# design 1

### Routed clock nets over the placement, design 1

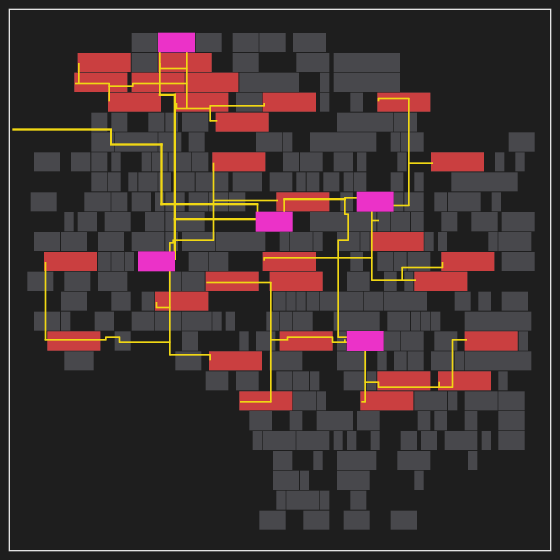

`config.mk`:
```
export PLATFORM = sky130hd
export DESIGN_NAME = scan_decoder
export DESIGN_NICKNAME = d
export VERILOG_FILES = /design/src/rtl/scan_decoder_pkg.sv /design/src/rtl/dwell_timer.sv /design/src/rtl/scan_decoder.sv
export SDC_FILE = /design/constraint.sdc
export NUM_CORES = 1
export LEC_CHECK = 0
export CORE_MARGIN = 2
export CORE_UTILIZATION = 37
export DETAILED_ROUTE_END_ITERATION = 10
export GPL_TIMING_DRIVEN = 0
export PLACE_DENSITY = 0.7
export SYNTH_ARGS = -nofsm -noshare
export SYNTH_HDL_FRONTEND = slang
export SYNTH_HIERARCHICAL = 1
export SYNTH_SLANG_ARGS = --single-unit
export TNS_END_PERCENT = 50
```
`constraint.sdc`:
```
create_clock -name clk -period 2.9 [get_ports clk]
set_input_delay 0.435 -clock clk [delete_from_list [all_inputs] [get_ports clk]]
set_output_delay 0.435 -clock clk [all_outputs]
set_load 0.01 [all_outputs]
```
`src/rtl/scan_decoder_pkg.sv`:
```
// Shared definitions for the scan decoder: mode encoding and the one-hot
// helper, sized for the widest supported select (6 bits -> 64 outputs).
package scan_decoder_pkg;

  localparam int unsigned MAX_SEL_W = 6;
  localparam int unsigned MAX_OUT_W = 2 ** MAX_SEL_W;

  typedef enum logic {
    MODE_DIRECT = 1'b0,
    MODE_SCAN   = 1'b1
  } mode_e;

  // Bit k set, bit 0 is the LSB; callers truncate to their own output width.
  function automatic logic [MAX_OUT_W-1:0] onehot(input logic [MAX_SEL_W-1:0] k);
    return MAX_OUT_W'(1) << k;
  endfunction

endpackage

```
`src/rtl/dwell_timer.sv`:
```
// Dwell counter for scan mode: counts enabled cycles and strobes when the
// live dwell threshold is reached, then restarts from zero.
module dwell_timer #(
  parameter int unsigned DWELL_W = 16
) (
  input  logic               clk,
  input  logic               rst,
  input  logic               clear,
  input  logic               hold,
  input  logic [DWELL_W-1:0] dwell,
  output logic               adv_c
);

  logic [DWELL_W-1:0] count;

  // Compare against the live threshold so lowering dwell advances immediately.
  assign adv_c = !clear && !hold && (count >= dwell);

  always_ff @(posedge clk) begin
    if (rst || clear) begin
      count <= '0;
    end else if (!hold) begin
      if (adv_c) count <= '0;
      else       count <= count + DWELL_W'(1);
    end
  end

endmodule

```
`src/rtl/scan_decoder.sv`:
```
// Registered one-hot decoder with a DIRECT mode (decode x) and a SCAN mode
// that auto-cycles the active output, holding each index dwell+1 cycles.
module scan_decoder
  import scan_decoder_pkg::*;
#(
  parameter  int unsigned SEL_W      = 3,
  parameter  int unsigned DWELL_W    = 16,
  parameter  bit          ACTIVE_LOW = 1'b0,
  localparam int unsigned OUT_W      = 2 ** SEL_W
) (
  input  logic               clk,
  input  logic               rst,
  input  logic               en,
  input  logic               mode,
  input  logic [SEL_W-1:0]   x,
  input  logic [DWELL_W-1:0] dwell,
  output logic [OUT_W-1:0]   y,
  output logic [SEL_W-1:0]   idx,
  output logic               wrap
);

  localparam logic [OUT_W-1:0] INACTIVE = ACTIVE_LOW ? '1 : '0;
  localparam logic [SEL_W-1:0] LAST_IDX = '1;

  mode_e      prev_mode;
  logic       scan_sel;
  logic       entry;
  logic       adv_c;
  logic [SEL_W-1:0] idx_inc;

  assign scan_sel = (mode_e'(mode) == MODE_SCAN);
  assign entry    = scan_sel && (prev_mode == MODE_DIRECT);
  assign idx_inc  = idx + SEL_W'(1);

  // Decoded output pattern with polarity applied.
  function automatic logic [OUT_W-1:0] dec(input logic [SEL_W-1:0] k);
    logic [OUT_W-1:0] v;
    v = OUT_W'(onehot(MAX_SEL_W'(k)));
    return ACTIVE_LOW ? ~v : v;
  endfunction

  // Counter restarts on any DIRECT cycle or scan entry; frozen while disabled.
  dwell_timer #(
    .DWELL_W (DWELL_W)
  ) u_dwell_timer (
    .clk   (clk),
    .rst   (rst),
    .clear (en && (!scan_sel || entry)),
    .hold  (!en),
    .dwell (dwell),
    .adv_c (adv_c)
  );

  always_ff @(posedge clk) begin
    if (rst) begin
      y         <= INACTIVE;
      idx       <= '0;
      wrap      <= 1'b0;
      prev_mode <= MODE_DIRECT;
    end else if (!en) begin
      y    <= INACTIVE;
      wrap <= 1'b0;
    end else if (!scan_sel) begin
      y         <= dec(x);
      idx       <= x;
      wrap      <= 1'b0;
      prev_mode <= MODE_DIRECT;
    end else if (entry) begin
      y         <= dec(x);
      idx       <= x;
      wrap      <= 1'b0;
      prev_mode <= MODE_SCAN;
    end else if (adv_c) begin
      y    <= dec(idx_inc);
      idx  <= idx_inc;
      wrap <= (idx == LAST_IDX);
    end else begin
      y    <= dec(idx);
      wrap <= 1'b0;
    end
  end

endmodule

```
# design 2

$ cat config.mk
export PLATFORM = sky130hd
export DESIGN_NAME = fifo_wr_ptr_gray
export DESIGN_NICKNAME = d
export VERILOG_FILES = /design/src/rtl/fifo_pkg.sv /design/src/rtl/ptr_sync.sv /design/src/rtl/fifo_wr_ptr_gray.sv
export SDC_FILE = /design/constraint.sdc
export NUM_CORES = 1
export LEC_CHECK = 0
export ABC_AREA = 1
export CORE_UTILIZATION = 45
export DETAILED_ROUTE_END_ITERATION = 10
export DONT_BUFFER_PORTS = 1
export SYNTH_ARGS = -nofsm -noshare
export SYNTH_HDL_FRONTEND = slang
export SYNTH_SLANG_ARGS = --single-unit
$ cat constraint.sdc
create_clock -name clk -period 2.1 [get_ports clk]
set_input_delay 0.21 -clock clk [delete_from_list [all_inputs] [get_ports clk]]
set_output_delay 0.21 -clock clk [all_outputs]
set_load 0.005 [all_outputs]
$ cat src/rtl/fifo_pkg.sv
// Shared FIFO definitions: pointer type, depth and Gray/binary conversion helpers.
package fifo_pkg;

   localparam int FIFO_ADDR_WIDTH = 3;
   localparam int DEPTH           = 2 ** FIFO_ADDR_WIDTH;

   // Widest pointer the helpers handle; callers cast the result to their own width.
   localparam int FN_W = 32;

   typedef logic [FIFO_ADDR_WIDTH:0] ptr_t;

   // Gray encode: works for any width because the unused upper bits are zero.
   function automatic logic [FN_W-1:0] bin2gray(input logic [FN_W-1:0] b);
      return b ^ (b >> 1);
   endfunction

   // Gray decode of the low w bits: XOR prefix running down from bit w-1.
   function automatic logic [FN_W-1:0] gray2bin(input logic [FN_W-1:0] g, input int w);
      logic [FN_W-1:0] b;
      b = '0;
      for (int i = FN_W - 1; i >= 0; i--) begin
         if (i >= w) begin
            b[i] = 1'b0;
         end else if (i == w - 1) begin
            b[i] = g[i];
         end else begin
            b[i] = b[i+1] ^ g[i];
         end
      end
      return b;
   endfunction

endpackage

$ cat src/rtl/ptr_sync.sv
// N-stage flop chain that carries a Gray pointer bus into the local clock domain.
// Shared by the write-side and read-side pointer managers.
module ptr_sync #(
   parameter int WIDTH  = 4,
   parameter int STAGES = 2
) (
   input  logic             clk,
   input  logic             rst,
   input  logic [WIDTH-1:0] d,
   output logic [WIDTH-1:0] q
);

   logic [WIDTH-1:0] stage_r [STAGES];

   // Plain shift chain: nothing but wire between consecutive stages.
   always_ff @(posedge clk or posedge rst) begin
      if (rst) begin
         for (int i = 0; i < STAGES; i++) begin
            stage_r[i] <= '0;
         end
      end else begin
         stage_r[0] <= d;
         for (int i = 1; i < STAGES; i++) begin
            stage_r[i] <= stage_r[i-1];
         end
      end
   end

   assign q = stage_r[STAGES-1];

endmodule

$ cat src/rtl/fifo_wr_ptr_gray.sv
// Write-side pointer manager of the async FIFO: binary write pointer, registered
// Gray copy for the read domain, synchronized read pointer, full/level/overflow.
module fifo_wr_ptr_gray
   import fifo_pkg::*;
#(
   parameter int ADDR_WIDTH  = 3,
   parameter int SYNC_STAGES = 2
) (
   input  logic                  clk,
   input  logic                  rst,
   input  logic                  push,
   input  logic [ADDR_WIDTH:0]   rptr_gray,
   output logic                  wr_en,
   output logic [ADDR_WIDTH-1:0] wr_addr,
   output logic [ADDR_WIDTH:0]   wptr_gray,
   output logic                  full,
   output logic [ADDR_WIDTH:0]   wr_level,
   output logic                  overflow
);

   localparam int PW = ADDR_WIDTH + 1;

   logic [PW-1:0] wbin_r;
   logic [PW-1:0] wgray_r;
   logic          full_r;
   logic [PW-1:0] level_r;
   logic          overflow_r;

   logic [PW-1:0] rq_gray_s;
   logic [PW-1:0] rbin_sync_s;
   logic          accept_s;
   logic [PW-1:0] wbin_next_s;
   logic [PW-1:0] wgray_next_s;
   logic [PW-1:0] full_match_s;

   ptr_sync #(
      .WIDTH  (PW),
      .STAGES (SYNC_STAGES)
   ) u_rptr_sync (
      .clk (clk),
      .rst (rst),
      .d   (rptr_gray),
      .q   (rq_gray_s)
   );

   // Next-pointer logic; the synced read pointer is the only view of the read side.
   always_comb begin
      accept_s = push & ~full_r;
      if (accept_s) begin
         wbin_next_s = wbin_r + {{(PW-1){1'b0}}, 1'b1};
      end else begin
         wbin_next_s = wbin_r;
      end
      wgray_next_s = PW'(bin2gray(FN_W'(wbin_next_s)));
      rbin_sync_s  = PW'(gray2bin(FN_W'(rq_gray_s), PW));
      // Full when write Gray equals read Gray with the top two bits inverted.
      full_match_s = {~rq_gray_s[PW-1:PW-2], rq_gray_s[PW-3:0]};
   end

   // Pointer and status registers; full is computed from the next pointer so it
   // asserts in the same cycle the last slot is taken.
   always_ff @(posedge clk or posedge rst) begin
      if (rst) begin
         wbin_r     <= '0;
         wgray_r    <= '0;
         full_r     <= 1'b0;
         level_r    <= '0;
         overflow_r <= 1'b0;
      end else begin
         wbin_r     <= wbin_next_s;
         wgray_r    <= wgray_next_s;
         full_r     <= (wgray_next_s == full_match_s);
         level_r    <= wbin_next_s - rbin_sync_s;
         overflow_r <= push & full_r;
      end
   end

   assign wr_en     = accept_s;
   assign wr_addr   = wbin_r[ADDR_WIDTH-1:0];
   assign wptr_gray = wgray_r;
   assign full      = full_r;
   assign wr_level  = level_r;
   assign overflow  = overflow_r;

endmodule

# design 3

### src/rtl/writeback_stage.sv
// Writeback stage: holds one retiring instruction, aligns/extends load data and drives the
// register-file write port. Optional retire counter built when WB_RETIRE_CNT_EN is defined.
module writeback_stage #(
    parameter int XLEN       = 32,
    parameter int REG_ADDR_W = 5
) (
    input  logic                  clk,
    input  logic                  rst_n,
    input  logic                  in_valid,
    output logic                  in_ready,
    input  logic [REG_ADDR_W-1:0] in_rd,
    input  logic                  in_reg_we,
    input  logic [1:0]            in_wb_sel,
    input  logic [XLEN-1:0]       in_alu,
    input  logic [XLEN-1:0]       in_pc,
    input  logic [2:0]            in_funct3,
    input  logic                  flush,
    input  logic [XLEN-1:0]       dmem_rdata,
    input  logic                  dmem_rvalid,
    output logic                  we,
    output logic [REG_ADDR_W-1:0] wa,
    output logic [XLEN-1:0]       wd,
    output logic [31:0]           retire_cnt,
    output logic [1:0]            dbg_state
);

    typedef enum logic [1:0] {
        EMPTY = 2'd0,
        HOLD  = 2'd1,
        WAIT  = 2'd2
    } state_t;

    state_t                  state_q;
    logic [REG_ADDR_W-1:0]   rd_q;
    logic                    reg_we_q;
    logic [1:0]              wb_sel_q;
    logic [XLEN-1:0]         alu_q;
    logic [XLEN-1:0]         pc_q;
    logic [2:0]              funct3_q;

    logic                    valid_q;
    logic                    is_load;
    logic                    commit;
    logic                    accept;

    // Handshake: in_* is taken when in_valid && in_ready && !flush. in_ready depends only on
    // the held entry and dmem_rvalid, never on in_valid, so the slot frees in the commit cycle.
    assign valid_q  = (state_q != EMPTY);
    assign is_load  = (wb_sel_q == 2'b01);
    assign commit   = valid_q && (!is_load || dmem_rvalid);
    assign in_ready = !valid_q || commit;
    assign accept   = in_valid && in_ready && !flush;
    assign dbg_state = state_q;

    always_ff @(posedge clk) begin
        if (!rst_n) begin
            state_q  <= EMPTY;
            rd_q     <= '0;
            reg_we_q <= 1'b0;
            wb_sel_q <= 2'b00;
            alu_q    <= '0;
            pc_q     <= '0;
            funct3_q <= 3'b000;
        end else if (accept) begin
            state_q  <= (in_wb_sel == 2'b01) ? WAIT : HOLD;
            rd_q     <= in_rd;
            reg_we_q <= in_reg_we;
            wb_sel_q <= in_wb_sel;
            alu_q    <= in_alu;
            pc_q     <= in_pc;
            funct3_q <= in_funct3;
        end else if (commit) begin
            state_q  <= EMPTY;
        end
    end

    logic [7:0]      ld_byte;
    logic [15:0]     ld_half;
    logic [XLEN-1:0] ld_data;
    logic [XLEN-1:0] wd_raw;

    // Misaligned LH/LHU use the half selected by off[1] only; LW ignores the offset entirely.
    always_comb begin
        ld_byte = dmem_rdata[{alu_q[1:0], 3'b000} +: 8];
        ld_half = alu_q[1] ? dmem_rdata[31:16] : dmem_rdata[15:0];
        case (funct3_q)
            3'b000:  ld_data = {{(XLEN-8){ld_byte[7]}}, ld_byte};
            3'b001:  ld_data = {{(XLEN-16){ld_half[15]}}, ld_half};
            3'b100:  ld_data = {{(XLEN-8){1'b0}}, ld_byte};
            3'b101:  ld_data = {{(XLEN-16){1'b0}}, ld_half};
            default: ld_data = dmem_rdata;
        endcase
    end

    always_comb begin
        case (wb_sel_q)
            2'b01:   wd_raw = ld_data;
            2'b10:   wd_raw = pc_q + XLEN'(4);
            default: wd_raw = alu_q;
        endcase
    end

    assign we = commit && reg_we_q && (rd_q != '0);
    assign wa = rd_q;
    assign wd = (rd_q == '0) ? '0 : wd_raw;

`ifdef WB_RETIRE_CNT_EN
    logic [31:0] cnt_q;

    always_ff @(posedge clk) begin
        if (!rst_n) begin
            cnt_q <= 32'h0;
        end else if (commit) begin
            cnt_q <= cnt_q + 32'h1;
        end
    end

    assign retire_cnt = cnt_q;
`else
    assign retire_cnt = 32'h0;
`endif

endmodule

### config.mk
export PLATFORM = sky130hd
export DESIGN_NAME = writeback_stage
export DESIGN_NICKNAME = d
export VERILOG_FILES = /design/src/rtl/writeback_stage.sv
export SDC_FILE = /design/constraint.sdc
export NUM_CORES = 1
export LEC_CHECK = 0
export CORE_AREA = 2 2 122 124
export CTS_CLUSTER_SIZE = 8
export DETAILED_ROUTE_END_ITERATION = 10
export DIE_AREA = 0 0 124 126
export PLACE_DENSITY = 0.74
export SLEW_MARGIN = 20
export SYNTH_ARGS = -nofsm -noshare
export SYNTH_HDL_FRONTEND = slang
export SYNTH_SLANG_ARGS = --single-unit
export TNS_END_PERCENT = 10
### constraint.sdc
create_clock -name clk -period 4.15 [get_ports clk]
set_input_delay 0.6225 -clock clk [delete_from_list [all_inputs] [get_ports clk]]
set_output_delay 0.6225 -clock clk [all_outputs]
set_load 0.01 [all_outputs]
# design 4

File: src/rtl/seq_chunk_adder_pkg.sv
// Shared types and helpers for the chunk-serial adder: FSM state encoding
// and the chunk-index width calculation.
package seq_chunk_adder_pkg;

    typedef enum logic [1:0] {
        IDLE = 2'd0,
        BUSY = 2'd1,
        DONE = 2'd2
    } state_t;

    // A single-chunk configuration still needs a 1-bit index register.
    function automatic int idx_width(input int nchunk);
        return (nchunk > 1) ? $clog2(nchunk) : 1;
    endfunction

endpackage

File: src/rtl/seq_chunk_adder_chunk_rca.sv
// Combinational W-bit ripple-carry adder slice; also exposes the carry into
// its top bit so the parent can form signed overflow on the final chunk.
module chunk_rca #(
    parameter int W = 8
) (
    input  logic [W-1:0] x,
    input  logic [W-1:0] y,
    input  logic         ci,
    output logic [W-1:0] s,
    output logic         co,
    output logic         c_msb_in
);

    logic [W:0] c_s;

    // Bit-serial ripple of sum and carry through the slice.
    always_comb begin
        c_s    = '0;
        s      = '0;
        c_s[0] = ci;
        for (int i = 0; i < W; i++) begin
            s[i]     = x[i] ^ y[i] ^ c_s[i];
            c_s[i+1] = (x[i] & y[i]) | (c_s[i] & (x[i] ^ y[i]));
        end
    end

    assign co       = c_s[W];
    assign c_msb_in = c_s[W-1];

endmodule

File: src/rtl/seq_chunk_adder.sv
// Multi-cycle adder: accepts a, b, cin, then adds CHUNK bits per cycle
// through one shared ripple slice and presents sum/cout/ovf with a handshake.
module seq_chunk_adder #(
    parameter int WIDTH = 32,
    parameter int CHUNK = 8
) (
    input  logic             clk,
    input  logic             rst,
    input  logic             in_valid,
    output logic             in_ready,
    input  logic [WIDTH-1:0] a,
    input  logic [WIDTH-1:0] b,
    input  logic             cin,
    output logic             out_valid,
    input  logic             out_ready,
    output logic [WIDTH-1:0] sum,
    output logic             cout,
    output logic             ovf
);
    import seq_chunk_adder_pkg::*;

    localparam int NCHUNK = WIDTH / CHUNK;
    localparam int IDXW   = idx_width(NCHUNK);
    localparam logic [IDXW-1:0] LAST_IDX = IDXW'(NCHUNK - 1);

    state_t             state_r;
    logic [WIDTH-1:0]   a_r;
    logic [WIDTH-1:0]   b_r;
    logic [WIDTH-1:0]   sum_r;
    logic               carry_r;
    logic [IDXW-1:0]    idx_r;
    logic               cout_r;
    logic               ovf_r;
    logic               out_valid_r;
    logic               in_ready_r;

    logic [CHUNK-1:0]   a_chunk_s;
    logic [CHUNK-1:0]   b_chunk_s;
    logic [CHUNK-1:0]   s_chunk_s;
    logic               co_s;
    logic               c_msb_s;

    assign a_chunk_s = a_r[int'(idx_r) * CHUNK +: CHUNK];
    assign b_chunk_s = b_r[int'(idx_r) * CHUNK +: CHUNK];

    chunk_rca #(.W(CHUNK)) u_rca (
        .x        (a_chunk_s),
        .y        (b_chunk_s),
        .ci       (carry_r),
        .s        (s_chunk_s),
        .co       (co_s),
        .c_msb_in (c_msb_s)
    );

    // Control FSM with operand, partial-sum and flag registers.
    always_ff @(posedge clk) begin
        if (rst) begin
            state_r     <= IDLE;
            in_ready_r  <= 1'b1;
            out_valid_r <= 1'b0;
            a_r         <= '0;
            b_r         <= '0;
            sum_r       <= '0;
            carry_r     <= 1'b0;
            idx_r       <= '0;
            cout_r      <= 1'b0;
            ovf_r       <= 1'b0;
        end else begin
            case (state_r)
                IDLE: begin
                    if (in_valid) begin
                        a_r        <= a;
                        b_r        <= b;
                        carry_r    <= cin;
                        idx_r      <= '0;
                        in_ready_r <= 1'b0;
                        state_r    <= BUSY;
                    end
                end
                BUSY: begin
                    sum_r[int'(idx_r) * CHUNK +: CHUNK] <= s_chunk_s;
                    carry_r <= co_s;
                    idx_r   <= idx_r + IDXW'(1);
                    // The last chunk's carries define the whole-word flags.
                    if (idx_r == LAST_IDX) begin
                        cout_r      <= co_s;
                        ovf_r       <= co_s ^ c_msb_s;
                        out_valid_r <= 1'b1;
                        state_r     <= DONE;
                    end
                end
                DONE: begin
                    if (out_ready) begin
                        out_valid_r <= 1'b0;
                        in_ready_r  <= 1'b1;
                        state_r     <= IDLE;
                    end
                end
                default: begin
                    out_valid_r <= 1'b0;
                    in_ready_r  <= 1'b1;
                    state_r     <= IDLE;
                end
            endcase
        end
    end

    assign in_ready  = in_ready_r;
    assign out_valid = out_valid_r;
    assign sum       = sum_r;
    assign cout      = cout_r;
    assign ovf       = ovf_r;

endmodule

File: config.mk
export PLATFORM = sky130hd
export DESIGN_NAME = seq_chunk_adder
export DESIGN_NICKNAME = d
export VERILOG_FILES = /design/src/rtl/seq_chunk_adder_pkg.sv /design/src/rtl/seq_chunk_adder_chunk_rca.sv /design/src/rtl/seq_chunk_adder.sv
export SDC_FILE = /design/constraint.sdc
export NUM_CORES = 1
export LEC_CHECK = 0
export CAP_MARGIN = 20
export CORE_UTILIZATION = 49
export DETAILED_ROUTE_END_ITERATION = 16
export PLACE_DENSITY = 0.77
export SLEW_MARGIN = 20
export SYNTH_ARGS = -nofsm -noshare
export SYNTH_HDL_FRONTEND = slang
export SYNTH_SLANG_ARGS = --single-unit
File: constraint.sdc
create_clock -name clk -period 4.45 [get_ports clk]
set_input_delay 0.6675 -clock clk [delete_from_list [all_inputs] [get_ports clk]]
set_output_delay 0.6675 -clock clk [all_outputs]
set_load 0.02 [all_outputs]
### Routed metal, one color a layer, design 3

Bar = 20 um.
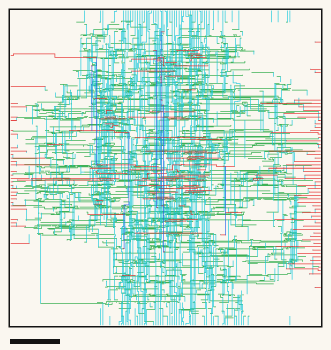
layer	color	wire length
metal 3	red	1320 um
metal 2	cyan	7690 um
metal 1	green	7360 um
metal 4	blue	334 um

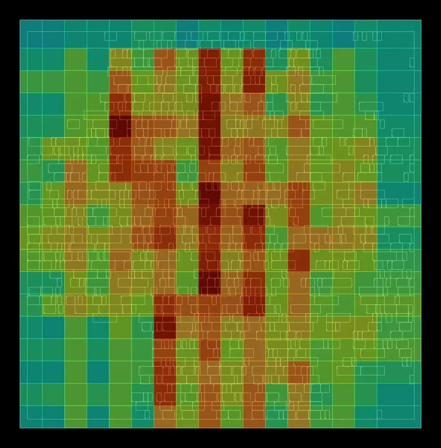
*Track usage over the die, design 3*
GR Layer Usage met2: 33.9%
GRT Overall Usage: 21.6%

==> PnR_summary.wiki, design 3 <==
== Implementation results ==
{| class="wikitable"
! Metric !! Value
|-
| Half-perimeter wire length of the detailed placement result || 12.5 mm
|-
| Register share of total power || 40.1%
|-
| Worst hold endpoint || alu_q[3]$_SDFFE_PN0P_
|-
| Rows || 44
|-
| Overall die height || 126 um
|-
| Number of buffers inserted by hold repair at cts || 0
|-
| Crit path buf inv count || 1
|-
| GR met1 Demand/Resource || 29.4%
|-
| Non-clock buffer share || 23.6%
|-
| Setup ws final || 553 ps
|-
| Max cap viols || 0
|-
| Cell leakage power || 2.37 nW
|-
| Setup repair bufs after CTS || 0
|-
| Master of the slowest instance on the critical path || clkdlybuf4s50_1
|-
| Count of unique library cells instantiated by Yosys || 58
|-
| Post-synthesis average cell area || 7.31 um2
|-
| Antenna violations before repair || 0
|-
| Crit path DAT || 2970 ps
|-
| Final setup violation count || 0
|-
| Worst Reg-to-Reg Cells || 7
|-
| Buffers on Ports || 152
|-
| Sum of met2 wire segment lengths after detailed routing || 7.69 mm
|-
| Fin util || 47.7%
|-
| Status || complete, no violations
|-
| Worst reg2reg startpoint || wb_sel_q[0]$_SDFFE_PN0P_
|-
| Synth area leader || dfxtp_1
|-
| CTS tree || done
|-
| Timing-limited maximum frequency || 278 MHz
|}
## design 3: flip-flops by register name (all words and copies together) (netlist names)
name and flops:
alu_q 32, dbg_state 2, funct3_q 3, pc_q 32, reg_we_q 1, wa 5
wb_sel_q 2
## design 3: kinds of logic (layout without fill, tap and decap cells)
group | after synthesis | after routing
simple gates | 264 | 264
compound gates | 209 | 209
buf+inv | 103 | 198
flops | 77 | 77
xor+xnor | 24 | 24
mux | 7 | 7
fa+ha+maj | 3 | 3
other cells | 1 | 32
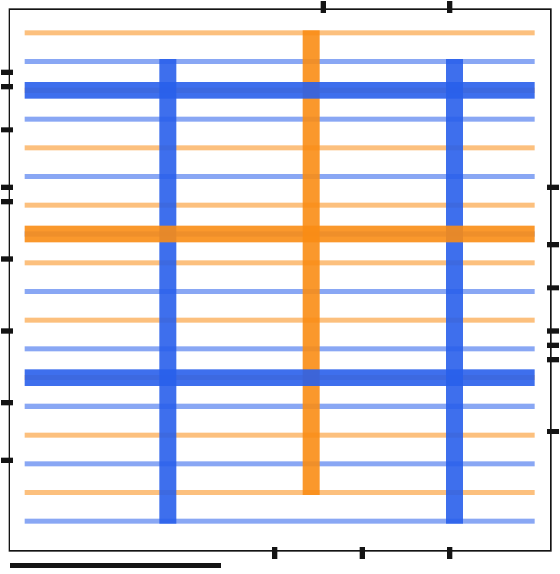
*Supply network, design 2*
Bar = 20 um. Pins as bars on the die edge.
net	color
VDD	orange
VSS	blue
signal pins	21
rows	17

==> PnR_summary.wiki, design 2 <==
== Implementation results ==
{| class="wikitable"
! Metric !! Value
|-
| Status || complete, no violations
|-
| Final setup violation count || 0
|-
| Nature of the critical path startpoint || register
|-
| Relative contribution of the clock network to total power || 12.3%
|-
| Total Power Consumption || 1.60 mW
|-
| Via count of the first global-routing pass || 776
|-
| Non-clock buffer share || 5.01%
|-
| Final design area excluding fillers || 0.00120 mm2
|-
| Worst Reg-to-Reg Cells || 10
|-
| Number of H-tree levels || 1
|-
| Post-detailed-route via-to-cell ratio || 4.97
|-
| Portion of the layout cell area used by clock cells || 2.50%
|-
| Async set-reset flop share out of synthesis || 100%
|-
| Via total after detailed routing || 790
|-
| Yosys warning total || 0
|}
## design 2: critical path, stage by stage (launching register included)
cell and delay (ps):
dfrtp_1 480, ha_1 340, inv_1 60, nand3_1 70, nand2_2 120, nand3_1 110, nand2_1 80, inv_1 40
ha_1 160, a21oi_1 150, xor2_1 150
## design 2: metal layers
layer | track usage (%) | wire length (um)
met1 | 19.5 | 795
met2 | 28.9 | 897
met3 | 6.25 | 112
met4 | 8.33 | 35
met5 | 0 | 0
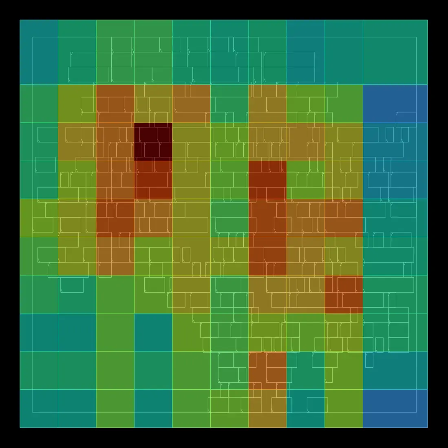
*Track usage over the die, design 1*
average wire length per cell after detail routing: 12.4 um
GRT Overall Usage: 15.5%
fin util: 53.9%

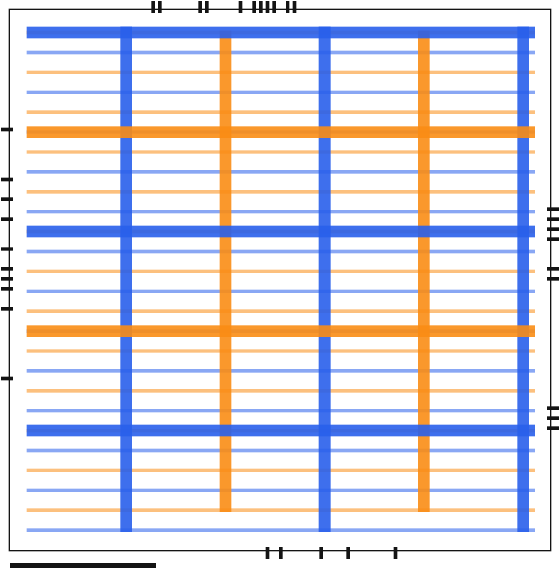
*Supply network, design 1*
Bar = 20 um. Pins as bars on the die edge.
net	color
VDD	orange
VSS	blue
rows	25
signal pins	35

About 'Routed clock nets over the placement' of design 1:
[clock drivers] magenta | count: 5
[flip-flops] red | count: 29
[clock wires] yellow | length: 403 um
routed clock nets	6

==> PnR_summary.wiki, design 1 <==
== Implementation results ==
{| class="wikitable"
! Metric !! Value
|-
| Crit path DAT || 2970 ps
|-
| Most frequent cells in the layout || 29 x dfxtp_1, 28 x clkdlybuf4s50_1, 19 x nor2_1
|-
| Comb gates || 153
|-
| Combinational group power || 0.142 mW
|-
| Std-Cell Core Area || 0.00472 mm2
|-
| Status || complete, no violations
|-
| Logic pwr share || 16.2%
|-
| Tap cell count || 67
|-
| Proportion of netlist area held by the largest area contributor || 32.2%
|-
| CTS tree || done
|-
| End point of the critical path || y[7]$_SDFF_PP0_
|-
| Crit end category || register
|-
| Post-route fraction of the period consumed by the critical path || 97.1%
|-
| Worst hold endpoint || idx[2]$_SDFFE_PP0P_
|-
| Non-clock buffer share || 17.8%
|-
| Dominant cell by count in the synthesized netlist || dfxtp_1
|-
| Minimum setup slack among reg-to-reg paths || 230 ps
|}
==> design 1: registers in the layout, summed over array words and instances, names as in the netlist <==
signal / flops
idx: 3
u_dwell_timer/count: 16
wrap: 1
prev_mode: 1
y: 8
==> design 1: worst max-delay path, cell delays in order <==
cell	delay (ps)
clkdlybuf4s50_1	460
inv_1	60
ha_4	260
nand2_2	50
nor3_4	180
or4b_4	510
nand3_4	100
nor3b_4	270
buf_4	170
mux2_4	300
nand2_2	80
o22ai_1	90
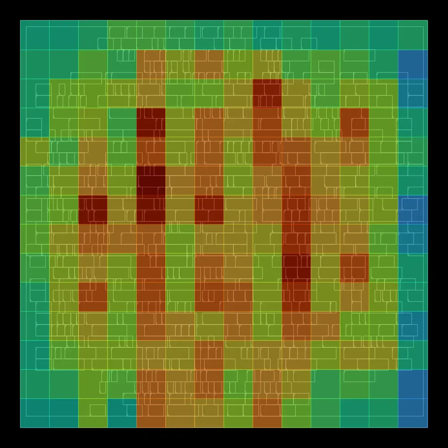
*Track usage over the die, design 4*
fin util: 64.9%
GR met1 Demand/Resource: 27.9%
busiest layer in global routing: met2
average wire length per cell after detail routing: 14.7 um
GR Layer Usage met2: 39.2%

==> PnR_summary.wiki, design 4 <==
== Implementation results ==
{| class="wikitable"
! Metric !! Value
|-
| Status || complete, no violations
|-
| Routability Congestion || 0.825
|-
| Register share of total power || 54.0%
|-
| Setup repair bufs after CTS || 0
|-
| Std-Cell Core Area || 0.00872 mm2
|-
| Total wire length after detailed routing || 10.1 mm
|-
| Total count of hold-check failures in the final report || 0
|-
| Commonest cells in the netlist || 146 x nand2_1, 105 x dfxtp_1, 87 x a21oi_1
|-
| Portion of the layout cell area used by clock cells || 3.43%
|-
| Largest stage delay on the critical path || 520 ps
|-
| Via count of the first global-routing pass || 3604
|-
| I/O Pins || 105
|-
| Final setup violation count || 0
|-
| Most numerous logic cell after layout || nand2_1
|-
| Worst hold endpoint || sum[28]$_SDFFE_PP0P_
|}
[design 4: layer usage]
metal | vias up | global-route usage, %
met3 | 17 | 3.76
met1 | 1693 | 27.9
met4 | 0 | 9.41
met2 | 114 | 39.2
met5 | - | 0
li1 | 1821 | -
[design 4: critical path, delay by kind of cell (launching register included)]
| family | cells | cell delay [ps] |
|---|---|---|
| adder cells (fa/ha/maj) | 8 | 2210 |
| multiplexers | 1 | 520 |
| flip-flops | 1 | 430 |
| buffers and inverters | 6 | 390 |
| AND-OR/OR-AND | 2 | 200 |
| AND/OR/NAND/NOR | 1 | 170 |

# design 5

### Supply network, design 5

Bar = 20 um. Pins as bars on the die edge.
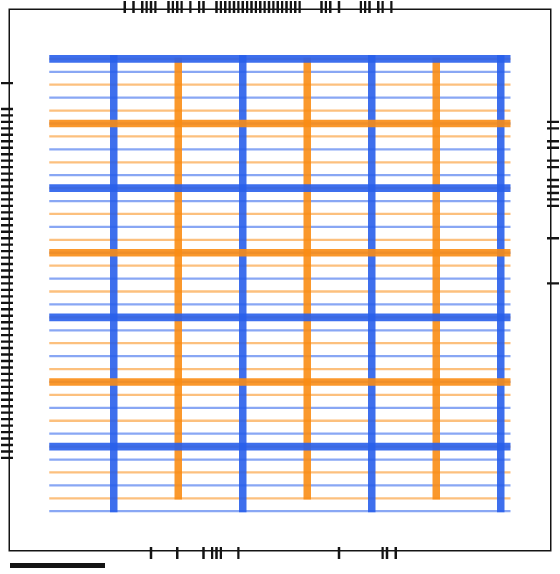

File: config.mk
export PLATFORM = sky130hd
export DESIGN_NAME = bus_arbiter_rr
export DESIGN_NICKNAME = d
export VERILOG_FILES = /design/src/rtl/bus_arb_pkg.sv /design/src/rtl/rr_picker.sv /design/src/rtl/bus_arbiter_rr.sv
export SDC_FILE = /design/constraint.sdc
export NUM_CORES = 1
export LEC_CHECK = 0
export ABC_CLOCK_PERIOD_IN_PS = 3300
export CORE_MARGIN = 8
export CORE_UTILIZATION = 29
export CTS_BUF_LIST = sky130_fd_sc_hd__clkbuf_8
export DETAILED_ROUTE_END_ITERATION = 8
export DONT_BUFFER_PORTS = 1
export GPL_TIMING_DRIVEN = 0
export PLACE_DENSITY = 0.43
export SLEW_MARGIN = 0
export SYNTH_ARGS = -nofsm -noshare
export SYNTH_HDL_FRONTEND = slang
export SYNTH_HIERARCHICAL = 1
export SYNTH_SLANG_ARGS = --single-unit
File: constraint.sdc
create_clock -name clk -period 3.3 [get_ports clk]
set_input_delay 0.495 -clock clk [delete_from_list [all_inputs] [get_ports clk]]
set_output_delay 0.495 -clock clk [all_outputs]
set_load 0.02 [all_outputs]
File: src/rtl/bus_arb_pkg.sv
// Shared types and widths for the round-robin bus arbiter.
package bus_arb_pkg;

   localparam int unsigned ADDR_W = 8;
   localparam int unsigned DATA_W = 8;
   localparam int unsigned MODE_W = 2;
   localparam int unsigned CNT_W  = 8;

   typedef enum logic [1:0] {
      MODE_NOP   = 2'b00,
      MODE_READ  = 2'b01,
      MODE_WRITE = 2'b10,
      MODE_RSVD  = 2'b11
   } bus_mode_e;

   typedef enum logic [1:0] {
      IDLE,
      LAUNCH,
      WAIT,
      DONE
   } arb_state_e;

   // Command latched from the winning requester.
   typedef struct packed {
      bus_mode_e          mode;
      logic [ADDR_W-1:0]  addr;
      logic [DATA_W-1:0]  wdata;
   } bus_cmd_t;

   // Only reads and writes actually drive the shared bus.
   function automatic logic mode_is_xfer(input bus_mode_e m);
      return (m == MODE_READ) || (m == MODE_WRITE);
   endfunction

endpackage

File: src/rtl/rr_picker.sv
// Combinational round-robin picker: first request at index >= ptr, wrapping.
module rr_picker #(
   parameter int unsigned NREQ = 4
) (
   input  logic [NREQ-1:0]         req,
   input  logic [$clog2(NREQ)-1:0] ptr,
   output logic                    valid,
   output logic [$clog2(NREQ)-1:0] winner
);

   localparam int unsigned IDX_W = $clog2(NREQ);
   localparam int unsigned SUM_W = IDX_W + 1;

   logic [2*NREQ-1:0] w_dbl;
   logic [NREQ-1:0]   w_rot;
   logic [IDX_W-1:0]  w_off;
   logic [SUM_W-1:0]  w_sum;

   // Rotate so that bit 0 corresponds to the pointer position.
   assign w_dbl = {req, req};
   assign w_rot = NREQ'(w_dbl >> ptr);

   // Lowest set bit of the rotated vector.
   always_comb begin
      w_off = '0;
      for (int i = NREQ - 1; i >= 0; i--) begin
         if (w_rot[i]) w_off = IDX_W'(i);
      end
   end

   // Un-rotate with an explicit wrap (NREQ need not be a power of two).
   assign w_sum  = SUM_W'(ptr) + SUM_W'(w_off);
   assign winner = (w_sum > SUM_W'(NREQ - 1)) ? IDX_W'(w_sum - SUM_W'(NREQ))
                                              : IDX_W'(w_sum);
   assign valid  = |req;

endmodule

File: src/rtl/bus_arbiter_rr.sv
// Round-robin arbiter and single-beat transaction sequencer for a shared ifa bus.
module bus_arbiter_rr
   import bus_arb_pkg::*;
#(
   parameter int unsigned NREQ    = 4,
   parameter int unsigned TIMEOUT = 15
) (
   input  logic                     clk,
   input  logic                     rst,
   input  logic [NREQ-1:0]          req,
   input  logic [MODE_W*NREQ-1:0]   req_mode,
   input  logic [ADDR_W*NREQ-1:0]   req_addr,
   input  logic [DATA_W*NREQ-1:0]   req_wdata,
   output logic [NREQ-1:0]          gnt,
   output logic [NREQ-1:0]          done,
   output logic                     err,
   output logic [DATA_W-1:0]        rdata,
   output logic                     bus_start,
   output logic [MODE_W-1:0]        bus_mode,
   output logic [ADDR_W-1:0]        bus_addr,
   output logic [DATA_W-1:0]        bus_wdata,
   input  logic                     bus_rdy,
   input  logic [DATA_W-1:0]        bus_rdata
);

   localparam int unsigned IDX_W = $clog2(NREQ);

   arb_state_e          r_state,  w_state_nxt;
   logic [NREQ-1:0]     r_gnt,    w_gnt_nxt;
   logic [NREQ-1:0]     r_done,   w_done_nxt;
   logic                r_err,    w_err_nxt;
   logic [DATA_W-1:0]   r_rdata,  w_rdata_nxt;
   logic                r_start,  w_start_nxt;
   bus_cmd_t            r_cmd,    w_cmd_nxt;
   logic [IDX_W-1:0]    r_winner, w_winner_nxt;
   logic [IDX_W-1:0]    r_ptr,    w_ptr_nxt;
   logic [CNT_W-1:0]    r_cnt,    w_cnt_nxt;

   logic                w_pick_vld;
   logic [IDX_W-1:0]    w_pick_idx;
   bus_cmd_t            w_sel_cmd;
   logic [NREQ-1:0]     w_win_1h;

   rr_picker #(.NREQ(NREQ)) u_picker (
      .req    (req),
      .ptr    (r_ptr),
      .valid  (w_pick_vld),
      .winner (w_pick_idx)
   );

   assign w_win_1h = NREQ'(1) << r_winner;

   // Mux out the picked requester's command; write data only travels with writes.
   always_comb begin
      w_sel_cmd = '0;
      for (int i = 0; i < NREQ; i++) begin
         if (w_pick_idx == IDX_W'(i)) begin
            w_sel_cmd.mode  = bus_mode_e'(req_mode[i*MODE_W +: MODE_W]);
            w_sel_cmd.addr  = req_addr[i*ADDR_W +: ADDR_W];
            w_sel_cmd.wdata = (bus_mode_e'(req_mode[i*MODE_W +: MODE_W]) == MODE_WRITE)
                              ? req_wdata[i*DATA_W +: DATA_W] : '0;
         end
      end
   end

   // Next-state and next-output logic; strobes default low, everything else holds.
   always_comb begin
      w_state_nxt  = r_state;
      w_gnt_nxt    = r_gnt;
      w_done_nxt   = '0;
      w_err_nxt    = r_err;
      w_rdata_nxt  = r_rdata;
      w_start_nxt  = 1'b0;
      w_cmd_nxt    = r_cmd;
      w_winner_nxt = r_winner;
      w_ptr_nxt    = r_ptr;
      w_cnt_nxt    = r_cnt;

      case (r_state)
         IDLE: begin
            if (w_pick_vld) begin
               w_winner_nxt = w_pick_idx;
               w_cmd_nxt    = w_sel_cmd;
               w_gnt_nxt    = NREQ'(1) << w_pick_idx;
               w_start_nxt  = mode_is_xfer(w_sel_cmd.mode);
               w_state_nxt  = LAUNCH;
            end
         end
         LAUNCH: begin
            w_cnt_nxt = '0;
            if (mode_is_xfer(r_cmd.mode)) begin
               w_state_nxt = WAIT;
            end else begin
               w_done_nxt  = w_win_1h;
               w_err_nxt   = 1'b1;
               w_state_nxt = DONE;
            end
         end
         WAIT: begin
            if (bus_rdy) begin
               if (r_cmd.mode == MODE_READ) w_rdata_nxt = bus_rdata;
               w_err_nxt   = 1'b0;
               w_done_nxt  = w_win_1h;
               w_state_nxt = DONE;
            end else if (r_cnt == CNT_W'(TIMEOUT - 1)) begin
               w_err_nxt   = 1'b1;
               w_done_nxt  = w_win_1h;
               w_state_nxt = DONE;
            end else begin
               w_cnt_nxt = r_cnt + CNT_W'(1);
            end
         end
         DONE: begin
            w_ptr_nxt   = (r_winner == IDX_W'(NREQ - 1)) ? '0 : r_winner + IDX_W'(1);
            w_gnt_nxt   = '0;
            w_state_nxt = IDLE;
         end
         default: w_state_nxt = IDLE;
      endcase
   end

   // State and output registers; reset also aborts any transaction in flight.
   always_ff @(posedge clk) begin
      if (rst) begin
         r_state  <= IDLE;
         r_gnt    <= '0;
         r_done   <= '0;
         r_err    <= 1'b0;
         r_rdata  <= '0;
         r_start  <= 1'b0;
         r_cmd    <= '0;
         r_winner <= '0;
         r_ptr    <= '0;
         r_cnt    <= '0;
      end else begin
         r_state  <= w_state_nxt;
         r_gnt    <= w_gnt_nxt;
         r_done   <= w_done_nxt;
         r_err    <= w_err_nxt;
         r_rdata  <= w_rdata_nxt;
         r_start  <= w_start_nxt;
         r_cmd    <= w_cmd_nxt;
         r_winner <= w_winner_nxt;
         r_ptr    <= w_ptr_nxt;
         r_cnt    <= w_cnt_nxt;
      end
   end

   assign gnt       = r_gnt;
   assign done      = r_done;
   assign err       = r_err;
   assign rdata     = r_rdata;
   assign bus_start = r_start;
   assign bus_mode  = r_cmd.mode;
   assign bus_addr  = r_cmd.addr;
   assign bus_wdata = r_cmd.wdata;

endmodule
# design 6

File: config.mk
export PLATFORM = sky130hd
export DESIGN_NAME = serial_pattern_ctrl
export DESIGN_NICKNAME = d
export VERILOG_FILES = /design/src/rtl/serial_pattern_ctrl.sv
export SDC_FILE = /design/constraint.sdc
export NUM_CORES = 1
export LEC_CHECK = 0
export ABC_AREA = 1
export CORE_AREA = 2 2 101 73
export CTS_BUF_LIST = sky130_fd_sc_hd__clkbuf_4
export DETAILED_ROUTE_END_ITERATION = 7
export DIE_AREA = 0 0 103 75
export DONT_BUFFER_PORTS = 1
export HOLD_SLACK_MARGIN = 0.15
export PLACE_DENSITY = 0.8
export SLEW_MARGIN = 20
export SYNTH_ARGS = -nofsm -noshare
export SYNTH_HDL_FRONTEND = slang
export SYNTH_SLANG_ARGS = --single-unit
File: constraint.sdc
create_clock -name sys_clk -period 2.45 [get_ports sys_clk]
set_clock_uncertainty 0.05 [all_clocks]
set_input_delay 0.3675 -clock sys_clk [delete_from_list [all_inputs] [get_ports sys_clk]]
set_output_delay 0.3675 -clock sys_clk [all_outputs]
set_load 0.01 [all_outputs]
File: src/rtl/serial_pattern_ctrl.sv
// serial_pattern_ctrl: run controller for serial bit-pattern detection.
//
// Latches a pattern of up to PAT_W bits and searches a qualified serial
// stream for it. Overlapping matches are counted. Each match is reported
// through a valid/ready event port that carries the bit position. An
// optional hold-off window after each match suppresses further matches.
//
// Optional feature macro: SERIAL_PATTERN_HOLDOFF_EN (HOLDOFF state and
// hold-off counter). When it is undefined, cfg_holdoff is ignored.
//
// Ports:
//   sys_clk, rst            clock; asynchronous active-high reset
//   cfg_pattern/len/holdoff/target
//                           search configuration, latched on start
//   start, abort            single-cycle arm / stop requests
//   dat_in, dat_vld         serial bit and its qualifier
//   busy, done              run status (HUNT/HOLDOFF, DONE)
//   match_cnt               saturating match count since start
//   evt_valid, evt_ready    match event handshake
//   evt_pos                 bit index of the bit that completed the match
//   overflow                sticky: match seen while an event was pending
module serial_pattern_ctrl #(
    parameter int PAT_W = 8,
    parameter int CNT_W = 8
) (
    input  logic             sys_clk,
    input  logic             rst,
    input  logic [PAT_W-1:0] cfg_pattern,
    input  logic [3:0]       cfg_len,
    input  logic [3:0]       cfg_holdoff,
    input  logic [CNT_W-1:0] cfg_target,
    input  logic             start,
    input  logic             abort,
    input  logic             dat_in,
    input  logic             dat_vld,
    output logic             busy,
    output logic             done,
    output logic [CNT_W-1:0] match_cnt,
    output logic             evt_valid,
    input  logic             evt_ready,
    output logic [15:0]      evt_pos,
    output logic             overflow
);

    localparam logic [3:0] PAT_LEN = 4'(PAT_W);

    typedef enum logic [1:0] {StIdle, StHunt, StHoldoff, StDone} state_t;

    state_t           state_q, state_d;
    logic [PAT_W-1:0] pat_q, pat_d;
    logic [3:0]       len_q, len_d;
    logic [CNT_W-1:0] target_q, target_d;
    // Only the newest PAT_W-1 bits are stored; the incoming bit completes
    // the PAT_W-wide window that is compared.
    logic [PAT_W-2:0] sh_q, sh_d;
    logic [3:0]       fill_q, fill_d;
    logic [15:0]      idx_q, idx_d;
    logic [CNT_W-1:0] cnt_q, cnt_d;
    logic             evt_valid_q, evt_valid_d;
    logic [15:0]      evt_pos_q, evt_pos_d;
    logic             overflow_q, overflow_d;
    logic             busy_q, busy_d;
    logic             done_q, done_d;
`ifdef SERIAL_PATTERN_HOLDOFF_EN
    logic [3:0]       hold_cfg_q, hold_cfg_d;
    logic [3:0]       hold_q, hold_d;
`else
    logic             unused_holdoff;
    assign unused_holdoff = ^cfg_holdoff;
`endif

    logic [PAT_W-1:0] sh_post;
    logic [PAT_W-1:0] mask;
    logic [3:0]       fill_post;
    logic [3:0]       len_clamp;
    logic [CNT_W-1:0] cnt_inc;
    logic             hit;

    always_comb begin
        sh_post   = {sh_q, dat_in};
        fill_post = (fill_q == PAT_LEN) ? PAT_LEN : fill_q + 4'd1;
        len_clamp = (cfg_len == 4'd0) ? 4'd1 : ((cfg_len > PAT_LEN) ? PAT_LEN : cfg_len);
        cnt_inc   = (&cnt_q) ? cnt_q : cnt_q + 1'b1;
        mask      = '0;
        for (int i = 0; i < PAT_W; i++) begin
            mask[i] = (i < int'(len_q));
        end
        hit = (state_q == StHunt) && dat_vld && (((sh_post ^ pat_q) & mask) == '0) &&
              (fill_post >= len_q);

        state_d     = state_q;
        pat_d       = pat_q;
        len_d       = len_q;
        target_d    = target_q;
        sh_d        = sh_q;
        fill_d      = fill_q;
        idx_d       = idx_q;
        cnt_d       = cnt_q;
        evt_valid_d = evt_valid_q;
        evt_pos_d   = evt_pos_q;
        overflow_d  = overflow_q;
`ifdef SERIAL_PATTERN_HOLDOFF_EN
        hold_cfg_d  = hold_cfg_q;
        hold_d      = hold_q;
`endif

        if (evt_valid_q && evt_ready) begin
            evt_valid_d = 1'b0;
        end

        if (abort) begin
            state_d     = StIdle;
            evt_valid_d = 1'b0;
`ifdef SERIAL_PATTERN_HOLDOFF_EN
            hold_d      = 4'd0;
`endif
        end else begin
            unique case (state_q)
                StIdle, StDone: begin
                    if (start) begin
                        state_d     = StHunt;
                        pat_d       = cfg_pattern;
                        len_d       = len_clamp;
                        target_d    = cfg_target;
                        sh_d        = '0;
                        fill_d      = 4'd0;
                        idx_d       = 16'd0;
                        cnt_d       = '0;
                        evt_valid_d = 1'b0;
                        overflow_d  = 1'b0;
`ifdef SERIAL_PATTERN_HOLDOFF_EN
                        hold_cfg_d  = cfg_holdoff;
`endif
                    end
                end
                StHunt, StHoldoff: begin
                    if (dat_vld) begin
                        sh_d   = sh_post[PAT_W-2:0];
                        fill_d = fill_post;
                        idx_d  = idx_q + 16'd1;
`ifdef SERIAL_PATTERN_HOLDOFF_EN
                        if (state_q == StHoldoff) begin
                            hold_d = hold_q - 4'd1;
                            if (hold_q == 4'd1) begin
                                state_d = StHunt;
                            end
                        end
`endif
                        if (hit) begin
                            cnt_d = cnt_inc;
                            // A pending, unaccepted event keeps its position;
                            // the newer match is only counted and flagged.
                            if (evt_valid_q && !evt_ready) begin
                                overflow_d = 1'b1;
                            end else begin
                                evt_valid_d = 1'b1;
                                evt_pos_d   = idx_q;
                            end
                            if ((target_q != '0) && (cnt_inc == target_q)) begin
                                state_d = StDone;
                            end
`ifdef SERIAL_PATTERN_HOLDOFF_EN
                            else if (hold_cfg_q != 4'd0) begin
                                hold_d  = hold_cfg_q;
                                state_d = StHoldoff;
                            end
`endif
                        end
                    end
                end
                default: state_d = StIdle;
            endcase
        end

        busy_d = (state_d == StHunt) || (state_d == StHoldoff);
        done_d = (state_d == StDone);
    end

    always_ff @(posedge sys_clk or posedge rst) begin
        if (rst) begin
            state_q     <= StIdle;
            pat_q       <= '0;
            len_q       <= 4'd1;
            target_q    <= '0;
            sh_q        <= '0;
            fill_q      <= 4'd0;
            idx_q       <= 16'd0;
            cnt_q       <= '0;
            evt_valid_q <= 1'b0;
            evt_pos_q   <= 16'd0;
            overflow_q  <= 1'b0;
            busy_q      <= 1'b0;
            done_q      <= 1'b0;
`ifdef SERIAL_PATTERN_HOLDOFF_EN
            hold_cfg_q  <= 4'd0;
            hold_q      <= 4'd0;
`endif
        end else begin
            state_q     <= state_d;
            pat_q       <= pat_d;
            len_q       <= len_d;
            target_q    <= target_d;
            sh_q        <= sh_d;
            fill_q      <= fill_d;
            idx_q       <= idx_d;
            cnt_q       <= cnt_d;
            evt_valid_q <= evt_valid_d;
            evt_pos_q   <= evt_pos_d;
            overflow_q  <= overflow_d;
            busy_q      <= busy_d;
            done_q      <= done_d;
`ifdef SERIAL_PATTERN_HOLDOFF_EN
            hold_cfg_q  <= hold_cfg_d;
            hold_q      <= hold_d;
`endif
        end
    end

    assign busy      = busy_q;
    assign done      = done_q;
    assign match_cnt = cnt_q;
    assign evt_valid = evt_valid_q;
    assign evt_pos   = evt_pos_q;
    assign overflow  = overflow_q;

endmodule

# design 7

<file path="src/rtl/axi_sram_wr_ctrl.sv">
// ---------------------------------------------------------------------------
// axi_sram_wr_ctrl
//   AXI4 write-channel slave stage placed directly in front of an SRAM.
//   It accepts one AW burst at a time, consumes that burst's W beats, and
//   issues one masked single-cycle SRAM write per beat. It then returns a
//   B response. Only one burst is in flight at any time.
//
// Ports
//   ACLK, ARESETn            clock (rising edge), async active-low reset
//   AWID/AWADDR/AWLEN/
//   AWSIZE/AWBURST,
//   AWVALID/AWREADY          write address channel
//   WDATA/WSTRB/WLAST,
//   WVALID/WREADY            write data channel
//   BID/BRESP/BVALID/BREADY  write response channel
//   mem_we                   one-cycle SRAM write strobe
//   mem_addr                 SRAM word index (byte address / STRB_WIDTH)
//   mem_wdata, mem_be        SRAM write data and byte enables
//   All outputs come straight from flops.
// ---------------------------------------------------------------------------
module axi_sram_wr_ctrl #(
    parameter int DATA_WIDTH = 32,
    parameter int ADDR_WIDTH = 16,
    parameter int ID_WIDTH   = 12,
    parameter int STRB_WIDTH = DATA_WIDTH / 8
) (
    input  logic                                       ACLK,
    input  logic                                       ARESETn,
    input  logic [ID_WIDTH-1:0]                        AWID,
    input  logic [ADDR_WIDTH-1:0]                      AWADDR,
    input  logic [7:0]                                 AWLEN,
    input  logic [2:0]                                 AWSIZE,
    input  logic [1:0]                                 AWBURST,
    input  logic                                       AWVALID,
    output logic                                       AWREADY,
    input  logic [DATA_WIDTH-1:0]                      WDATA,
    input  logic [STRB_WIDTH-1:0]                      WSTRB,
    input  logic                                       WLAST,
    input  logic                                       WVALID,
    output logic                                       WREADY,
    output logic [ID_WIDTH-1:0]                        BID,
    output logic [1:0]                                 BRESP,
    output logic                                       BVALID,
    input  logic                                       BREADY,
    output logic                                       mem_we,
    output logic [ADDR_WIDTH-$clog2(STRB_WIDTH)-1:0]   mem_addr,
    output logic [DATA_WIDTH-1:0]                      mem_wdata,
    output logic [STRB_WIDTH-1:0]                      mem_be
);

    localparam int LOG2_STRB = $clog2(STRB_WIDTH);
    localparam int WORD_W    = ADDR_WIDTH - LOG2_STRB;

    localparam logic [ADDR_WIDTH-1:0] ONE_A     = ADDR_WIDTH'(1'b1);
    localparam logic [ADDR_WIDTH-1:0] LANE_M_A  = ADDR_WIDTH'(STRB_WIDTH - 1);

    localparam logic [1:0] BURST_FIXED = 2'b00;
    localparam logic [1:0] BURST_INCR  = 2'b01;
    localparam logic [1:0] BURST_WRAP  = 2'b10;
    localparam logic [1:0] RESP_OKAY   = 2'b00;
    localparam logic [1:0] RESP_SLVERR = 2'b10;

    typedef enum logic [1:0] {
        IDLE = 2'd0,
        DATA = 2'd1,
        RESP = 2'd2
    } state_t;

    // Byte lanes lo..hi inclusive; lanes outside 0..STRB_WIDTH-1 simply drop out.
    function automatic logic [STRB_WIDTH-1:0] lane_mask(
        input logic [ADDR_WIDTH-1:0] lo,
        input logic [ADDR_WIDTH-1:0] hi
    );
        logic [STRB_WIDTH-1:0] m;
        m = {STRB_WIDTH{1'b0}};
        for (int i = 0; i < STRB_WIDTH; i++) begin
            if ((ADDR_WIDTH'(i) >= lo) && (ADDR_WIDTH'(i) <= hi)) begin
                m[i] = 1'b1;
            end else begin
                m[i] = 1'b0;
            end
        end
        return m;
    endfunction

    // Registered state
    state_t                  state_r,     state_nxt_s;
    logic [ID_WIDTH-1:0]     id_r,        id_nxt_s;
    logic [ADDR_WIDTH-1:0]   cur_addr_r,  cur_addr_nxt_s;
    logic [7:0]              len_r,       len_nxt_s;
    logic [2:0]              size_r,      size_nxt_s;
    logic [1:0]              burst_r,     burst_nxt_s;
    logic [ADDR_WIDTH-1:0]   wrap_lo_r,   wrap_lo_nxt_s;
    logic [ADDR_WIDTH-1:0]   wrap_hi_r,   wrap_hi_nxt_s;
    logic [7:0]              beat_r,      beat_nxt_s;
    logic                    illegal_r,   illegal_nxt_s;
    logic                    err_r,       err_nxt_s;
    logic                    awready_r,   awready_nxt_s;
    logic                    wready_r,    wready_nxt_s;
    logic                    bvalid_r,    bvalid_nxt_s;
    logic [ID_WIDTH-1:0]     bid_r,       bid_nxt_s;
    logic [1:0]              bresp_r,     bresp_nxt_s;
    logic                    mem_we_r,    mem_we_nxt_s;
    logic [WORD_W-1:0]       mem_addr_r,  mem_addr_nxt_s;
    logic [DATA_WIDTH-1:0]   mem_wdata_r, mem_wdata_nxt_s;
    logic [STRB_WIDTH-1:0]   mem_be_r,    mem_be_nxt_s;

    // Capture-time helpers
    logic [3:0]              wrap_shift_s;
    logic [ADDR_WIDTH-1:0]   wrap_total_s;
    logic [ADDR_WIDTH-1:0]   wrap_lo_s;
    logic                    illegal_s;

    // Per-beat helpers
    logic [ADDR_WIDTH-1:0]   size_bytes_s;
    logic [ADDR_WIDTH-1:0]   aligned_s;
    logic [ADDR_WIDTH-1:0]   lane_lo_s;
    logic [ADDR_WIDTH-1:0]   lane_hi_s;
    logic [ADDR_WIDTH-1:0]   wrap_inc_s;
    logic [ADDR_WIDTH-1:0]   next_addr_s;
    logic [STRB_WIDTH-1:0]   beat_mask_s;
    logic                    first_mask_s;
    logic                    is_last_s;
    logic                    wlast_bad_s;

    // Wrap container and legality of the burst presented on AW
    always_comb begin
        case (AWLEN)
            8'd1:    wrap_shift_s = 4'd1;
            8'd3:    wrap_shift_s = 4'd2;
            8'd7:    wrap_shift_s = 4'd3;
            8'd15:   wrap_shift_s = 4'd4;
            default: wrap_shift_s = 4'd0;
        endcase
        // The container is size*(len+1) bytes; both factors are powers of two.
        wrap_total_s = ONE_A << ({1'b0, AWSIZE} + wrap_shift_s);
        wrap_lo_s    = AWADDR & ~(wrap_total_s - ONE_A);
        illegal_s    = (AWBURST == 2'b11) ||
                       (int'(AWSIZE) > LOG2_STRB) ||
                       ((AWBURST == BURST_WRAP) && (wrap_shift_s == 4'd0));
    end

    // Beat address, lane mask and next beat address for the current beat
    always_comb begin
        size_bytes_s = ONE_A << size_r;
        aligned_s    = cur_addr_r & ~(size_bytes_s - ONE_A);
        lane_lo_s    = cur_addr_r & LANE_M_A;
        first_mask_s = (beat_r == 8'd0) || (burst_r == BURST_FIXED);
        // The first (or FIXED) beat may start mid-transfer. Its top lane is the
        // end of the aligned transfer, measured from the word base.
        if (first_mask_s) begin
            lane_hi_s = aligned_s + size_bytes_s - ONE_A - (cur_addr_r - lane_lo_s);
        end else begin
            lane_hi_s = lane_lo_s + size_bytes_s - ONE_A;
        end
        beat_mask_s = lane_mask(lane_lo_s, lane_hi_s);

        wrap_inc_s = cur_addr_r + size_bytes_s;
        case (burst_r)
            BURST_FIXED: next_addr_s = cur_addr_r;
            BURST_INCR:  next_addr_s = aligned_s + size_bytes_s;
            BURST_WRAP: begin
                if (wrap_inc_s == wrap_hi_r) begin
                    next_addr_s = wrap_lo_r;
                end else begin
                    next_addr_s = wrap_inc_s;
                end
            end
            default:     next_addr_s = cur_addr_r;
        endcase

        is_last_s   = (beat_r == len_r);
        wlast_bad_s = (WLAST != is_last_s);
    end

    // Next-state and next-output logic of the burst FSM
    always_comb begin
        state_nxt_s     = state_r;
        id_nxt_s        = id_r;
        cur_addr_nxt_s  = cur_addr_r;
        len_nxt_s       = len_r;
        size_nxt_s      = size_r;
        burst_nxt_s     = burst_r;
        wrap_lo_nxt_s   = wrap_lo_r;
        wrap_hi_nxt_s   = wrap_hi_r;
        beat_nxt_s      = beat_r;
        illegal_nxt_s   = illegal_r;
        err_nxt_s       = err_r;
        awready_nxt_s   = awready_r;
        wready_nxt_s    = wready_r;
        bvalid_nxt_s    = bvalid_r;
        bid_nxt_s       = bid_r;
        bresp_nxt_s     = bresp_r;
        mem_we_nxt_s    = 1'b0;
        mem_addr_nxt_s  = mem_addr_r;
        mem_wdata_nxt_s = mem_wdata_r;
        mem_be_nxt_s    = mem_be_r;

        case (state_r)
            IDLE: begin
                awready_nxt_s = 1'b1;
                if (AWVALID && awready_r) begin
                    id_nxt_s       = AWID;
                    cur_addr_nxt_s = AWADDR;
                    len_nxt_s      = AWLEN;
                    size_nxt_s     = AWSIZE;
                    burst_nxt_s    = AWBURST;
                    wrap_lo_nxt_s  = wrap_lo_s;
                    wrap_hi_nxt_s  = wrap_lo_s + wrap_total_s;
                    beat_nxt_s     = 8'd0;
                    illegal_nxt_s  = illegal_s;
                    err_nxt_s      = 1'b0;
                    awready_nxt_s  = 1'b0;
                    wready_nxt_s   = 1'b1;
                    state_nxt_s    = DATA;
                end else begin
                    state_nxt_s    = IDLE;
                end
            end
            DATA: begin
                if (WVALID && wready_r) begin
                    mem_we_nxt_s    = ~illegal_r;
                    mem_addr_nxt_s  = cur_addr_r[ADDR_WIDTH-1:LOG2_STRB];
                    mem_wdata_nxt_s = WDATA;
                    mem_be_nxt_s    = WSTRB & beat_mask_s;
                    cur_addr_nxt_s  = next_addr_s;
                    beat_nxt_s      = beat_r + 8'd1;
                    err_nxt_s       = err_r | wlast_bad_s;
                    // AWLEN, not WLAST, ends the burst.
                    if (is_last_s) begin
                        wready_nxt_s = 1'b0;
                        bvalid_nxt_s = 1'b1;
                        bid_nxt_s    = id_r;
                        if (illegal_r || err_r || wlast_bad_s) begin
                            bresp_nxt_s = RESP_SLVERR;
                        end else begin
                            bresp_nxt_s = RESP_OKAY;
                        end
                        state_nxt_s  = RESP;
                    end else begin
                        state_nxt_s  = DATA;
                    end
                end else begin
                    state_nxt_s = DATA;
                end
            end
            RESP: begin
                if (bvalid_r && BREADY) begin
                    bvalid_nxt_s  = 1'b0;
                    awready_nxt_s = 1'b1;
                    state_nxt_s   = IDLE;
                end else begin
                    state_nxt_s   = RESP;
                end
            end
            default: begin
                awready_nxt_s = 1'b0;
                wready_nxt_s  = 1'b0;
                bvalid_nxt_s  = 1'b0;
                state_nxt_s   = IDLE;
            end
        endcase
    end

    // State, captured burst and output registers
    always_ff @(posedge ACLK or negedge ARESETn) begin
        if (!ARESETn) begin
            state_r     <= IDLE;
            id_r        <= {ID_WIDTH{1'b0}};
            cur_addr_r  <= {ADDR_WIDTH{1'b0}};
            len_r       <= 8'd0;
            size_r      <= 3'd0;
            burst_r     <= 2'b00;
            wrap_lo_r   <= {ADDR_WIDTH{1'b0}};
            wrap_hi_r   <= {ADDR_WIDTH{1'b0}};
            beat_r      <= 8'd0;
            illegal_r   <= 1'b0;
            err_r       <= 1'b0;
            awready_r   <= 1'b0;
            wready_r    <= 1'b0;
            bvalid_r    <= 1'b0;
            bid_r       <= {ID_WIDTH{1'b0}};
            bresp_r     <= 2'b00;
            mem_we_r    <= 1'b0;
            mem_addr_r  <= {WORD_W{1'b0}};
            mem_wdata_r <= {DATA_WIDTH{1'b0}};
            mem_be_r    <= {STRB_WIDTH{1'b0}};
        end else begin
            state_r     <= state_nxt_s;
            id_r        <= id_nxt_s;
            cur_addr_r  <= cur_addr_nxt_s;
            len_r       <= len_nxt_s;
            size_r      <= size_nxt_s;
            burst_r     <= burst_nxt_s;
            wrap_lo_r   <= wrap_lo_nxt_s;
            wrap_hi_r   <= wrap_hi_nxt_s;
            beat_r      <= beat_nxt_s;
            illegal_r   <= illegal_nxt_s;
            err_r       <= err_nxt_s;
            awready_r   <= awready_nxt_s;
            wready_r    <= wready_nxt_s;
            bvalid_r    <= bvalid_nxt_s;
            bid_r       <= bid_nxt_s;
            bresp_r     <= bresp_nxt_s;
            mem_we_r    <= mem_we_nxt_s;
            mem_addr_r  <= mem_addr_nxt_s;
            mem_wdata_r <= mem_wdata_nxt_s;
            mem_be_r    <= mem_be_nxt_s;
        end
    end

    assign AWREADY   = awready_r;
    assign WREADY    = wready_r;
    assign BVALID    = bvalid_r;
    assign BID       = bid_r;
    assign BRESP     = bresp_r;
    assign mem_we    = mem_we_r;
    assign mem_addr  = mem_addr_r;
    assign mem_wdata = mem_wdata_r;
    assign mem_be    = mem_be_r;

endmodule

</file>
<file path="config.mk">
export PLATFORM = sky130hd
export DESIGN_NAME = axi_sram_wr_ctrl
export DESIGN_NICKNAME = d
export VERILOG_FILES = /design/src/rtl/axi_sram_wr_ctrl.sv
export SDC_FILE = /design/constraint.sdc
export NUM_CORES = 1
export LEC_CHECK = 0
export CAP_MARGIN = 20
export CORE_MARGIN = 2
export CORE_UTILIZATION = 56
export DETAILED_ROUTE_END_ITERATION = 10
export HOLD_SLACK_MARGIN = 0.03
export PLACE_DENSITY = 0.81
export RECOVER_POWER = 25
export SYNTH_ARGS = -nofsm -noshare
export SYNTH_HDL_FRONTEND = slang
export SYNTH_SLANG_ARGS = --single-unit
</file>
<file path="constraint.sdc">
create_clock -name ACLK -period 6.5 [get_ports ACLK]
set_input_delay 1.3 -clock ACLK [delete_from_list [all_inputs] [get_ports ACLK]]
set_output_delay 1.3 -clock ACLK [all_outputs]
set_load 0.1 [all_outputs]
</file>
# design 8

## config.mk

```make
export PLATFORM = sky130hd
export DESIGN_NAME = mult_final_adder
export DESIGN_NICKNAME = d
export VERILOG_FILES = /design/src/rtl/mult_final_adder.sv
export SDC_FILE = /design/constraint.sdc
export NUM_CORES = 1
export LEC_CHECK = 0
export ABC_AREA = 1
export CORE_UTILIZATION = 56
export DETAILED_ROUTE_END_ITERATION = 8
export PLACE_DENSITY = 0.86
export SLEW_MARGIN = 25
export SYNTH_ARGS = -nofsm -noshare
export SYNTH_HDL_FRONTEND = slang
export SYNTH_SLANG_ARGS = --single-unit
```

## constraint.sdc

```tcl
create_clock -name clk -period 9.1 [get_ports clk]
set_input_delay 1.82 -clock clk [delete_from_list [all_inputs] [get_ports clk]]
set_output_delay 1.82 -clock clk [all_outputs]
set_load 0.005 [all_outputs]
```

## src/rtl/mult_final_adder.sv

```systemverilog
// mult_final_adder: final carry-propagate stage of the 16x16 radix-4 Booth
// multiplier. Resolves the redundant carry/sum vectors from dadda_tree into the
// two's-complement product with a chunked ripple adder, CHUNK bits per cycle.
// WIDTH must be a multiple of CHUNK.
module mult_final_adder #(
  parameter int WIDTH = 32,
  parameter int CHUNK = 8
) (
  input  logic             clk,
  input  logic             rst,
  input  logic             in_valid,
  output logic             in_ready,
  input  logic [WIDTH-1:0] in_a,
  input  logic [WIDTH-1:0] in_b,
  output logic             out_valid,
  input  logic             out_ready,
  output logic [WIDTH-1:0] product,
  output logic             busy
);

  localparam int NCHUNK = WIDTH / CHUNK;
  localparam int IDX_W  = (NCHUNK > 1) ? $clog2(NCHUNK) : 1;
  localparam logic [IDX_W-1:0] LAST_IDX = IDX_W'(NCHUNK - 1);

  typedef enum logic [1:0] {
    IDLE,
    ADD,
    DONE
  } state_t;

  state_t           state;
  state_t           state_nxt;
  logic [WIDTH-1:0] a_q;
  logic [WIDTH-1:0] b_q;
  logic             carry_q;
  logic [IDX_W-1:0] idx_q;
  logic [CHUNK:0]   chunk_sum;
  int               base;
  logic             accept;
  logic             last_chunk;

  // in_ready is forced low while reset is asserted, not just after the state clears.
  assign in_ready   = (state == IDLE) && !rst;
  assign out_valid  = (state == DONE);
  assign busy       = (state != IDLE);
  assign accept     = in_valid && in_ready;
  assign last_chunk = (idx_q == LAST_IDX);

  // Ripple-add the current chunk pair plus the carry from the previous chunk.
  assign base      = int'(idx_q) * CHUNK;
  assign chunk_sum = {1'b0, a_q[base +: CHUNK]} + {1'b0, b_q[base +: CHUNK]}
                   + {{CHUNK{1'b0}}, carry_q};

  // State register.
  // NOTE: sequential state uses non-blocking assignments so every register
  // samples the pre-edge values, independent of statement order.
  always_ff @(posedge clk or posedge rst) begin
    if (rst) state <= IDLE;
    else     state <= state_nxt;
  end

  // Next-state logic: accept in IDLE, walk the chunks in ADD, hold in DONE.
  // NOTE: state_nxt gets a default before the case so no path leaves it
  // unassigned, which would otherwise infer a latch.
  always_comb begin
    state_nxt = state;
    case (state)
      IDLE:    if (accept) state_nxt = ADD;
      ADD:     if (last_chunk) state_nxt = DONE;
      DONE:    if (out_ready) state_nxt = IDLE;
      default: state_nxt = IDLE;
    endcase
  end

  // Operand latch, chunk index, carry and product accumulation.
  // NOTE: the operand registers are plain flops, not a memory, so they are
  // reset along with everything else; an abort leaves no stale operands behind.
  always_ff @(posedge clk or posedge rst) begin
    if (rst) begin
      a_q     <= '0;
      b_q     <= '0;
      carry_q <= 1'b0;
      idx_q   <= '0;
      product <= '0;
    end else begin
      case (state)
        IDLE: begin
          if (accept) begin
            a_q     <= in_a;
            b_q     <= in_b;
            carry_q <= 1'b0;
            idx_q   <= '0;
            product <= '0;
          end
        end
        ADD: begin
          product[base +: CHUNK] <= chunk_sum[CHUNK-1:0];
          if (last_chunk) begin
            // Carry out of the top bit is discarded: the add is modulo 2^WIDTH.
            carry_q <= 1'b0;
            idx_q   <= '0;
          end else begin
            carry_q <= chunk_sum[CHUNK];
            idx_q   <= idx_q + 1'b1;
          end
        end
        default: ;
      endcase
    end
  end

endmodule

```

### Routed clock nets over the placement, design 7

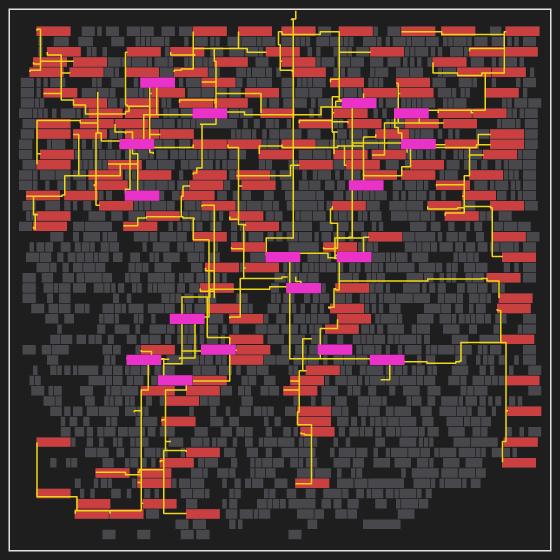
[clock drivers] magenta | count: 17
[clock wires] yellow | length: 1960 um
[flip-flops] red | count: 152
flops lie	widely spread
routed clock nets	18

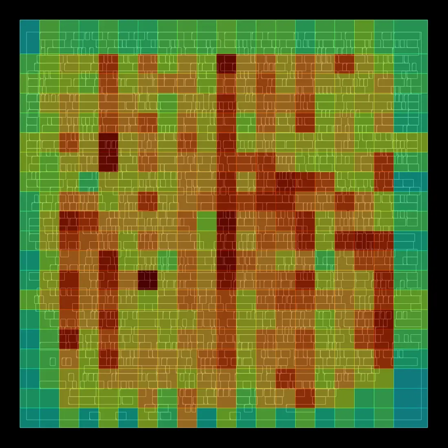
*Track usage over the die, design 7*
average wire length per cell after detail routing: 17.8 um
GR met1 Demand/Resource: 39.6%
met3 Resource Use GR: 4.76%

==> PnR_summary.wiki, design 7 <==
== Implementation results ==
{| class="wikitable"
! Metric !! Value
|-
| End point of the critical path || mem_be[2]$_DFFE_PN0P_
|-
| Most numerous logic cell after layout || nand2_1
|-
| Fp_density || 57.4%
|-
| Max cap viols || 1
|-
| CTS tree || done
|-
| Worst reg2reg startpoint || size_r[0]$_DFFE_PN0P_
|-
| Final design area excluding fillers || 0.0133 mm2
|-
| Final routed DRC violation total || 0
|-
| Status || finished with violations
|-
| Wire length of the first global-routing pass || 48.4 mm
|-
| Failing checks || capacitance limit, slew limit
|-
| Adder Share, Synth || 9.65%
|-
| Maximum number of pins on one net before global-route repair || 102
|-
| Final-layout clock buffer total || 18
|-
| Nature of the critical path startpoint || register
|-
| Setup ws final || 320 ps
|-
| Master of the slowest instance on the critical path || dfrtp_1
|-
| Std-Cell Core Area || 0.0188 mm2
|-
| Number of gates given a new drive strength after cts || 0
|-
| Final count of pins violating max slew || 102
|-
| Antenna violations before repair || 1
|-
| Most area-consuming cells after synthesis || dfrtp_1 35%, nand2_1 10%, ha_1 8.9%, o21ai_0 3.4%, xnor2_1 3.2%
|-
| Async set-reset flop share out of synthesis || 100%
|-
| Ant diodes || 0
|}
[design 7: critical path: cells and delay by family (launching register included)]
kind | cells | cell delay, ps
AOI/OAI and AO/OA | 9 | 2020
xor gates and xnor gates | 2 | 440
adders and majority gates | 3 | 1010
buffers and inverters | 2 | 250
DFF | 1 | 480
and+or+nand+nor | 8 | 1840
[design 7: layer usage]
metal / GRT usage, % / vias up
li1: - / 4800
met1: 39.6 / 4741
met2: 49.6 / 373
met3: 4.76 / 74
met4: 10.2 / 2
met5: 0 / -
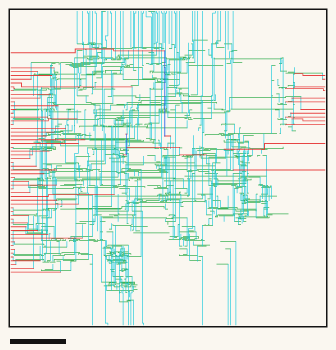
*Routed metal, one color a layer, design 5*
Bar = 20 um.
layer	color	wire length
metal 2	cyan	3950 um
metal 4	blue	38.1 um
metal 1	green	3250 um
metal 3	red	846 um

Notes on 'Supply network' of design 5 above:
net	color
VSS	blue
VDD	orange
signal pins	123
met5 straps	7

==> PnR_summary.wiki, design 5 <==
== Implementation results ==
{| class="wikitable"
! Metric !! Value
|-
| Status || complete, no violations
|-
| Placed Instance Area || 0.00293 mm2
|-
| Hold slack final || 309 ps
|-
| Clock latency on the worst-skew pair || 300 ps
|-
| Portion of the layout cell area used by clock cells || 3.71%
|-
| RSZ-0062 raised after global routing || false
|-
| Share of the synthesized netlist area taken by xor and xnor gates || 2.22%
|-
| Layout Nets || 411
|-
| Std-Cell Core Area || 0.00924 mm2
|-
| Req. time, crit path || 3520 ps
|-
| GRT Overall Usage || 12.4%
|-
| Average wire length per cell after detail routing || 18.3 um
|-
| Maximum buffer depth of the clock tree || 2
|-
| Fin util || 32.9%
|-
| Yosys reg bits || 50
|-
| Placed cell count || 434
|}
## design 5: kinds of logic (layout without fill, tap and decap cells)
group	Yosys count	after routing
DFF	50	50
adders and majority gates	12	12
and+or+nand+nor	114	114
buffers and inverters	29	36
muxes	21	21
AOI/OAI and AO/OA	72	72
xor gates and xnor gates	7	7
## design 5: flip-flops by register name, summed over array words and instances, names as in the netlist
| register | flops |
|---|---|
| r_state | 2 |
| r_cnt | 8 |
| done | 4 |
| r_ptr | 2 |
| bus_wdata | 8 |
| r_winner | 2 |
| gnt | 4 |
| bus_start | 1 |
| bus_addr | 8 |
| err | 1 |
| rdata | 8 |
| bus_mode | 2 |
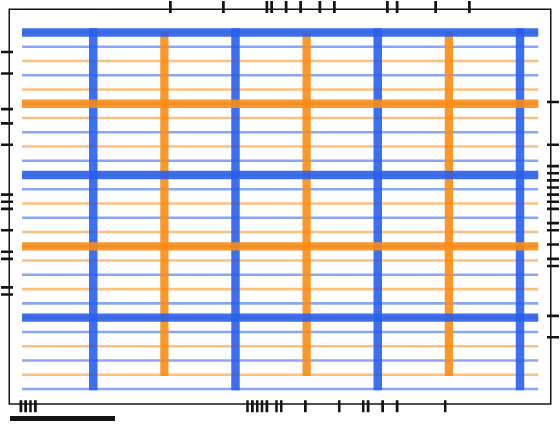
*Supply network, design 6*
Bar = 20 um. Pins as bars on the die edge.
net	color
VSS	blue
VDD	orange
met5 straps	5
met4 straps	7

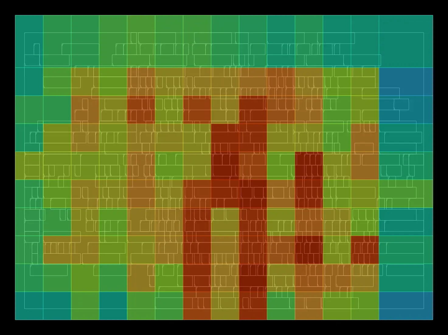
*Track usage over the die, design 6*
average wire length per cell after detail routing: 14.4 um
GRT Overall Usage: 24.0%

==> PnR_summary.wiki, design 6 <==
== Implementation results ==
{| class="wikitable"
! Metric !! Value
|-
| Instance count of the mapped netlist || 472
|-
| Fraction of standard cell area in multi-input logic || 38.1%
|-
| Via count of the first global-routing pass || 2993
|-
| Endpoint of the worst-slack reg-to-reg timing path || busy$_DFF_PP0_
|-
| Leftover overflow at the end of global routing || 0
|-
| Mux contribution to synthesized area || 0%
|-
| Dominant cell by count in the synthesized netlist || nand2_1
|-
| I/O Pins || 59
|-
| Fp_density || 58.2%
|-
| GR met1 Demand/Resource || 32.1%
|-
| Synth Area in Compound Gates || 12.9%
|-
| Number of routed nets with antenna violations || 0
|-
| Share of synthesized cell area in and, or, nand and nor gates || 23.8%
|-
| Start-to-end type of the worst setup path || reg -> reg
|-
| Worst-path cell chain || inv_2 -> ha_4 -> nand2_1 -> nand3_2 -> o21ai_2 -> ha_4 -> nand4_1 -> nand3_1 -> nand3_2 -> nor2_2 -> nand2_1 -> nand2_2 -> nand2_1 -> a21oi_2 -> ha_1
|-
| Setup TNS Final || 0 ps
|-
| Most frequent cells in the layout || 130 x nand2_1, 72 x dfrtp_1, 60 x inv_1
|-
| Area-dominant class || registers
|-
| Iteration count of the initial detailed-routing pass || 4
|-
| End point of the critical path || busy$_DFF_PP0_
|-
| Status || complete, no violations
|-
| Combined area of all synthesized cells || 0.00389 mm2
|-
| Req. time, crit path || 2720 ps
|-
| Area figure in the yosys stat output || 0.00389 mm2
|}
## design 6: metrics by stage
step           cells  util, %  instance area (um2)  hold slack [ps]  setup WS (ps)
2_1_floorplan    472        -                 3890              381           67.5
3_3_place_gp     564     60.3                 4030              324            148
3_5_place_dp     564     60.3                 4030              325          -17.0
4_1_cts          606     65.9                 4410              156           9.62
5_1_grt          611     67.6                 4530              166          -94.0
6_report         611     67.6                 4530              188           72.5
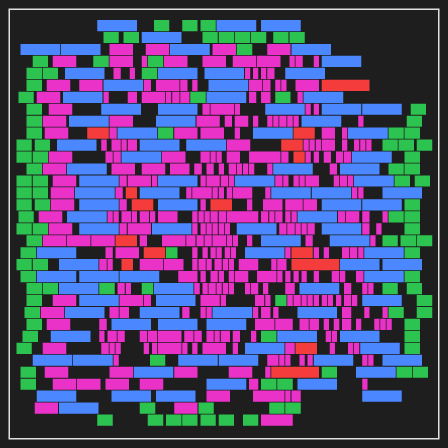
*Placed cells, one color a class, design 8*
class	color	cells	share of their area
clock drivers and dummy loads	red	15	3.8%
remaining buffers and delay cells	green	105	17%
sequential cells	blue	101	41%
combinational and other logic	magenta	349	39%

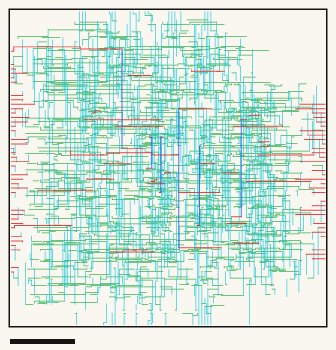
*Routed metal, one color a layer, design 8*
Bar = 20 um.
layer	color	wire length
metal 4	blue	154 um
metal 3	red	582 um
metal 1	green	4850 um
metal 2	cyan	5530 um

==> PnR_summary.wiki, design 8 <==
== Implementation results ==
{| class="wikitable"
! Metric !! Value
|-
| Number of buffers other than clock buffers in the final layout || 105
|-
| Overall die height || 97.4 um
|-
| Clock transition at path regs || 90 ps
|-
| Comb gates || 314
|-
| Slew @ Worst Pin || 755 ps
|-
| Status || complete, no violations
|-
| Adder Share, Synth || 3.49%
|-
| Post-Layout Cell Count || 678
|-
| Nature of the critical path startpoint || primary input
|-
| Root cell of the clock tree || clkbuf_8
|-
| Critical hold path startpoint || product[29]$_DFFE_PP0P_
|-
| Post-synthesis average cell area || 10.9 um2
|-
| Flop share of the area || 39.9%
|-
| Total count of hold-check failures in the final report || 0
|-
| Final setup violation count || 0
|-
| GRT Overall Usage || 24.1%
|-
| Number of H-tree levels || 3
|-
| Worst setup skew after layout || 12.6 ps
|}
## design 8: per-stage QoR
step	hold WS, ps	setup slack (ps)
final	489	4190
after global routing	521	4160
after CTS	496	4190
after detailed placement	474	4190
after global placement	464	4210
after floorplan	465	4630
## design 8: worst max-delay path, stage by stage
cell and delay [ps]:
clkdlybuf4s50_1 550, nor2_8 200, clkdlybuf4s50_1 520
## design 8: metal layers
layer / track usage (%) / share of wire, % / vias to the layer above
met5: 0 / 0 / -
met4: 6.90 / 1.4 / 0
met3: 3.96 / 5.2 / 14
met2: 40.3 / 50 / 131
met1: 32.6 / 44 / 1844
li1: - / - / 1765

# design 9

### Routed metal, one color a layer, design 9

Bar = 20 um.
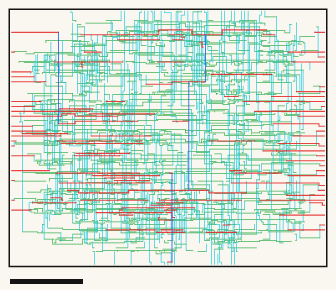

File: src/rtl/instr_fetch.sv
// Byte-serial 6502 instruction fetch: reads opcode plus 0-2 operand bytes
// and hands {opcode, operand, pc, length} to the decoder over valid/ready.
module instr_fetch #(
   parameter logic [15:0] RESET_PC = 16'h8000
) (
   input  logic        clk_i,
   input  logic        rst_i,
   output logic        mem_req_o,
   output logic [15:0] mem_addr_o,
   input  logic        mem_valid_i,
   input  logic [7:0]  mem_rdata_i,
   output logic        instr_valid_o,
   input  logic        decode_ready_i,
   output logic [7:0]  opcode_o,
   output logic [15:0] data_o,
   output logic [15:0] instr_pc_o,
   output logic [1:0]  instr_len_o,
   input  logic        redirect_i,
   input  logic [15:0] redirect_pc_i
);

   typedef enum logic [2:0] {
      S_OP,
      S_OPD1,
      S_OPD2,
      S_HOLD,
      S_DRAIN
   } state_t;

   state_t      r_state;
   state_t      w_next;
   logic [15:0] r_pc;
   logic        r_req;
   logic [15:0] r_addr;
   logic [7:0]  r_op;
   logic [15:0] r_data;
   logic [15:0] r_ipc;
   logic [1:0]  r_len;
   logic        w_done;
   logic        w_req_next;
   logic [1:0]  w_len;
   logic [2:0]  w_a;
   logic [2:0]  w_b;
   logic [15:0] w_pc_inc;

   assign w_done   = r_req & mem_valid_i;
   assign w_pc_inc = r_pc + 16'd1;
   assign w_a      = mem_rdata_i[7:5];
   assign w_b      = mem_rdata_i[4:2];

   always_comb begin
      w_len = 2'd1;
      unique case (mem_rdata_i[1:0])
         2'b01: begin
            if (w_b == 3'b011 || w_b == 3'b110 || w_b == 3'b111)
               w_len = 2'd3;
            else
               w_len = 2'd2;
         end
         2'b10: begin
            unique case (w_b)
               3'b000, 3'b001, 3'b101: w_len = 2'd2;
               3'b011, 3'b111:         w_len = 2'd3;
               default:                w_len = 2'd1;
            endcase
         end
         2'b00: begin
            if (w_b == 3'b000) begin
               if (w_a == 3'b001)
                  w_len = 2'd3;
               else if (w_a[2])
                  w_len = 2'd2;
               else
                  w_len = 2'd1;
            end else begin
               unique case (w_b)
                  3'b001, 3'b100, 3'b101: w_len = 2'd2;
                  3'b011, 3'b111:         w_len = 2'd3;
                  default:                w_len = 2'd1;
               endcase
            end
         end
         default: w_len = 2'd1;
      endcase
   end

   always_ff @(posedge clk_i) begin
      if (rst_i)
         r_state <= S_OP;
      else
         r_state <= w_next;
   end

   always_comb begin
      w_next = r_state;
      unique case (r_state)
         S_OP: begin
            if (w_done)
               w_next = (w_len != 2'd1) ? S_OPD1 : S_HOLD;
         end
         S_OPD1: begin
            if (w_done)
               w_next = (r_len == 2'd3) ? S_OPD2 : S_HOLD;
         end
         S_OPD2: begin
            if (w_done)
               w_next = S_HOLD;
         end
         S_HOLD: begin
            if (decode_ready_i)
               w_next = S_OP;
         end
         S_DRAIN: begin
            if (w_done)
               w_next = S_OP;
         end
         default: w_next = S_OP;
      endcase
      // An outstanding read must finish before the new pc is fetched
      if (redirect_i)
         w_next = (r_req && !mem_valid_i) ? S_DRAIN : S_OP;
   end

   // Request rises one cycle after entering a fetch state, holds until data
   assign w_req_next = !w_done
                    && (w_next != S_HOLD)
                    && (r_state != S_HOLD)
                    && !(redirect_i && (w_next != S_DRAIN));

   always_ff @(posedge clk_i) begin
      if (rst_i) begin
         r_pc   <= RESET_PC;
         r_req  <= 1'b0;
         r_addr <= 16'h0000;
         r_op   <= 8'h00;
         r_data <= 16'h0000;
         r_ipc  <= 16'h0000;
         r_len  <= 2'd0;
      end else begin
         r_req <= w_req_next;
         if (w_req_next && !r_req)
            r_addr <= r_pc;
         if (redirect_i)
            r_pc <= redirect_pc_i;
         else if (w_done && r_state != S_DRAIN)
            r_pc <= w_pc_inc;
         if (w_done && !redirect_i) begin
            unique case (r_state)
               S_OP: begin
                  r_op   <= mem_rdata_i;
                  r_ipc  <= r_pc;
                  r_len  <= w_len;
                  r_data <= 16'h0000;
               end
               S_OPD1: r_data <= {mem_rdata_i, 8'h00};
               S_OPD2: r_data <= {mem_rdata_i, r_data[15:8]};
               default: ;
            endcase
         end
      end
   end

   assign mem_req_o     = r_req;
   assign mem_addr_o    = r_addr;
   assign instr_valid_o = (r_state == S_HOLD);
   assign opcode_o      = r_op;
   assign data_o        = r_data;
   assign instr_pc_o    = r_ipc;
   assign instr_len_o   = r_len;

endmodule

File: config.mk
export PLATFORM = sky130hd
export DESIGN_NAME = instr_fetch
export DESIGN_NICKNAME = d
export VERILOG_FILES = /design/src/rtl/instr_fetch.sv
export SDC_FILE = /design/constraint.sdc
export NUM_CORES = 1
export LEC_CHECK = 0
export ABC_AREA = 1
export CAP_MARGIN = 20
export CORE_ASPECT_RATIO = 0.8
export CORE_MARGIN = 2
export CORE_UTILIZATION = 62
export DETAILED_ROUTE_END_ITERATION = 6
export DONT_BUFFER_PORTS = 1
export GPL_TIMING_DRIVEN = 0
export PLACE_DENSITY = 0.78
export SYNTH_ARGS = -nofsm -noshare
export SYNTH_HDL_FRONTEND = slang
export SYNTH_SLANG_ARGS = --single-unit
File: constraint.sdc
create_clock -name clk_i -period 1.6 [get_ports clk_i]
set_input_delay 0.48 -clock clk_i [delete_from_list [all_inputs] [get_ports clk_i]]
set_output_delay 0.48 -clock clk_i [all_outputs]
set_load 0.01 [all_outputs]
# design 10

$ cat src/rtl/alu_seq.sv
`default_nettype none
// +----------------------------------------------------------------------------+
// | alu_seq : registered ALU with Run/Done handshake, iterative mul and shifts   |
// | Rev 1.0 : initial release                                                    |
// +----------------------------------------------------------------------------+
module alu_seq #(
  parameter int WIDTH = 16,
  parameter int SHW   = $clog2(WIDTH)
) (
  input  logic             Clock,
  input  logic             Resetn,
  input  logic             Run,
  input  logic [2:0]       OpSelect,
  input  logic [WIDTH-1:0] A,
  input  logic [WIDTH-1:0] Ry,
  input  logic [WIDTH-1:0] Imm,
  output logic [WIDTH-1:0] result,
  output logic             Done,
  output logic             Busy,
  output logic [3:0]       flags
);

  typedef enum logic [0:0] {IDLE = 1'b0, EXEC = 1'b1} state_t;

  localparam logic [2:0] OP_ADD  = 3'd0;
  localparam logic [2:0] OP_SUB  = 3'd1;
  localparam logic [2:0] OP_NAND = 3'd2;
  localparam logic [2:0] OP_MUL  = 3'd3;
  localparam logic [2:0] OP_OUT  = 3'd4;
  localparam logic [2:0] OP_LDI  = 3'd5;
  localparam logic [2:0] OP_SHL  = 3'd6;
  localparam logic [2:0] OP_SHR  = 3'd7;
  localparam int         MSB     = WIDTH - 1;

  state_t               state_q,  state_d;
  logic [2:0]           op_q,     op_d;
  logic [SHW:0]         cnt_q,    cnt_d;
  logic [WIDTH-1:0]     sh_q,     sh_d;
  logic [2*WIDTH-1:0]   mcand_q,  mcand_d;
  logic [WIDTH-1:0]     mplier_q, mplier_d;
  logic [2*WIDTH-1:0]   prod_q,   prod_d;
  logic [WIDTH-1:0]     result_q, result_d;
  logic [3:0]           flags_q,  flags_d;
  logic                 done_q,   done_d;
  logic                 busy_q,   busy_d;

  logic [WIDTH:0]       add_w, sub_w;
  logic                 add_v, sub_v;
  logic [2*WIDTH-1:0]   prod_next;
  logic [WIDTH-1:0]     sh_next;
  logic                 sh_out;
  logic [SHW-1:0]       shamt;

  function automatic logic [3:0] mk_flags(input logic [WIDTH-1:0] r, input logic c, input logic v);
    return {r == '0, r[MSB], c, v};
  endfunction

  assign add_w     = {1'b0, A} + {1'b0, Ry};
  assign sub_w     = {1'b0, A} - {1'b0, Ry};
  assign add_v     = (A[MSB] == Ry[MSB]) && (add_w[MSB] != A[MSB]);
  assign sub_v     = (A[MSB] != Ry[MSB]) && (sub_w[MSB] != A[MSB]);
  assign shamt     = Ry[SHW-1:0];
  assign prod_next = prod_q + (mplier_q[0] ? mcand_q : '0);
  assign sh_next   = (op_q == OP_SHL) ? (sh_q << 1) : (sh_q >> 1);
  // The bit leaving on this step; on the final step it becomes the carry flag.
  assign sh_out    = (op_q == OP_SHL) ? sh_q[MSB] : sh_q[0];

  always_comb begin
    state_d  = state_q;
    op_d     = op_q;
    cnt_d    = cnt_q;
    sh_d     = sh_q;
    mcand_d  = mcand_q;
    mplier_d = mplier_q;
    prod_d   = prod_q;
    result_d = result_q;
    flags_d  = flags_q;
    done_d   = 1'b0;
    busy_d   = busy_q;
    case (state_q)
      IDLE: begin
        if (Run) begin
          op_d = OpSelect;
          case (OpSelect)
            OP_ADD: begin
              result_d = add_w[WIDTH-1:0];
              flags_d  = mk_flags(add_w[WIDTH-1:0], add_w[WIDTH], add_v);
              done_d   = 1'b1;
            end
            OP_SUB: begin
              result_d = sub_w[WIDTH-1:0];
              flags_d  = mk_flags(sub_w[WIDTH-1:0], ~sub_w[WIDTH], sub_v);
              done_d   = 1'b1;
            end
            OP_NAND: begin
              result_d = ~(A & Ry);
              flags_d  = mk_flags(~(A & Ry), 1'b0, 1'b0);
              done_d   = 1'b1;
            end
            OP_MUL: begin
              mcand_d  = {{WIDTH{1'b0}}, A};
              mplier_d = Ry;
              prod_d   = '0;
              cnt_d    = (SHW+1)'(WIDTH);
              busy_d   = 1'b1;
              state_d  = EXEC;
            end
            OP_OUT: begin
              result_d = A;
              flags_d  = mk_flags(A, 1'b0, 1'b0);
              done_d   = 1'b1;
            end
            OP_LDI: begin
              result_d = Imm;
              flags_d  = mk_flags(Imm, 1'b0, 1'b0);
              done_d   = 1'b1;
            end
            default: begin
              if (shamt == '0) begin
                result_d = A;
                flags_d  = mk_flags(A, 1'b0, 1'b0);
                done_d   = 1'b1;
              end else begin
                sh_d    = A;
                cnt_d   = {1'b0, shamt};
                busy_d  = 1'b1;
                state_d = EXEC;
              end
            end
          endcase
        end
      end
      EXEC: begin
        cnt_d = cnt_q - (SHW+1)'(1);
        if (op_q == OP_MUL) begin
          prod_d   = prod_next;
          mcand_d  = mcand_q << 1;
          mplier_d = mplier_q >> 1;
        end else begin
          sh_d = sh_next;
        end
        if (cnt_q == (SHW+1)'(1)) begin
          state_d = IDLE;
          busy_d  = 1'b0;
          done_d  = 1'b1;
          if (op_q == OP_MUL) begin
            result_d = prod_next[WIDTH-1:0];
            flags_d  = mk_flags(prod_next[WIDTH-1:0], |prod_next[2*WIDTH-1:WIDTH], 1'b0);
          end else begin
            result_d = sh_next;
            flags_d  = mk_flags(sh_next, sh_out, 1'b0);
          end
        end
      end
      default: state_d = IDLE;
    endcase
  end

  always_ff @(posedge Clock) begin
    if (!Resetn) begin
      state_q  <= IDLE;
      op_q     <= OP_ADD;
      cnt_q    <= '0;
      sh_q     <= '0;
      mcand_q  <= '0;
      mplier_q <= '0;
      prod_q   <= '0;
      result_q <= '0;
      flags_q  <= '0;
      done_q   <= 1'b0;
      busy_q   <= 1'b0;
    end else begin
      state_q  <= state_d;
      op_q     <= op_d;
      cnt_q    <= cnt_d;
      sh_q     <= sh_d;
      mcand_q  <= mcand_d;
      mplier_q <= mplier_d;
      prod_q   <= prod_d;
      result_q <= result_d;
      flags_q  <= flags_d;
      done_q   <= done_d;
      busy_q   <= busy_d;
    end
  end

  assign result = result_q;
  assign flags  = flags_q;
  assign Done   = done_q;
  assign Busy   = busy_q;

endmodule
`default_nettype wire
$ cat config.mk
export PLATFORM = sky130hd
export DESIGN_NAME = alu_seq
export DESIGN_NICKNAME = d
export VERILOG_FILES = /design/src/rtl/alu_seq.sv
export SDC_FILE = /design/constraint.sdc
export NUM_CORES = 1
export LEC_CHECK = 0
export ABC_AREA = 1
export CORE_MARGIN = 3
export CORE_UTILIZATION = 40
export DETAILED_ROUTE_END_ITERATION = 10
export PLACE_DENSITY = 0.58
export SETUP_SLACK_MARGIN = 0.02
export SLEW_MARGIN = 20
export SYNTH_ARGS = -nofsm -noshare
export SYNTH_HDL_FRONTEND = slang
export SYNTH_SLANG_ARGS = --single-unit
$ cat constraint.sdc
create_clock -name Clock -period 4.8 [get_ports Clock]
set_input_delay 0.48 -clock Clock [delete_from_list [all_inputs] [get_ports Clock]]
set_output_delay 0.48 -clock Clock [all_outputs]
set_load 0.03 [all_outputs]
# design 11

File: src/rtl/mat_mult_pkg.sv
// Shared types and width helpers for the sequential signed matrix multiplier.
// Holds the FSM state encoding and the default accumulator-width computation.
package mat_mult_pkg;

    typedef enum logic [2:0] {
        IDLE    = 3'd0,
        LOAD_A  = 3'd1,
        LOAD_B  = 3'd2,
        COMPUTE = 3'd3,
        DRAIN   = 3'd4
    } state_t;

    // Index width for a counter over 0..n-1; never narrower than one bit.
    function automatic int idx_w(input int n);
        return (n <= 2) ? 1 : $clog2(n);
    endfunction

    // Full-precision accumulator: product width plus growth of an n-term sum.
    function automatic int acc_w(input int dw, input int n);
        return 2 * dw + $clog2(n);
    endfunction

endpackage

File: src/rtl/mat_mult_mac.sv
// Registered signed multiply-accumulate with synchronous clear and enable.
// o_acc_next exposes the sum that the next enabled edge will store.
module mat_mult_mac
    import mat_mult_pkg::*;
#(
    parameter int DW   = 8,
    parameter int ACCW = 19
) (
    input  logic                   clk,
    input  logic                   rst_n,
    input  logic                   i_clr,
    input  logic                   i_en,
    input  logic signed [DW-1:0]   i_a,
    input  logic signed [DW-1:0]   i_b,
    output logic signed [ACCW-1:0] o_acc_next
);

    logic signed [2*DW-1:0] w_prod;
    logic signed [ACCW-1:0] w_prod_ext;
    logic signed [ACCW-1:0] r_acc;

    assign w_prod     = i_a * i_b;
    assign w_prod_ext = ACCW'(w_prod);
    assign o_acc_next = r_acc + w_prod_ext;

    // NOTE: clocked state uses non-blocking assignments so every flop samples pre-edge values.
    always_ff @(posedge clk or negedge rst_n) begin
        if (!rst_n) begin
            r_acc <= '0;
        end else if (i_clr) begin
            r_acc <= '0;
        end else if (i_en) begin
            r_acc <= o_acc_next;
        end
    end

endmodule

File: src/rtl/mat_mult_seq.sv
// Sequential NxN signed matrix multiplier: stream A then B in, stream C = A x B out.
// Define MATMUL_SAT_EN to saturate (instead of wrap) results when OW < ACCW.
module mat_mult_seq
    import mat_mult_pkg::*;
#(
    parameter int N    = 8,
    parameter int DW   = 8,
    parameter int ACCW = acc_w(DW, N),
    parameter int OW   = ACCW
) (
    input  logic          clk,
    input  logic          rst_n,
    input  logic          in_valid,
    output logic          in_ready,
    input  logic [DW-1:0] in_data,
    output logic          out_valid,
    input  logic          out_ready,
    output logic [OW-1:0] out_data,
    output logic          out_last,
    output logic          busy
);

    localparam int NN = N * N;
    localparam int IW = idx_w(N);
    localparam int LW = idx_w(NN);
    localparam logic [IW-1:0] LAST_IDX = IW'(N - 1);
    localparam logic [LW-1:0] LAST_LD  = LW'(NN - 1);

`ifdef MATMUL_SAT_EN
    localparam logic signed [ACCW-1:0] SAT_MAX = ACCW'((longint'(1) << (OW - 1)) - 1);
    localparam logic signed [ACCW-1:0] SAT_MIN = ~SAT_MAX;
`endif

    state_t               r_state;
    logic                 r_in_ready;
    logic                 r_busy;
    logic                 r_out_valid;
    logic [OW-1:0]        r_out_data;
    logic                 r_out_last;
    logic [LW-1:0]        r_ld_cnt;
    logic [IW-1:0]        r_i;
    logic [IW-1:0]        r_j;
    logic [IW-1:0]        r_k;

    logic signed [DW-1:0] r_mat_a [NN];
    logic signed [DW-1:0] r_mat_b [NN];

    logic                 w_in_xfer;
    logic                 w_last_elem;
    logic                 w_mac_en;
    logic                 w_mac_clr;
    logic [LW-1:0]        w_a_addr;
    logic [LW-1:0]        w_b_addr;
    logic signed [DW-1:0] w_a;
    logic signed [DW-1:0] w_b;
    logic signed [ACCW-1:0] w_acc_next;

    function automatic logic [OW-1:0] fit_out(input logic signed [ACCW-1:0] v);
`ifdef MATMUL_SAT_EN
        if (v > SAT_MAX) return OW'(SAT_MAX);
        if (v < SAT_MIN) return OW'(SAT_MIN);
        return v[OW-1:0];
`else
        return v[OW-1:0];
`endif
    endfunction

    assign w_in_xfer   = in_valid && r_in_ready;
    assign w_last_elem = (r_i == LAST_IDX) && (r_j == LAST_IDX);
    assign w_mac_en    = (r_state == COMPUTE);
    assign w_mac_clr   = !w_mac_en;

    // A is walked along row i, B down column j; both stored row-major.
    assign w_a_addr = LW'(int'(r_i) * N + int'(r_k));
    assign w_b_addr = LW'(int'(r_k) * N + int'(r_j));
    assign w_a      = r_mat_a[w_a_addr];
    assign w_b      = r_mat_b[w_b_addr];

    // NOTE: matrix storage has no reset; a full load always rewrites every entry before COMPUTE reads it.
    always_ff @(posedge clk) begin
        if (w_in_xfer) begin
            if (r_state == LOAD_A) begin
                r_mat_a[r_ld_cnt] <= $signed(in_data);
            end else begin
                r_mat_b[r_ld_cnt] <= $signed(in_data);
            end
        end
    end

    mat_mult_mac #(
        .DW   (DW),
        .ACCW (ACCW)
    ) u_mac (
        .clk        (clk),
        .rst_n      (rst_n),
        .i_clr      (w_mac_clr),
        .i_en       (w_mac_en),
        .i_a        (w_a),
        .i_b        (w_b),
        .o_acc_next (w_acc_next)
    );

    always_ff @(posedge clk or negedge rst_n) begin
        if (!rst_n) begin
            r_state     <= IDLE;
            r_in_ready  <= 1'b0;
            r_busy      <= 1'b0;
            r_out_valid <= 1'b0;
            r_out_data  <= '0;
            r_out_last  <= 1'b0;
            r_ld_cnt    <= '0;
            r_i         <= '0;
            r_j         <= '0;
            r_k         <= '0;
        end else begin
            case (r_state)
                IDLE: begin
                    if (in_valid) begin
                        r_state    <= LOAD_A;
                        r_in_ready <= 1'b1;
                        r_busy     <= 1'b1;
                        r_ld_cnt   <= '0;
                    end
                end
                LOAD_A: begin
                    if (w_in_xfer) begin
                        if (r_ld_cnt == LAST_LD) begin
                            r_ld_cnt <= '0;
                            r_state  <= LOAD_B;
                        end else begin
                            r_ld_cnt <= r_ld_cnt + LW'(1);
                        end
                    end
                end
                LOAD_B: begin
                    if (w_in_xfer) begin
                        if (r_ld_cnt == LAST_LD) begin
                            r_ld_cnt   <= '0;
                            r_state    <= COMPUTE;
                            r_in_ready <= 1'b0;
                            r_i        <= '0;
                            r_j        <= '0;
                            r_k        <= '0;
                        end else begin
                            r_ld_cnt <= r_ld_cnt + LW'(1);
                        end
                    end
                end
                COMPUTE: begin
                    // The last product is folded in combinationally so the result registers with out_valid.
                    if (r_k == LAST_IDX) begin
                        r_k         <= '0;
                        r_state     <= DRAIN;
                        r_out_valid <= 1'b1;
                        r_out_data  <= fit_out(w_acc_next);
                        r_out_last  <= w_last_elem;
                    end else begin
                        r_k <= r_k + IW'(1);
                    end
                end
                DRAIN: begin
                    if (out_ready) begin
                        r_out_valid <= 1'b0;
                        r_out_last  <= 1'b0;
                        if (w_last_elem) begin
                            r_state <= IDLE;
                            r_busy  <= 1'b0;
                            r_i     <= '0;
                            r_j     <= '0;
                        end else begin
                            r_state <= COMPUTE;
                            if (r_j == LAST_IDX) begin
                                r_j <= '0;
                                r_i <= r_i + IW'(1);
                            end else begin
                                r_j <= r_j + IW'(1);
                            end
                        end
                    end
                end
                default: begin
                    r_state <= IDLE;
                end
            endcase
        end
    end

    assign in_ready  = r_in_ready;
    assign busy      = r_busy;
    assign out_valid = r_out_valid;
    assign out_data  = r_out_data;
    assign out_last  = r_out_last;

endmodule

File: config.mk
export PLATFORM = sky130hd
export DESIGN_NAME = mat_mult_seq
export DESIGN_NICKNAME = d
export VERILOG_FILES = /design/src/rtl/mat_mult_pkg.sv /design/src/rtl/mat_mult_mac.sv /design/src/rtl/mat_mult_seq.sv
export SDC_FILE = /design/constraint.sdc
export NUM_CORES = 1
export LEC_CHECK = 0
export CAP_MARGIN = 20
export CORE_MARGIN = 3
export CORE_UTILIZATION = 60
export CTS_CLUSTER_SIZE = 24
export DETAILED_ROUTE_END_ITERATION = 16
export GPL_TIMING_DRIVEN = 0
export PLACE_DENSITY = 0.8
export SKIP_CTS_REPAIR_TIMING = 1
export SYNTH_ARGS = -nofsm -noshare
export SYNTH_HDL_FRONTEND = slang
export SYNTH_SLANG_ARGS = --single-unit
File: constraint.sdc
create_clock -name clk -period 16.5 [get_ports clk]
set_input_delay 1.65 -clock clk [delete_from_list [all_inputs] [get_ports clk]]
set_output_delay 1.65 -clock clk [all_outputs]
set_load 0.05 [all_outputs]
### Supply network, design 9

Bar = 20 um. Pins as bars on the die edge.
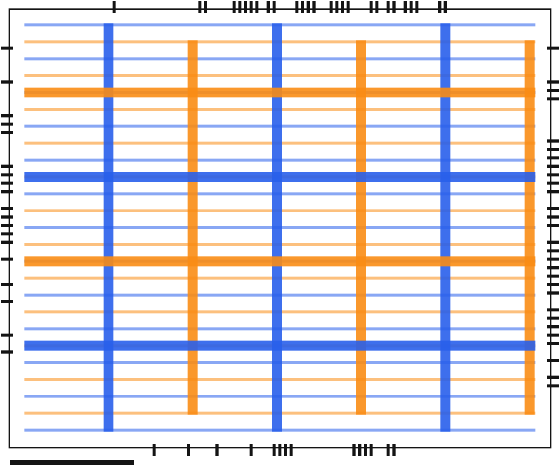
net	color
VDD	orange
VSS	blue
signal pins	89
met4 straps	6

Notes on 'Routed metal, one color a layer' of design 9 above:
layer	color	wire length
metal 4	blue	92.5 um
metal 3	red	1050 um
metal 1	green	3920 um
metal 2	cyan	3660 um

==> PnR_summary.wiki, design 9 <==
== Implementation results ==
{| class="wikitable"
! Metric !! Value
|-
| Status || complete, no violations
|-
| Chip Width || 87.0 um
|-
| Worst setup skew after layout || 7.79 ps
|-
| Area-dominant class || multi-input combinational cells
|-
| Layout Nets || 498
|-
| Yosys reg bits || 78
|-
| Mux contribution to synthesized area || 0%
|-
| Buffers on Ports || 0
|-
| Rows || 24
|-
| Half-perimeter wire length of the detailed placement result || 6.33 mm
|-
| Total wire length after detailed routing || 8.72 mm
|-
| Number of H-tree levels || 3
|-
| Maximum number of pins on one net before global-route repair || 15
|-
| Top fanout value on the critical path || 5
|-
| End point of the critical path || r_pc[14]$_SDFFE_PP0P_
|-
| CTS tree || done
|-
| Flop share of the area || 41.7%
|-
| GR Layer Usage met2 || 41.3%
|-
| Slew margin rel. || 59.2%
|-
| Highest metal used || met4
|-
| Minimum setup slack among reg-to-reg paths || 70 ps
|}
-- design 9: logic make-up (layout without fill, tap and decap cells) --
| logic type | Yosys count | count (layout) |
|---|---|---|
| flops | 78 | 78 |
| buf+inv | 59 | 75 |
| compound gates | 127 | 127 |
| fa+ha+maj | 1 | 1 |
| xor+xnor | 4 | 4 |
| simple gates | 188 | 188 |
-- design 9: timing repair --
| item | 4_1_cts | 5_1_grt |
|---|---|---|
| endpoints found under the setup margin | 1 | 25 |
| resized | 1 | 7 |
| gates cloned | 0 | 0 |
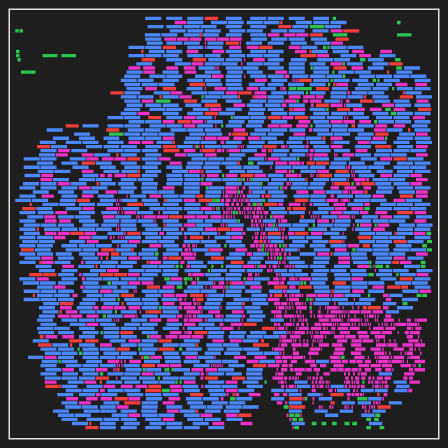
*Placed cells, one color a class, design 11*
class	color	cells	share of their area
clock drivers and dummy loads	red	189	6.9%
sequential cells	blue	1084	65%
combinational and other logic	magenta	1105	26%
remaining buffers and delay cells	green	164	2.5%

==> PnR_summary.wiki, design 11 <==
== Implementation results ==
{| class="wikitable"
! Metric !! Value
|-
| Status || complete, no violations
|-
| I/O Pins || 35
|-
| Average wire length per cell after detail routing || 34.3 um
|-
| Total wire length after detailed routing || 120 mm
|-
| Ant diodes || 0
|-
| Most numerous logic cell after layout || edfxtp_1
|-
| Yosys stat cell total || 2302
|-
| Worst-path cell chain || clkbuf_1 -> clkbuf_1 -> clkbuf_1 -> mux4_2 -> o22ai_1 -> a21oi_1 -> nor2b_2 -> fa_1 -> fa_1 -> fa_1 -> fa_1 -> ha_1 -> ha_1 -> o21a_1 -> o31a_1 -> or4_1 -> a211o_1 -> o31ai_1 -> xnor2_1 -> o21ai_1
|-
| Combined area of all synthesized cells || 0.0456 mm2
|-
| Synth Area in Compound Gates || 1.93%
|-
| Crit end category || register
|-
| Number of design-rule violations left by the first detailed-router iteration || 3995
|-
| Slew margin rel. || 20.2%
|-
| Layout Nets || 2605
|-
| Met3 Resource Use GR || 8.28%
|-
| Most frequent cells in the layout || 1024 x edfxtp_1, 309 x mux4_2, 206 x nor2_1
|-
| Share of the synthesized netlist area taken by xor and xnor gates || 0.384%
|-
| Worst Reg-to-Reg Cells || 20
|-
| OpenROAD warning count || 29
|-
| Worst hold endpoint || out_data[12]$_DFFE_PN0P_
|}
[design 11: registers in the layout, indices dropped and copies added (netlist names)]
name         cells
r_ld_cnt         6
in_ready         1
out_last         1
r_state          3
r_j              3
busy             1
r_k              3
out_data        19
r_mat_b        512
u_mac.r_acc     19
out_valid        1
r_i              3
r_mat_a        512
[design 11: layout make-up]
cell class | instances | area (um2)
timing repair buffer | 51 | 663
inverter | 97 | 364
clock buffer | 126 | 2740
sequential | 1084 | 32300
fill | 4494 | 23900
buffer | 113 | 586
tap | 969 | 1210
clock inverter | 63 | 718
multi-input combinational | 1008 | 12400
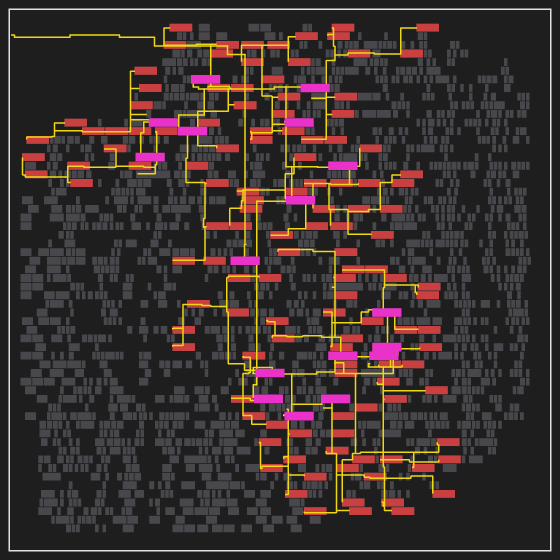
*Routed clock nets over the placement, design 10*
[flip-flops] red | count: 126
[clock drivers] magenta | count: 17
[clock wires] yellow | length: 1830 um
routed clock nets	18

==> PnR_summary.wiki, design 10 <==
== Implementation results ==
{| class="wikitable"
! Metric !! Value
|-
| Status || complete, no violations
|-
| Stages on worst setup path || 18
|-
| Number of gates given a new drive strength after cts || 0
|-
| Setup repair bufs after CTS || 0
|-
| Req. time, crit path || 5120 ps
|-
| Number of design-rule violations left by the first detailed-router iteration || 1029
|-
| Minimum setup slack among reg-to-reg paths || 1470 ps
|-
| Nature of the critical path startpoint || register
|-
| Critical hold path startpoint || Busy$_SDFFE_PN0P_
|-
| Met3 Resource Use GR || 2.76%
|-
| Post-detailed-route via-to-cell ratio || 5.33
|-
| Count of unique library cells instantiated by Yosys || 57
|-
| Yosys stat cell total || 1807
|-
| Number of H-tree levels || 4
|-
| Mux contribution to synthesized area || 0.372%
|-
| Buffers on Ports || 75
|-
| Flop share of the area || 20.5%
|-
| Largest stage delay on the critical path || 970 ps
|-
| Via count of the first global-routing pass || 11200
|-
| Maximum buffer depth of the clock tree || 2
|-
| Setup ws final || 1470 ps
|-
| Routability Congestion || 1.06
|-
| Most area-consuming cells after synthesis || dfxtp_1 23%, nand2_1 21%, inv_1 9.2%, ha_1 8.2%, a21oi_1 5.9%
|-
| Clock transition at path regs || 60 ps
|-
| Ant diodes || 0
|-
| Average wire length per cell after detail routing || 17.9 um
|}
design 10: registers in the layout, summed over array words and instances, names as in the netlist:
register and flops:
op_q 3, cnt_q 5, mcand_q 32, prod_q 32
result 15, state_q 1, mplier_q 16, Done 1
sh_q 16, flags 4, Busy 1
design 10: metrics by stage:
step                util, %  area (um2)  instances
finish                 46.9       12300       2190
global route           46.9       12300       2190
CTS                    46.9       12300       2190
detailed placement     44.6       11700       2159
global placement       44.6       11700       2159
floorplan                 -       10800       1807

## Gallery

Track usage over the die.
image #1
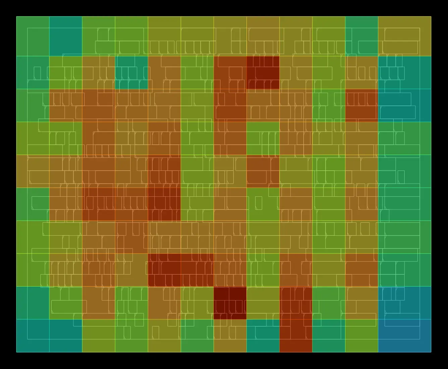
image #2
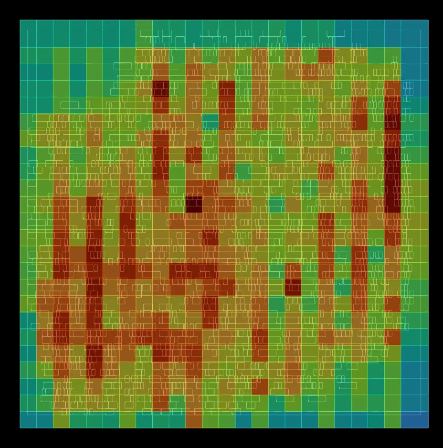
image #3
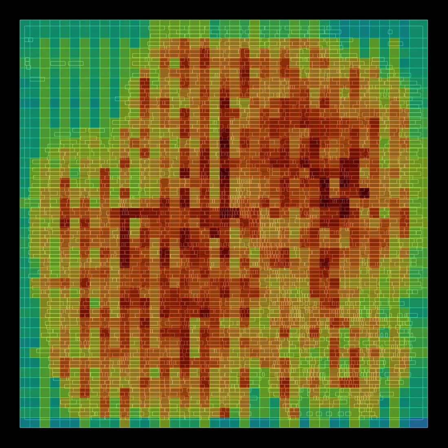
- lowest utilization: image #2
- most wire per cell: image #3
| picture | from |
|---|---|
| image #3 | design 11 |
| image #2 | design 10 |
| image #1 | design 9 |


# design 12

### config.mk
export PLATFORM = sky130hd
export DESIGN_NAME = freq_divider_prog
export DESIGN_NICKNAME = d
export VERILOG_FILES = /design/src/rtl/freq_divider_prog.sv
export SDC_FILE = /design/constraint.sdc
export NUM_CORES = 1
export LEC_CHECK = 0
export ABC_AREA = 1
export CAP_MARGIN = 20
export CORE_MARGIN = 5
export CORE_UTILIZATION = 33
export DETAILED_ROUTE_END_ITERATION = 8
export GPL_TIMING_DRIVEN = 0
export MAX_ROUTING_LAYER = met4
export PLACE_DENSITY = 0.63
export SLEW_MARGIN = 10
export SYNTH_ARGS = -nofsm -noshare
export SYNTH_HDL_FRONTEND = slang
export SYNTH_SLANG_ARGS = --single-unit
### constraint.sdc
create_clock -name clk -period 4.7 [get_ports clk]
set_input_delay 1.175 -clock clk [delete_from_list [all_inputs] [get_ports clk]]
set_output_delay 1.175 -clock clk [all_outputs]
set_load 0.005 [all_outputs]
### src/rtl/freq_divider_prog.sv
// -----------------------------------------------------------------------------
// freq_divider_prog
//   Programmable clock divider / pulse generator / PWM.
//   A counter runs 0..active_div while enabled, so one period is D+1 cycles.
//   New settings are captured into a pending shadow by 'load' and become
//   active at the next period boundary (or at once when the counter is
//   stopped). Outputs are all registered.
//
// Parameters
//   WIDTH      width of counter, divisor and duty fields
//   RESET_DIV  divisor in use after reset
//
// Ports
//   clk        system clock, rising edge
//   reset      asynchronous active-high reset
//   en         count enable (low = hold everything, tick forced low)
//   load       strobe: capture div_in/duty_in/mode_in into the pending shadow
//   div_in     requested terminal count D (period D+1)
//   duty_in    requested high time in cycles (duty mode)
//   mode_in    0 toggle, 1 pulse, 2 duty, 3 treated as toggle
//   clkdiv     divided clock / pulse / PWM output
//   tick       one-cycle strobe after each completed period
//   load_ack   one-cycle strobe after pending settings become active
//   active_div divisor currently in use
// -----------------------------------------------------------------------------
module freq_divider_prog #(
  parameter int WIDTH     = 16,
  parameter int RESET_DIV = 249
) (
  input  logic             clk,
  input  logic             reset,
  input  logic             en,
  input  logic             load,
  input  logic [WIDTH-1:0] div_in,
  input  logic [WIDTH-1:0] duty_in,
  input  logic [1:0]       mode_in,
  output logic             clkdiv,
  output logic             tick,
  output logic             load_ack,
  output logic [WIDTH-1:0] active_div
);

  localparam logic [1:0]       MODE_PULSE  = 2'd1;
  localparam logic [1:0]       MODE_DUTY   = 2'd2;
  localparam logic [WIDTH-1:0] RESET_DIV_C = WIDTH'(RESET_DIV);
  localparam logic [WIDTH-1:0] ZERO_C      = {WIDTH{1'b0}};
  localparam logic [WIDTH-1:0] ONE_C       = {{(WIDTH-1){1'b0}}, 1'b1};

  // Counter and active configuration
  logic [WIDTH-1:0] cnt_q,   cnt_d;
  logic [WIDTH-1:0] div_q,   div_d;
  logic [WIDTH-1:0] duty_q,  duty_d;
  logic [1:0]       mode_q,  mode_d;
  // Pending shadow configuration
  logic [WIDTH-1:0] pdiv_q,  pdiv_d;
  logic [WIDTH-1:0] pduty_q, pduty_d;
  logic [1:0]       pmode_q, pmode_d;
  logic             pend_q,  pend_d;
  // Registered outputs
  logic             clkdiv_q, clkdiv_d;
  logic             tick_q,   tick_d;
  logic             ack_q,    ack_d;

  logic             wrap_s;
  logic             apply_s;

  // Next-state logic: counting, apply of pending settings, output generation
  always_comb begin
    cnt_d    = cnt_q;
    div_d    = div_q;
    duty_d   = duty_q;
    mode_d   = mode_q;
    pdiv_d   = pdiv_q;
    pduty_d  = pduty_q;
    pmode_d  = pmode_q;
    pend_d   = pend_q;
    clkdiv_d = clkdiv_q;

    wrap_s  = en && (cnt_q == div_q);
    // Running: swap in at a period boundary. Stopped: swap in at once.
    apply_s = pend_q && (wrap_s || !en);

    tick_d = wrap_s;
    ack_d  = apply_s;

    // The apply edge already uses the new settings, so the new mode and duty
    // shape clkdiv from the very first cycle of the new period.
    if (apply_s) begin
      div_d  = pdiv_q;
      duty_d = pduty_q;
      mode_d = pmode_q;
      cnt_d  = ZERO_C;
    end else if (en) begin
      if (wrap_s) begin
        cnt_d = ZERO_C;
      end else begin
        cnt_d = cnt_q + ONE_C;
      end
    end else begin
      cnt_d = cnt_q;
    end

    if (en) begin
      case (mode_d)
        MODE_PULSE: clkdiv_d = wrap_s;
        MODE_DUTY:  clkdiv_d = (cnt_d < duty_d);
        // Toggle mode (and the reserved code): flip on each period end and
        // keep the current level across an apply.
        default: begin
          if (wrap_s) begin
            clkdiv_d = ~clkdiv_q;
          end else begin
            clkdiv_d = clkdiv_q;
          end
        end
      endcase
    end else begin
      clkdiv_d = clkdiv_q;
    end

    // The shadow is refilled after the apply decision, so a load on the
    // apply edge becomes the next pending set rather than being lost.
    if (load) begin
      pdiv_d  = div_in;
      pduty_d = duty_in;
      pmode_d = mode_in;
      pend_d  = 1'b1;
    end else if (apply_s) begin
      pend_d  = 1'b0;
    end else begin
      pend_d  = pend_q;
    end
  end

  // State and output registers
  always_ff @(posedge clk or posedge reset) begin
    if (reset) begin
      cnt_q    <= ZERO_C;
      div_q    <= RESET_DIV_C;
      duty_q   <= ZERO_C;
      mode_q   <= 2'd0;
      pdiv_q   <= ZERO_C;
      pduty_q  <= ZERO_C;
      pmode_q  <= 2'd0;
      pend_q   <= 1'b0;
      clkdiv_q <= 1'b0;
      tick_q   <= 1'b0;
      ack_q    <= 1'b0;
    end else begin
      cnt_q    <= cnt_d;
      div_q    <= div_d;
      duty_q   <= duty_d;
      mode_q   <= mode_d;
      pdiv_q   <= pdiv_d;
      pduty_q  <= pduty_d;
      pmode_q  <= pmode_d;
      pend_q   <= pend_d;
      clkdiv_q <= clkdiv_d;
      tick_q   <= tick_d;
      ack_q    <= ack_d;
    end
  end

  assign clkdiv     = clkdiv_q;
  assign tick       = tick_q;
  assign load_ack   = ack_q;
  assign active_div = div_q;

endmodule

# design 13

## src/rtl/id_inst_queue.sv

```systemverilog
// ---------------------------------------------------------------------------
// id_inst_queue
//   Instruction queue between IF and ID. It buffers up to DEPTH fetched
//   instructions, each with its PC and fetch-exception info, so IF can keep
//   fetching while ID stalls. Both sides use the valid/allowin handshake.
//   wb_ClrStpJmp_in empties the queue. id_redirect_in keeps only the head,
//   which is the delay slot of the branch that has already left.
//
//   Optional feature (compile-time macro ID_QUEUE_BYPASS_EN):
//     When the queue is empty, an incoming instruction is presented at the
//     head in the same cycle. If ID takes it in that cycle, it is not stored.
// ---------------------------------------------------------------------------
module id_inst_queue #(
    parameter int          DEPTH    = 4,
    parameter int          PTR_W    = 2,
    parameter logic [31:0] INI_INST = 32'h0000_0000
) (
    input  logic             clk,
    input  logic             rst_n,
    input  logic             if_valid_in,
    output logic             q_allowin_out,
    input  logic [31:0]      if_PC_in,
    input  logic [31:0]      if_Instruct_in,
    input  logic             if_exception_in,
    input  logic [4:0]       if_ExcCode_in,
    input  logic [31:0]      if_error_VAddr_in,
    input  logic             id_allowin_in,
    output logic             q_valid_out,
    output logic [31:0]      q_PC_out,
    output logic [31:0]      q_Instruct_out,
    output logic             q_exception_out,
    output logic [4:0]       q_ExcCode_out,
    output logic [31:0]      q_error_VAddr_out,
    output logic [PTR_W:0]   q_count_out,
    input  logic             wb_ClrStpJmp_in,
    input  logic             id_redirect_in
);

    // One queue slot: an instruction together with its fetch context.
    typedef struct packed {
        logic [31:0] pc;
        logic [31:0] inst;
        logic        exc;
        logic [4:0]  exc_code;
        logic [31:0] err_vaddr;
    } entry_t;

    localparam logic [PTR_W-1:0] PTR_ONE  = PTR_W'(1);
    localparam logic [PTR_W:0]   CNT_ONE  = (PTR_W + 1)'(1);
    localparam logic [PTR_W:0]   CNT_FULL = (PTR_W + 1)'(DEPTH);

    // Head contents shown whenever there is nothing valid to present.
    localparam entry_t IDLE_ENTRY = '{
        pc:        32'h0,
        inst:      INI_INST,
        exc:       1'b0,
        exc_code:  5'h0,
        err_vaddr: 32'h0
    };

    entry_t             mem [DEPTH];
    logic [PTR_W-1:0]   rd_ptr, wr_ptr;
    logic [PTR_W:0]     count;

    logic [PTR_W-1:0]   rd_ptr_nxt, wr_ptr_nxt;
    logic [PTR_W:0]     count_nxt;
    logic               wr_en;

    entry_t             in_entry;
    entry_t             head;
    logic               empty;
    logic               full;
    logic               push;
    logic               pop;
    logic               bypass;
    logic               pass_through;

    assign in_entry = '{
        pc:        if_PC_in,
        inst:      if_Instruct_in,
        exc:       if_exception_in,
        exc_code:  if_ExcCode_in,
        err_vaddr: if_error_VAddr_in
    };

    assign empty = (count == '0);
    assign full  = (count == CNT_FULL);

    // allowin depends only on stored occupancy, so there is no combinational
    // path from id_allowin_in back to IF.
    assign q_allowin_out = ~full;

`ifdef ID_QUEUE_BYPASS_EN
    // Empty queue, incoming instruction, and no flush or redirect pending.
    assign bypass = empty & if_valid_in & ~wb_ClrStpJmp_in & ~id_redirect_in;
`else
    assign bypass = 1'b0;
`endif

    assign q_valid_out  = ~empty | bypass;
    assign push         = if_valid_in & q_allowin_out;
    assign pop          = q_valid_out & id_allowin_in;
    // A bypassed instruction taken by ID in the same cycle is never stored.
    assign pass_through = bypass & pop;

    // Head source: bypassed input, stored entry, or idle values when empty.
    always_comb begin
        if (bypass) begin
            head = in_entry;
        end else if (empty) begin
            head = IDLE_ENTRY;
        end else begin
            head = mem[rd_ptr];
        end
    end

    assign q_PC_out          = head.pc;
    assign q_Instruct_out    = head.inst;
    assign q_exception_out   = head.exc;
    assign q_ExcCode_out     = head.exc_code;
    assign q_error_VAddr_out = head.err_vaddr;
    assign q_count_out       = count;

    // Next pointers and occupancy: flush, then redirect, then normal push/pop.
    always_comb begin
        // NOTE: every output of this block gets a default first, so no path
        // leaves a signal unassigned and no latch is inferred.
        rd_ptr_nxt = rd_ptr;
        wr_ptr_nxt = wr_ptr;
        count_nxt  = count;
        wr_en      = 1'b0;

        if (wb_ClrStpJmp_in) begin
            rd_ptr_nxt = '0;
            wr_ptr_nxt = '0;
            count_nxt  = '0;
        end else if (id_redirect_in) begin
            if (!empty) begin
                // The head is the delay slot; everything behind it is wrong-path.
                wr_ptr_nxt = rd_ptr + PTR_ONE;
                if (pop) begin
                    rd_ptr_nxt = rd_ptr + PTR_ONE;
                    count_nxt  = '0;
                end else begin
                    count_nxt  = CNT_ONE;
                end
            end else if (push) begin
                // Nothing queued yet: the incoming instruction is the delay slot.
                wr_en      = 1'b1;
                wr_ptr_nxt = wr_ptr + PTR_ONE;
                count_nxt  = CNT_ONE;
            end
        end else if (!pass_through) begin
            if (push) begin
                wr_en      = 1'b1;
                wr_ptr_nxt = wr_ptr + PTR_ONE;
            end
            if (pop) begin
                rd_ptr_nxt = rd_ptr + PTR_ONE;
            end
            case ({push, pop})
                2'b10:   count_nxt = count + CNT_ONE;
                2'b01:   count_nxt = count - CNT_ONE;
                default: count_nxt = count;
            endcase
        end
    end

    // Control state register with synchronous active-low reset.
    always_ff @(posedge clk) begin
        // NOTE: sequential state uses non-blocking assignments so every
        // register samples pre-edge values regardless of statement order.
        if (!rst_n) begin
            rd_ptr <= '0;
            wr_ptr <= '0;
            count  <= '0;
        end else begin
            rd_ptr <= rd_ptr_nxt;
            wr_ptr <= wr_ptr_nxt;
            count  <= count_nxt;
        end
    end

    // Entry storage write port.
    always_ff @(posedge clk) begin
        // NOTE: storage is deliberately not reset. An entry is only read
        // after it has been written, and the empty head shows IDLE_ENTRY.
        if (wr_en) begin
            mem[wr_ptr] <= in_entry;
        end
    end

endmodule

```

## config.mk

```make
export PLATFORM = sky130hd
export DESIGN_NAME = id_inst_queue
export DESIGN_NICKNAME = d
export VERILOG_FILES = /design/src/rtl/id_inst_queue.sv
export SDC_FILE = /design/constraint.sdc
export NUM_CORES = 1
export LEC_CHECK = 0
export ABC_CLOCK_PERIOD_IN_PS = 3800
export CAP_MARGIN = 20
export CORE_MARGIN = 4
export CORE_UTILIZATION = 49
export DETAILED_ROUTE_END_ITERATION = 7
export PLACE_DENSITY = 0.8
export SLEW_MARGIN = 20
export SYNTH_ARGS = -nofsm -noshare
export SYNTH_HDL_FRONTEND = slang
export SYNTH_SLANG_ARGS = --single-unit
```

## constraint.sdc

```tcl
create_clock -name clk -period 3.8 [get_ports clk]
set_input_delay 0.57 -clock clk [delete_from_list [all_inputs] [get_ports clk]]
set_output_delay 0.57 -clock clk [all_outputs]
set_load 0.05 [all_outputs]
```

### Routed clock nets over the placement, design 13

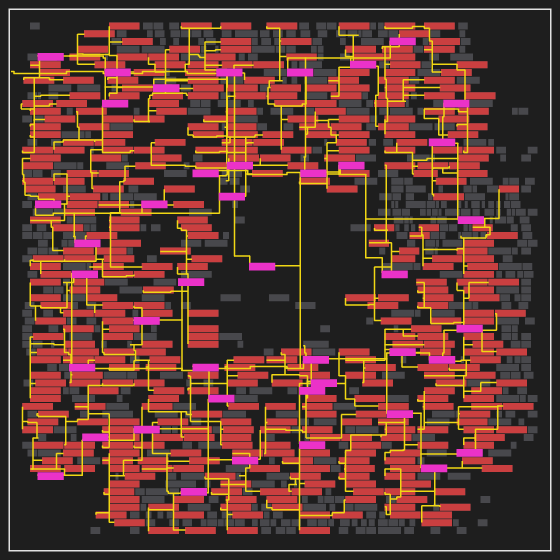
[clock drivers] magenta | count: 42
[flip-flops] red | count: 417
[clock wires] yellow | length: 4420 um
routed clock nets	43

==> PnR_summary.wiki, design 13 <==
== Implementation results ==
{| class="wikitable"
! Metric !! Value
|-
| RSZ-0062 raised after global routing || false
|-
| Status || complete, no violations
|-
| Worst reg2reg startpoint || q_count_out[0]$_SDFFE_PP0P_
|-
| Root cell of the clock tree || clkbuf_16
|-
| Maximum buffer depth of the clock tree || 3
|-
| Top fanout value on the critical path || 19
|-
| Timing-limited maximum frequency || 284 MHz
|-
| Commonest cells in the netlist || 408 x edfxtp_1, 106 x and2_1, 102 x mux4_2
|-
| Highest metal used || met5
|-
| Final count of pins violating max slew || 0
|-
| Post-route fraction of the period consumed by the critical path || 92.6%
|-
| Hold/Removal Path Class || reg -> reg
|-
| Overall die height || 189 um
|-
| Maximum number of pins on one net before global-route repair || 65
|-
| Via total after detailed routing || 7732
|-
| Portion of the post-synthesis area used by sequential elements || 77.3%
|-
| Number of enable-type register cells in the synthesized netlist || 408
|-
| Routability Congestion || 0.754
|-
| Hold slack final || 578 ps
|-
| Flip-flop count of the largest register after layout || 408
|-
| Synth logic family || multiplexers
|-
| Most frequent cells in the layout || 408 x edfxtp_1, 214 x clkdlybuf4s50_1, 102 x mux4_2, 102 x and2_1, 43 x clkbuf_16
|-
| Power per standard cell area || 483 mW/mm2
|}
## design 13: final cells by class
type	count	area share, %
inverter	3	0.0557
sequential	417	61.5
multi-input combinational	266	16.8
clock inverter	24	1.12
tap	442	2.73
timing repair buffer	235	12.2
clock buffer	51	5.47
antenna	3	0.0371
## design 13: metal layers
layer / global-route usage (%) / up-vias
met1: 23.4 / 4018
met4: 4.74 / 2
met3: 4.15 / 52
met5: 0 / -
met2: 29.9 / 221
li1: - / 3439
## design 13: worst min-delay path, cell delays in order, from the launching register on
cell	delay [ps]
dfxtp_1	330
xor2_1	140
nor2_1	60
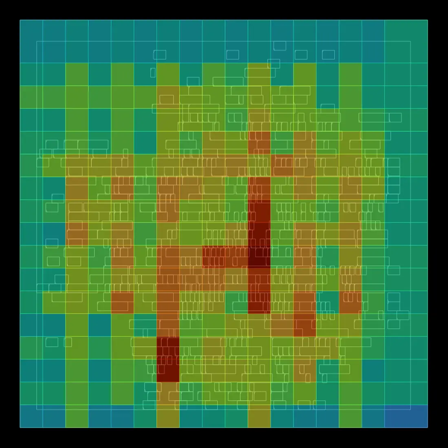
*Track usage over the die, design 12*
GRT Overall Usage: 13.6%
fin util: 42.4%
busiest layer in global routing: met2
met3 Resource Use GR: 2.56%
GR met1 Demand/Resource: 17.2%

==> PnR_summary.wiki, design 12 <==
== Implementation results ==
{| class="wikitable"
! Metric !! Value
|-
| Number of H-tree levels || 3
|-
| Status || complete, no violations
|-
| Proportion of netlist area held by the largest area contributor || 48.3%
|-
| Post-route fraction of the period consumed by the critical path || 74.3%
|-
| Yosys warning total || 0
|-
| Dominant register cell || dfrtp_1
|-
| Layout sequential cell count || 88
|-
| Timing-limited maximum frequency || 286 MHz
|-
| Mux contribution to synthesized area || 4.51%
|-
| Highest metal used || met4
|-
| Average wire length per cell after detail routing || 12.6 um
|-
| GR Layer Usage met2 || 21.9%
|-
| Share of synthesized cell area in and, or, nand and nor gates || 20.1%
|-
| Flop share of the area || 41.3%
|-
| Largest stage delay on the critical path || 440 ps
|-
| TritonCTS Buffers || 9
|-
| Start-to-end type of the worst setup path || in -> reg
|-
| Share of the synthesized netlist area taken by xor and xnor gates || 2.06%
|-
| Maximum vdd ir drop || 0.175 mV
|-
| DR WL met3 || 449 um
|-
| Number of sinks driven by the clock tree || 88
|-
| Comb gate area || 0.00170 mm2
|-
| Maximum number of pins on one net before global-route repair || 48
|-
| Layout Nets || 611
|-
| Crit path buf inv count || 3
|-
| Final setup violation count || 0
|-
| Final routed DRC violation total || 0
|-
| Number of design-rule violations left by the first detailed-router iteration || 135
|-
| Post-synthesis average cell area || 8.68 um2
|-
| Count of filler cells inserted in the layout || 1253
|}
[design 12: where the power goes]
group          leakage (nW)  internal, mW  total, mW  switching (mW)
combinational          1.29         0.168      0.337           0.168
clock                 0.152         0.479      0.763           0.284
sequential             1.06         0.848      0.902          0.0544
total                  2.51          1.49       2.00           0.507
[design 12: state kept, by name, indices dropped and copies added, names as in the netlist, 2 cells and up]
| name | cells |
|---|---|
| cnt_q | 16 |
| pdiv_q | 16 |
| pduty_q | 16 |
| active_div | 16 |
| pmode_q | 2 |
| duty_q | 16 |
| mode_q | 2 |


==> screenshots <==
Routed metal, one color a layer.
panel A
Bar = 20 um.
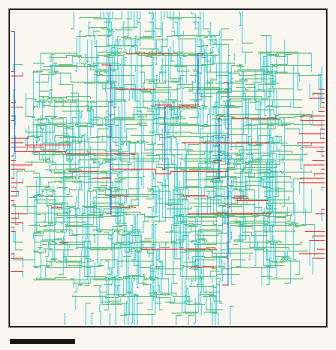
panel B
Bar = 20 um.
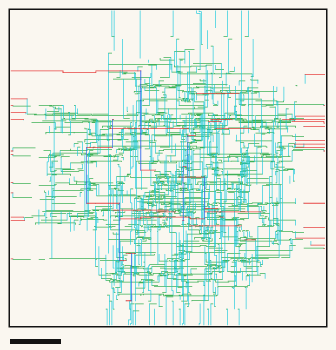
panel C
Bar = 20 um.
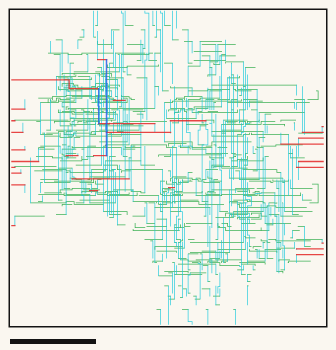
panel D
Bar = 50 um.
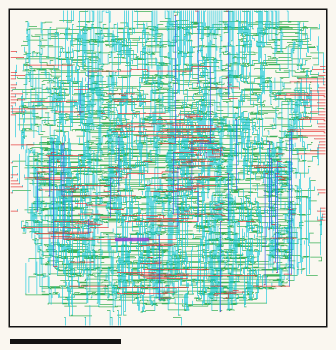
panel E
Bar = 20 um.
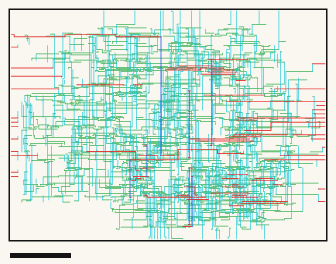
panel F
Bar = 100 um.
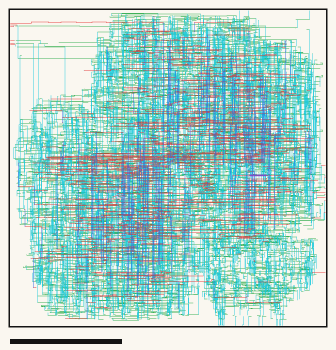
The one with the smallest die is panel C.
The one with the least wire is panel C.
Panel F comes from design 11.
Panel B comes from design 12.
Panel C comes from design 1.
Panel D comes from design 7.
Panel A comes from design 4.
Panel E comes from design 6.

Key to panel A:
layer	color	wire length
metal 1	green	4330 um
metal 3	red	495 um
metal 4	blue	197 um
metal 2	cyan	5090 um


## Gallery

Track usage over the die.
picture 1
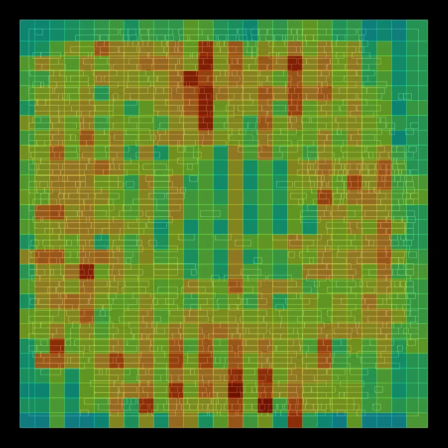
picture 2
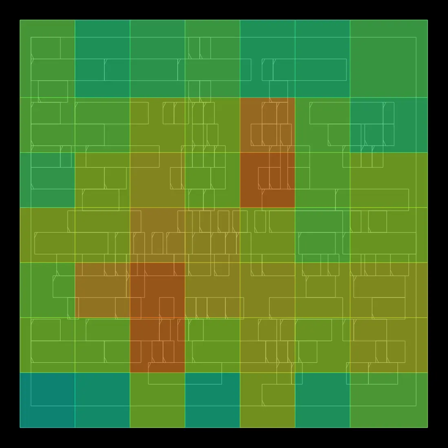
picture 3
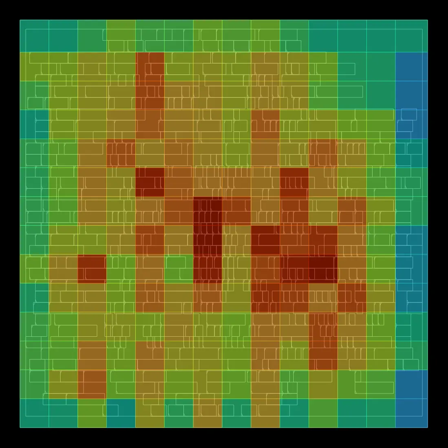
picture 4
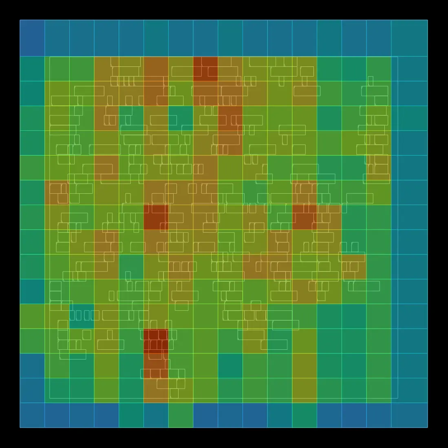
picture 2 -> design 2
picture 1 -> design 13
picture 4 -> design 5
picture 3 -> design 8

Power and IR drop assume default switching activity.
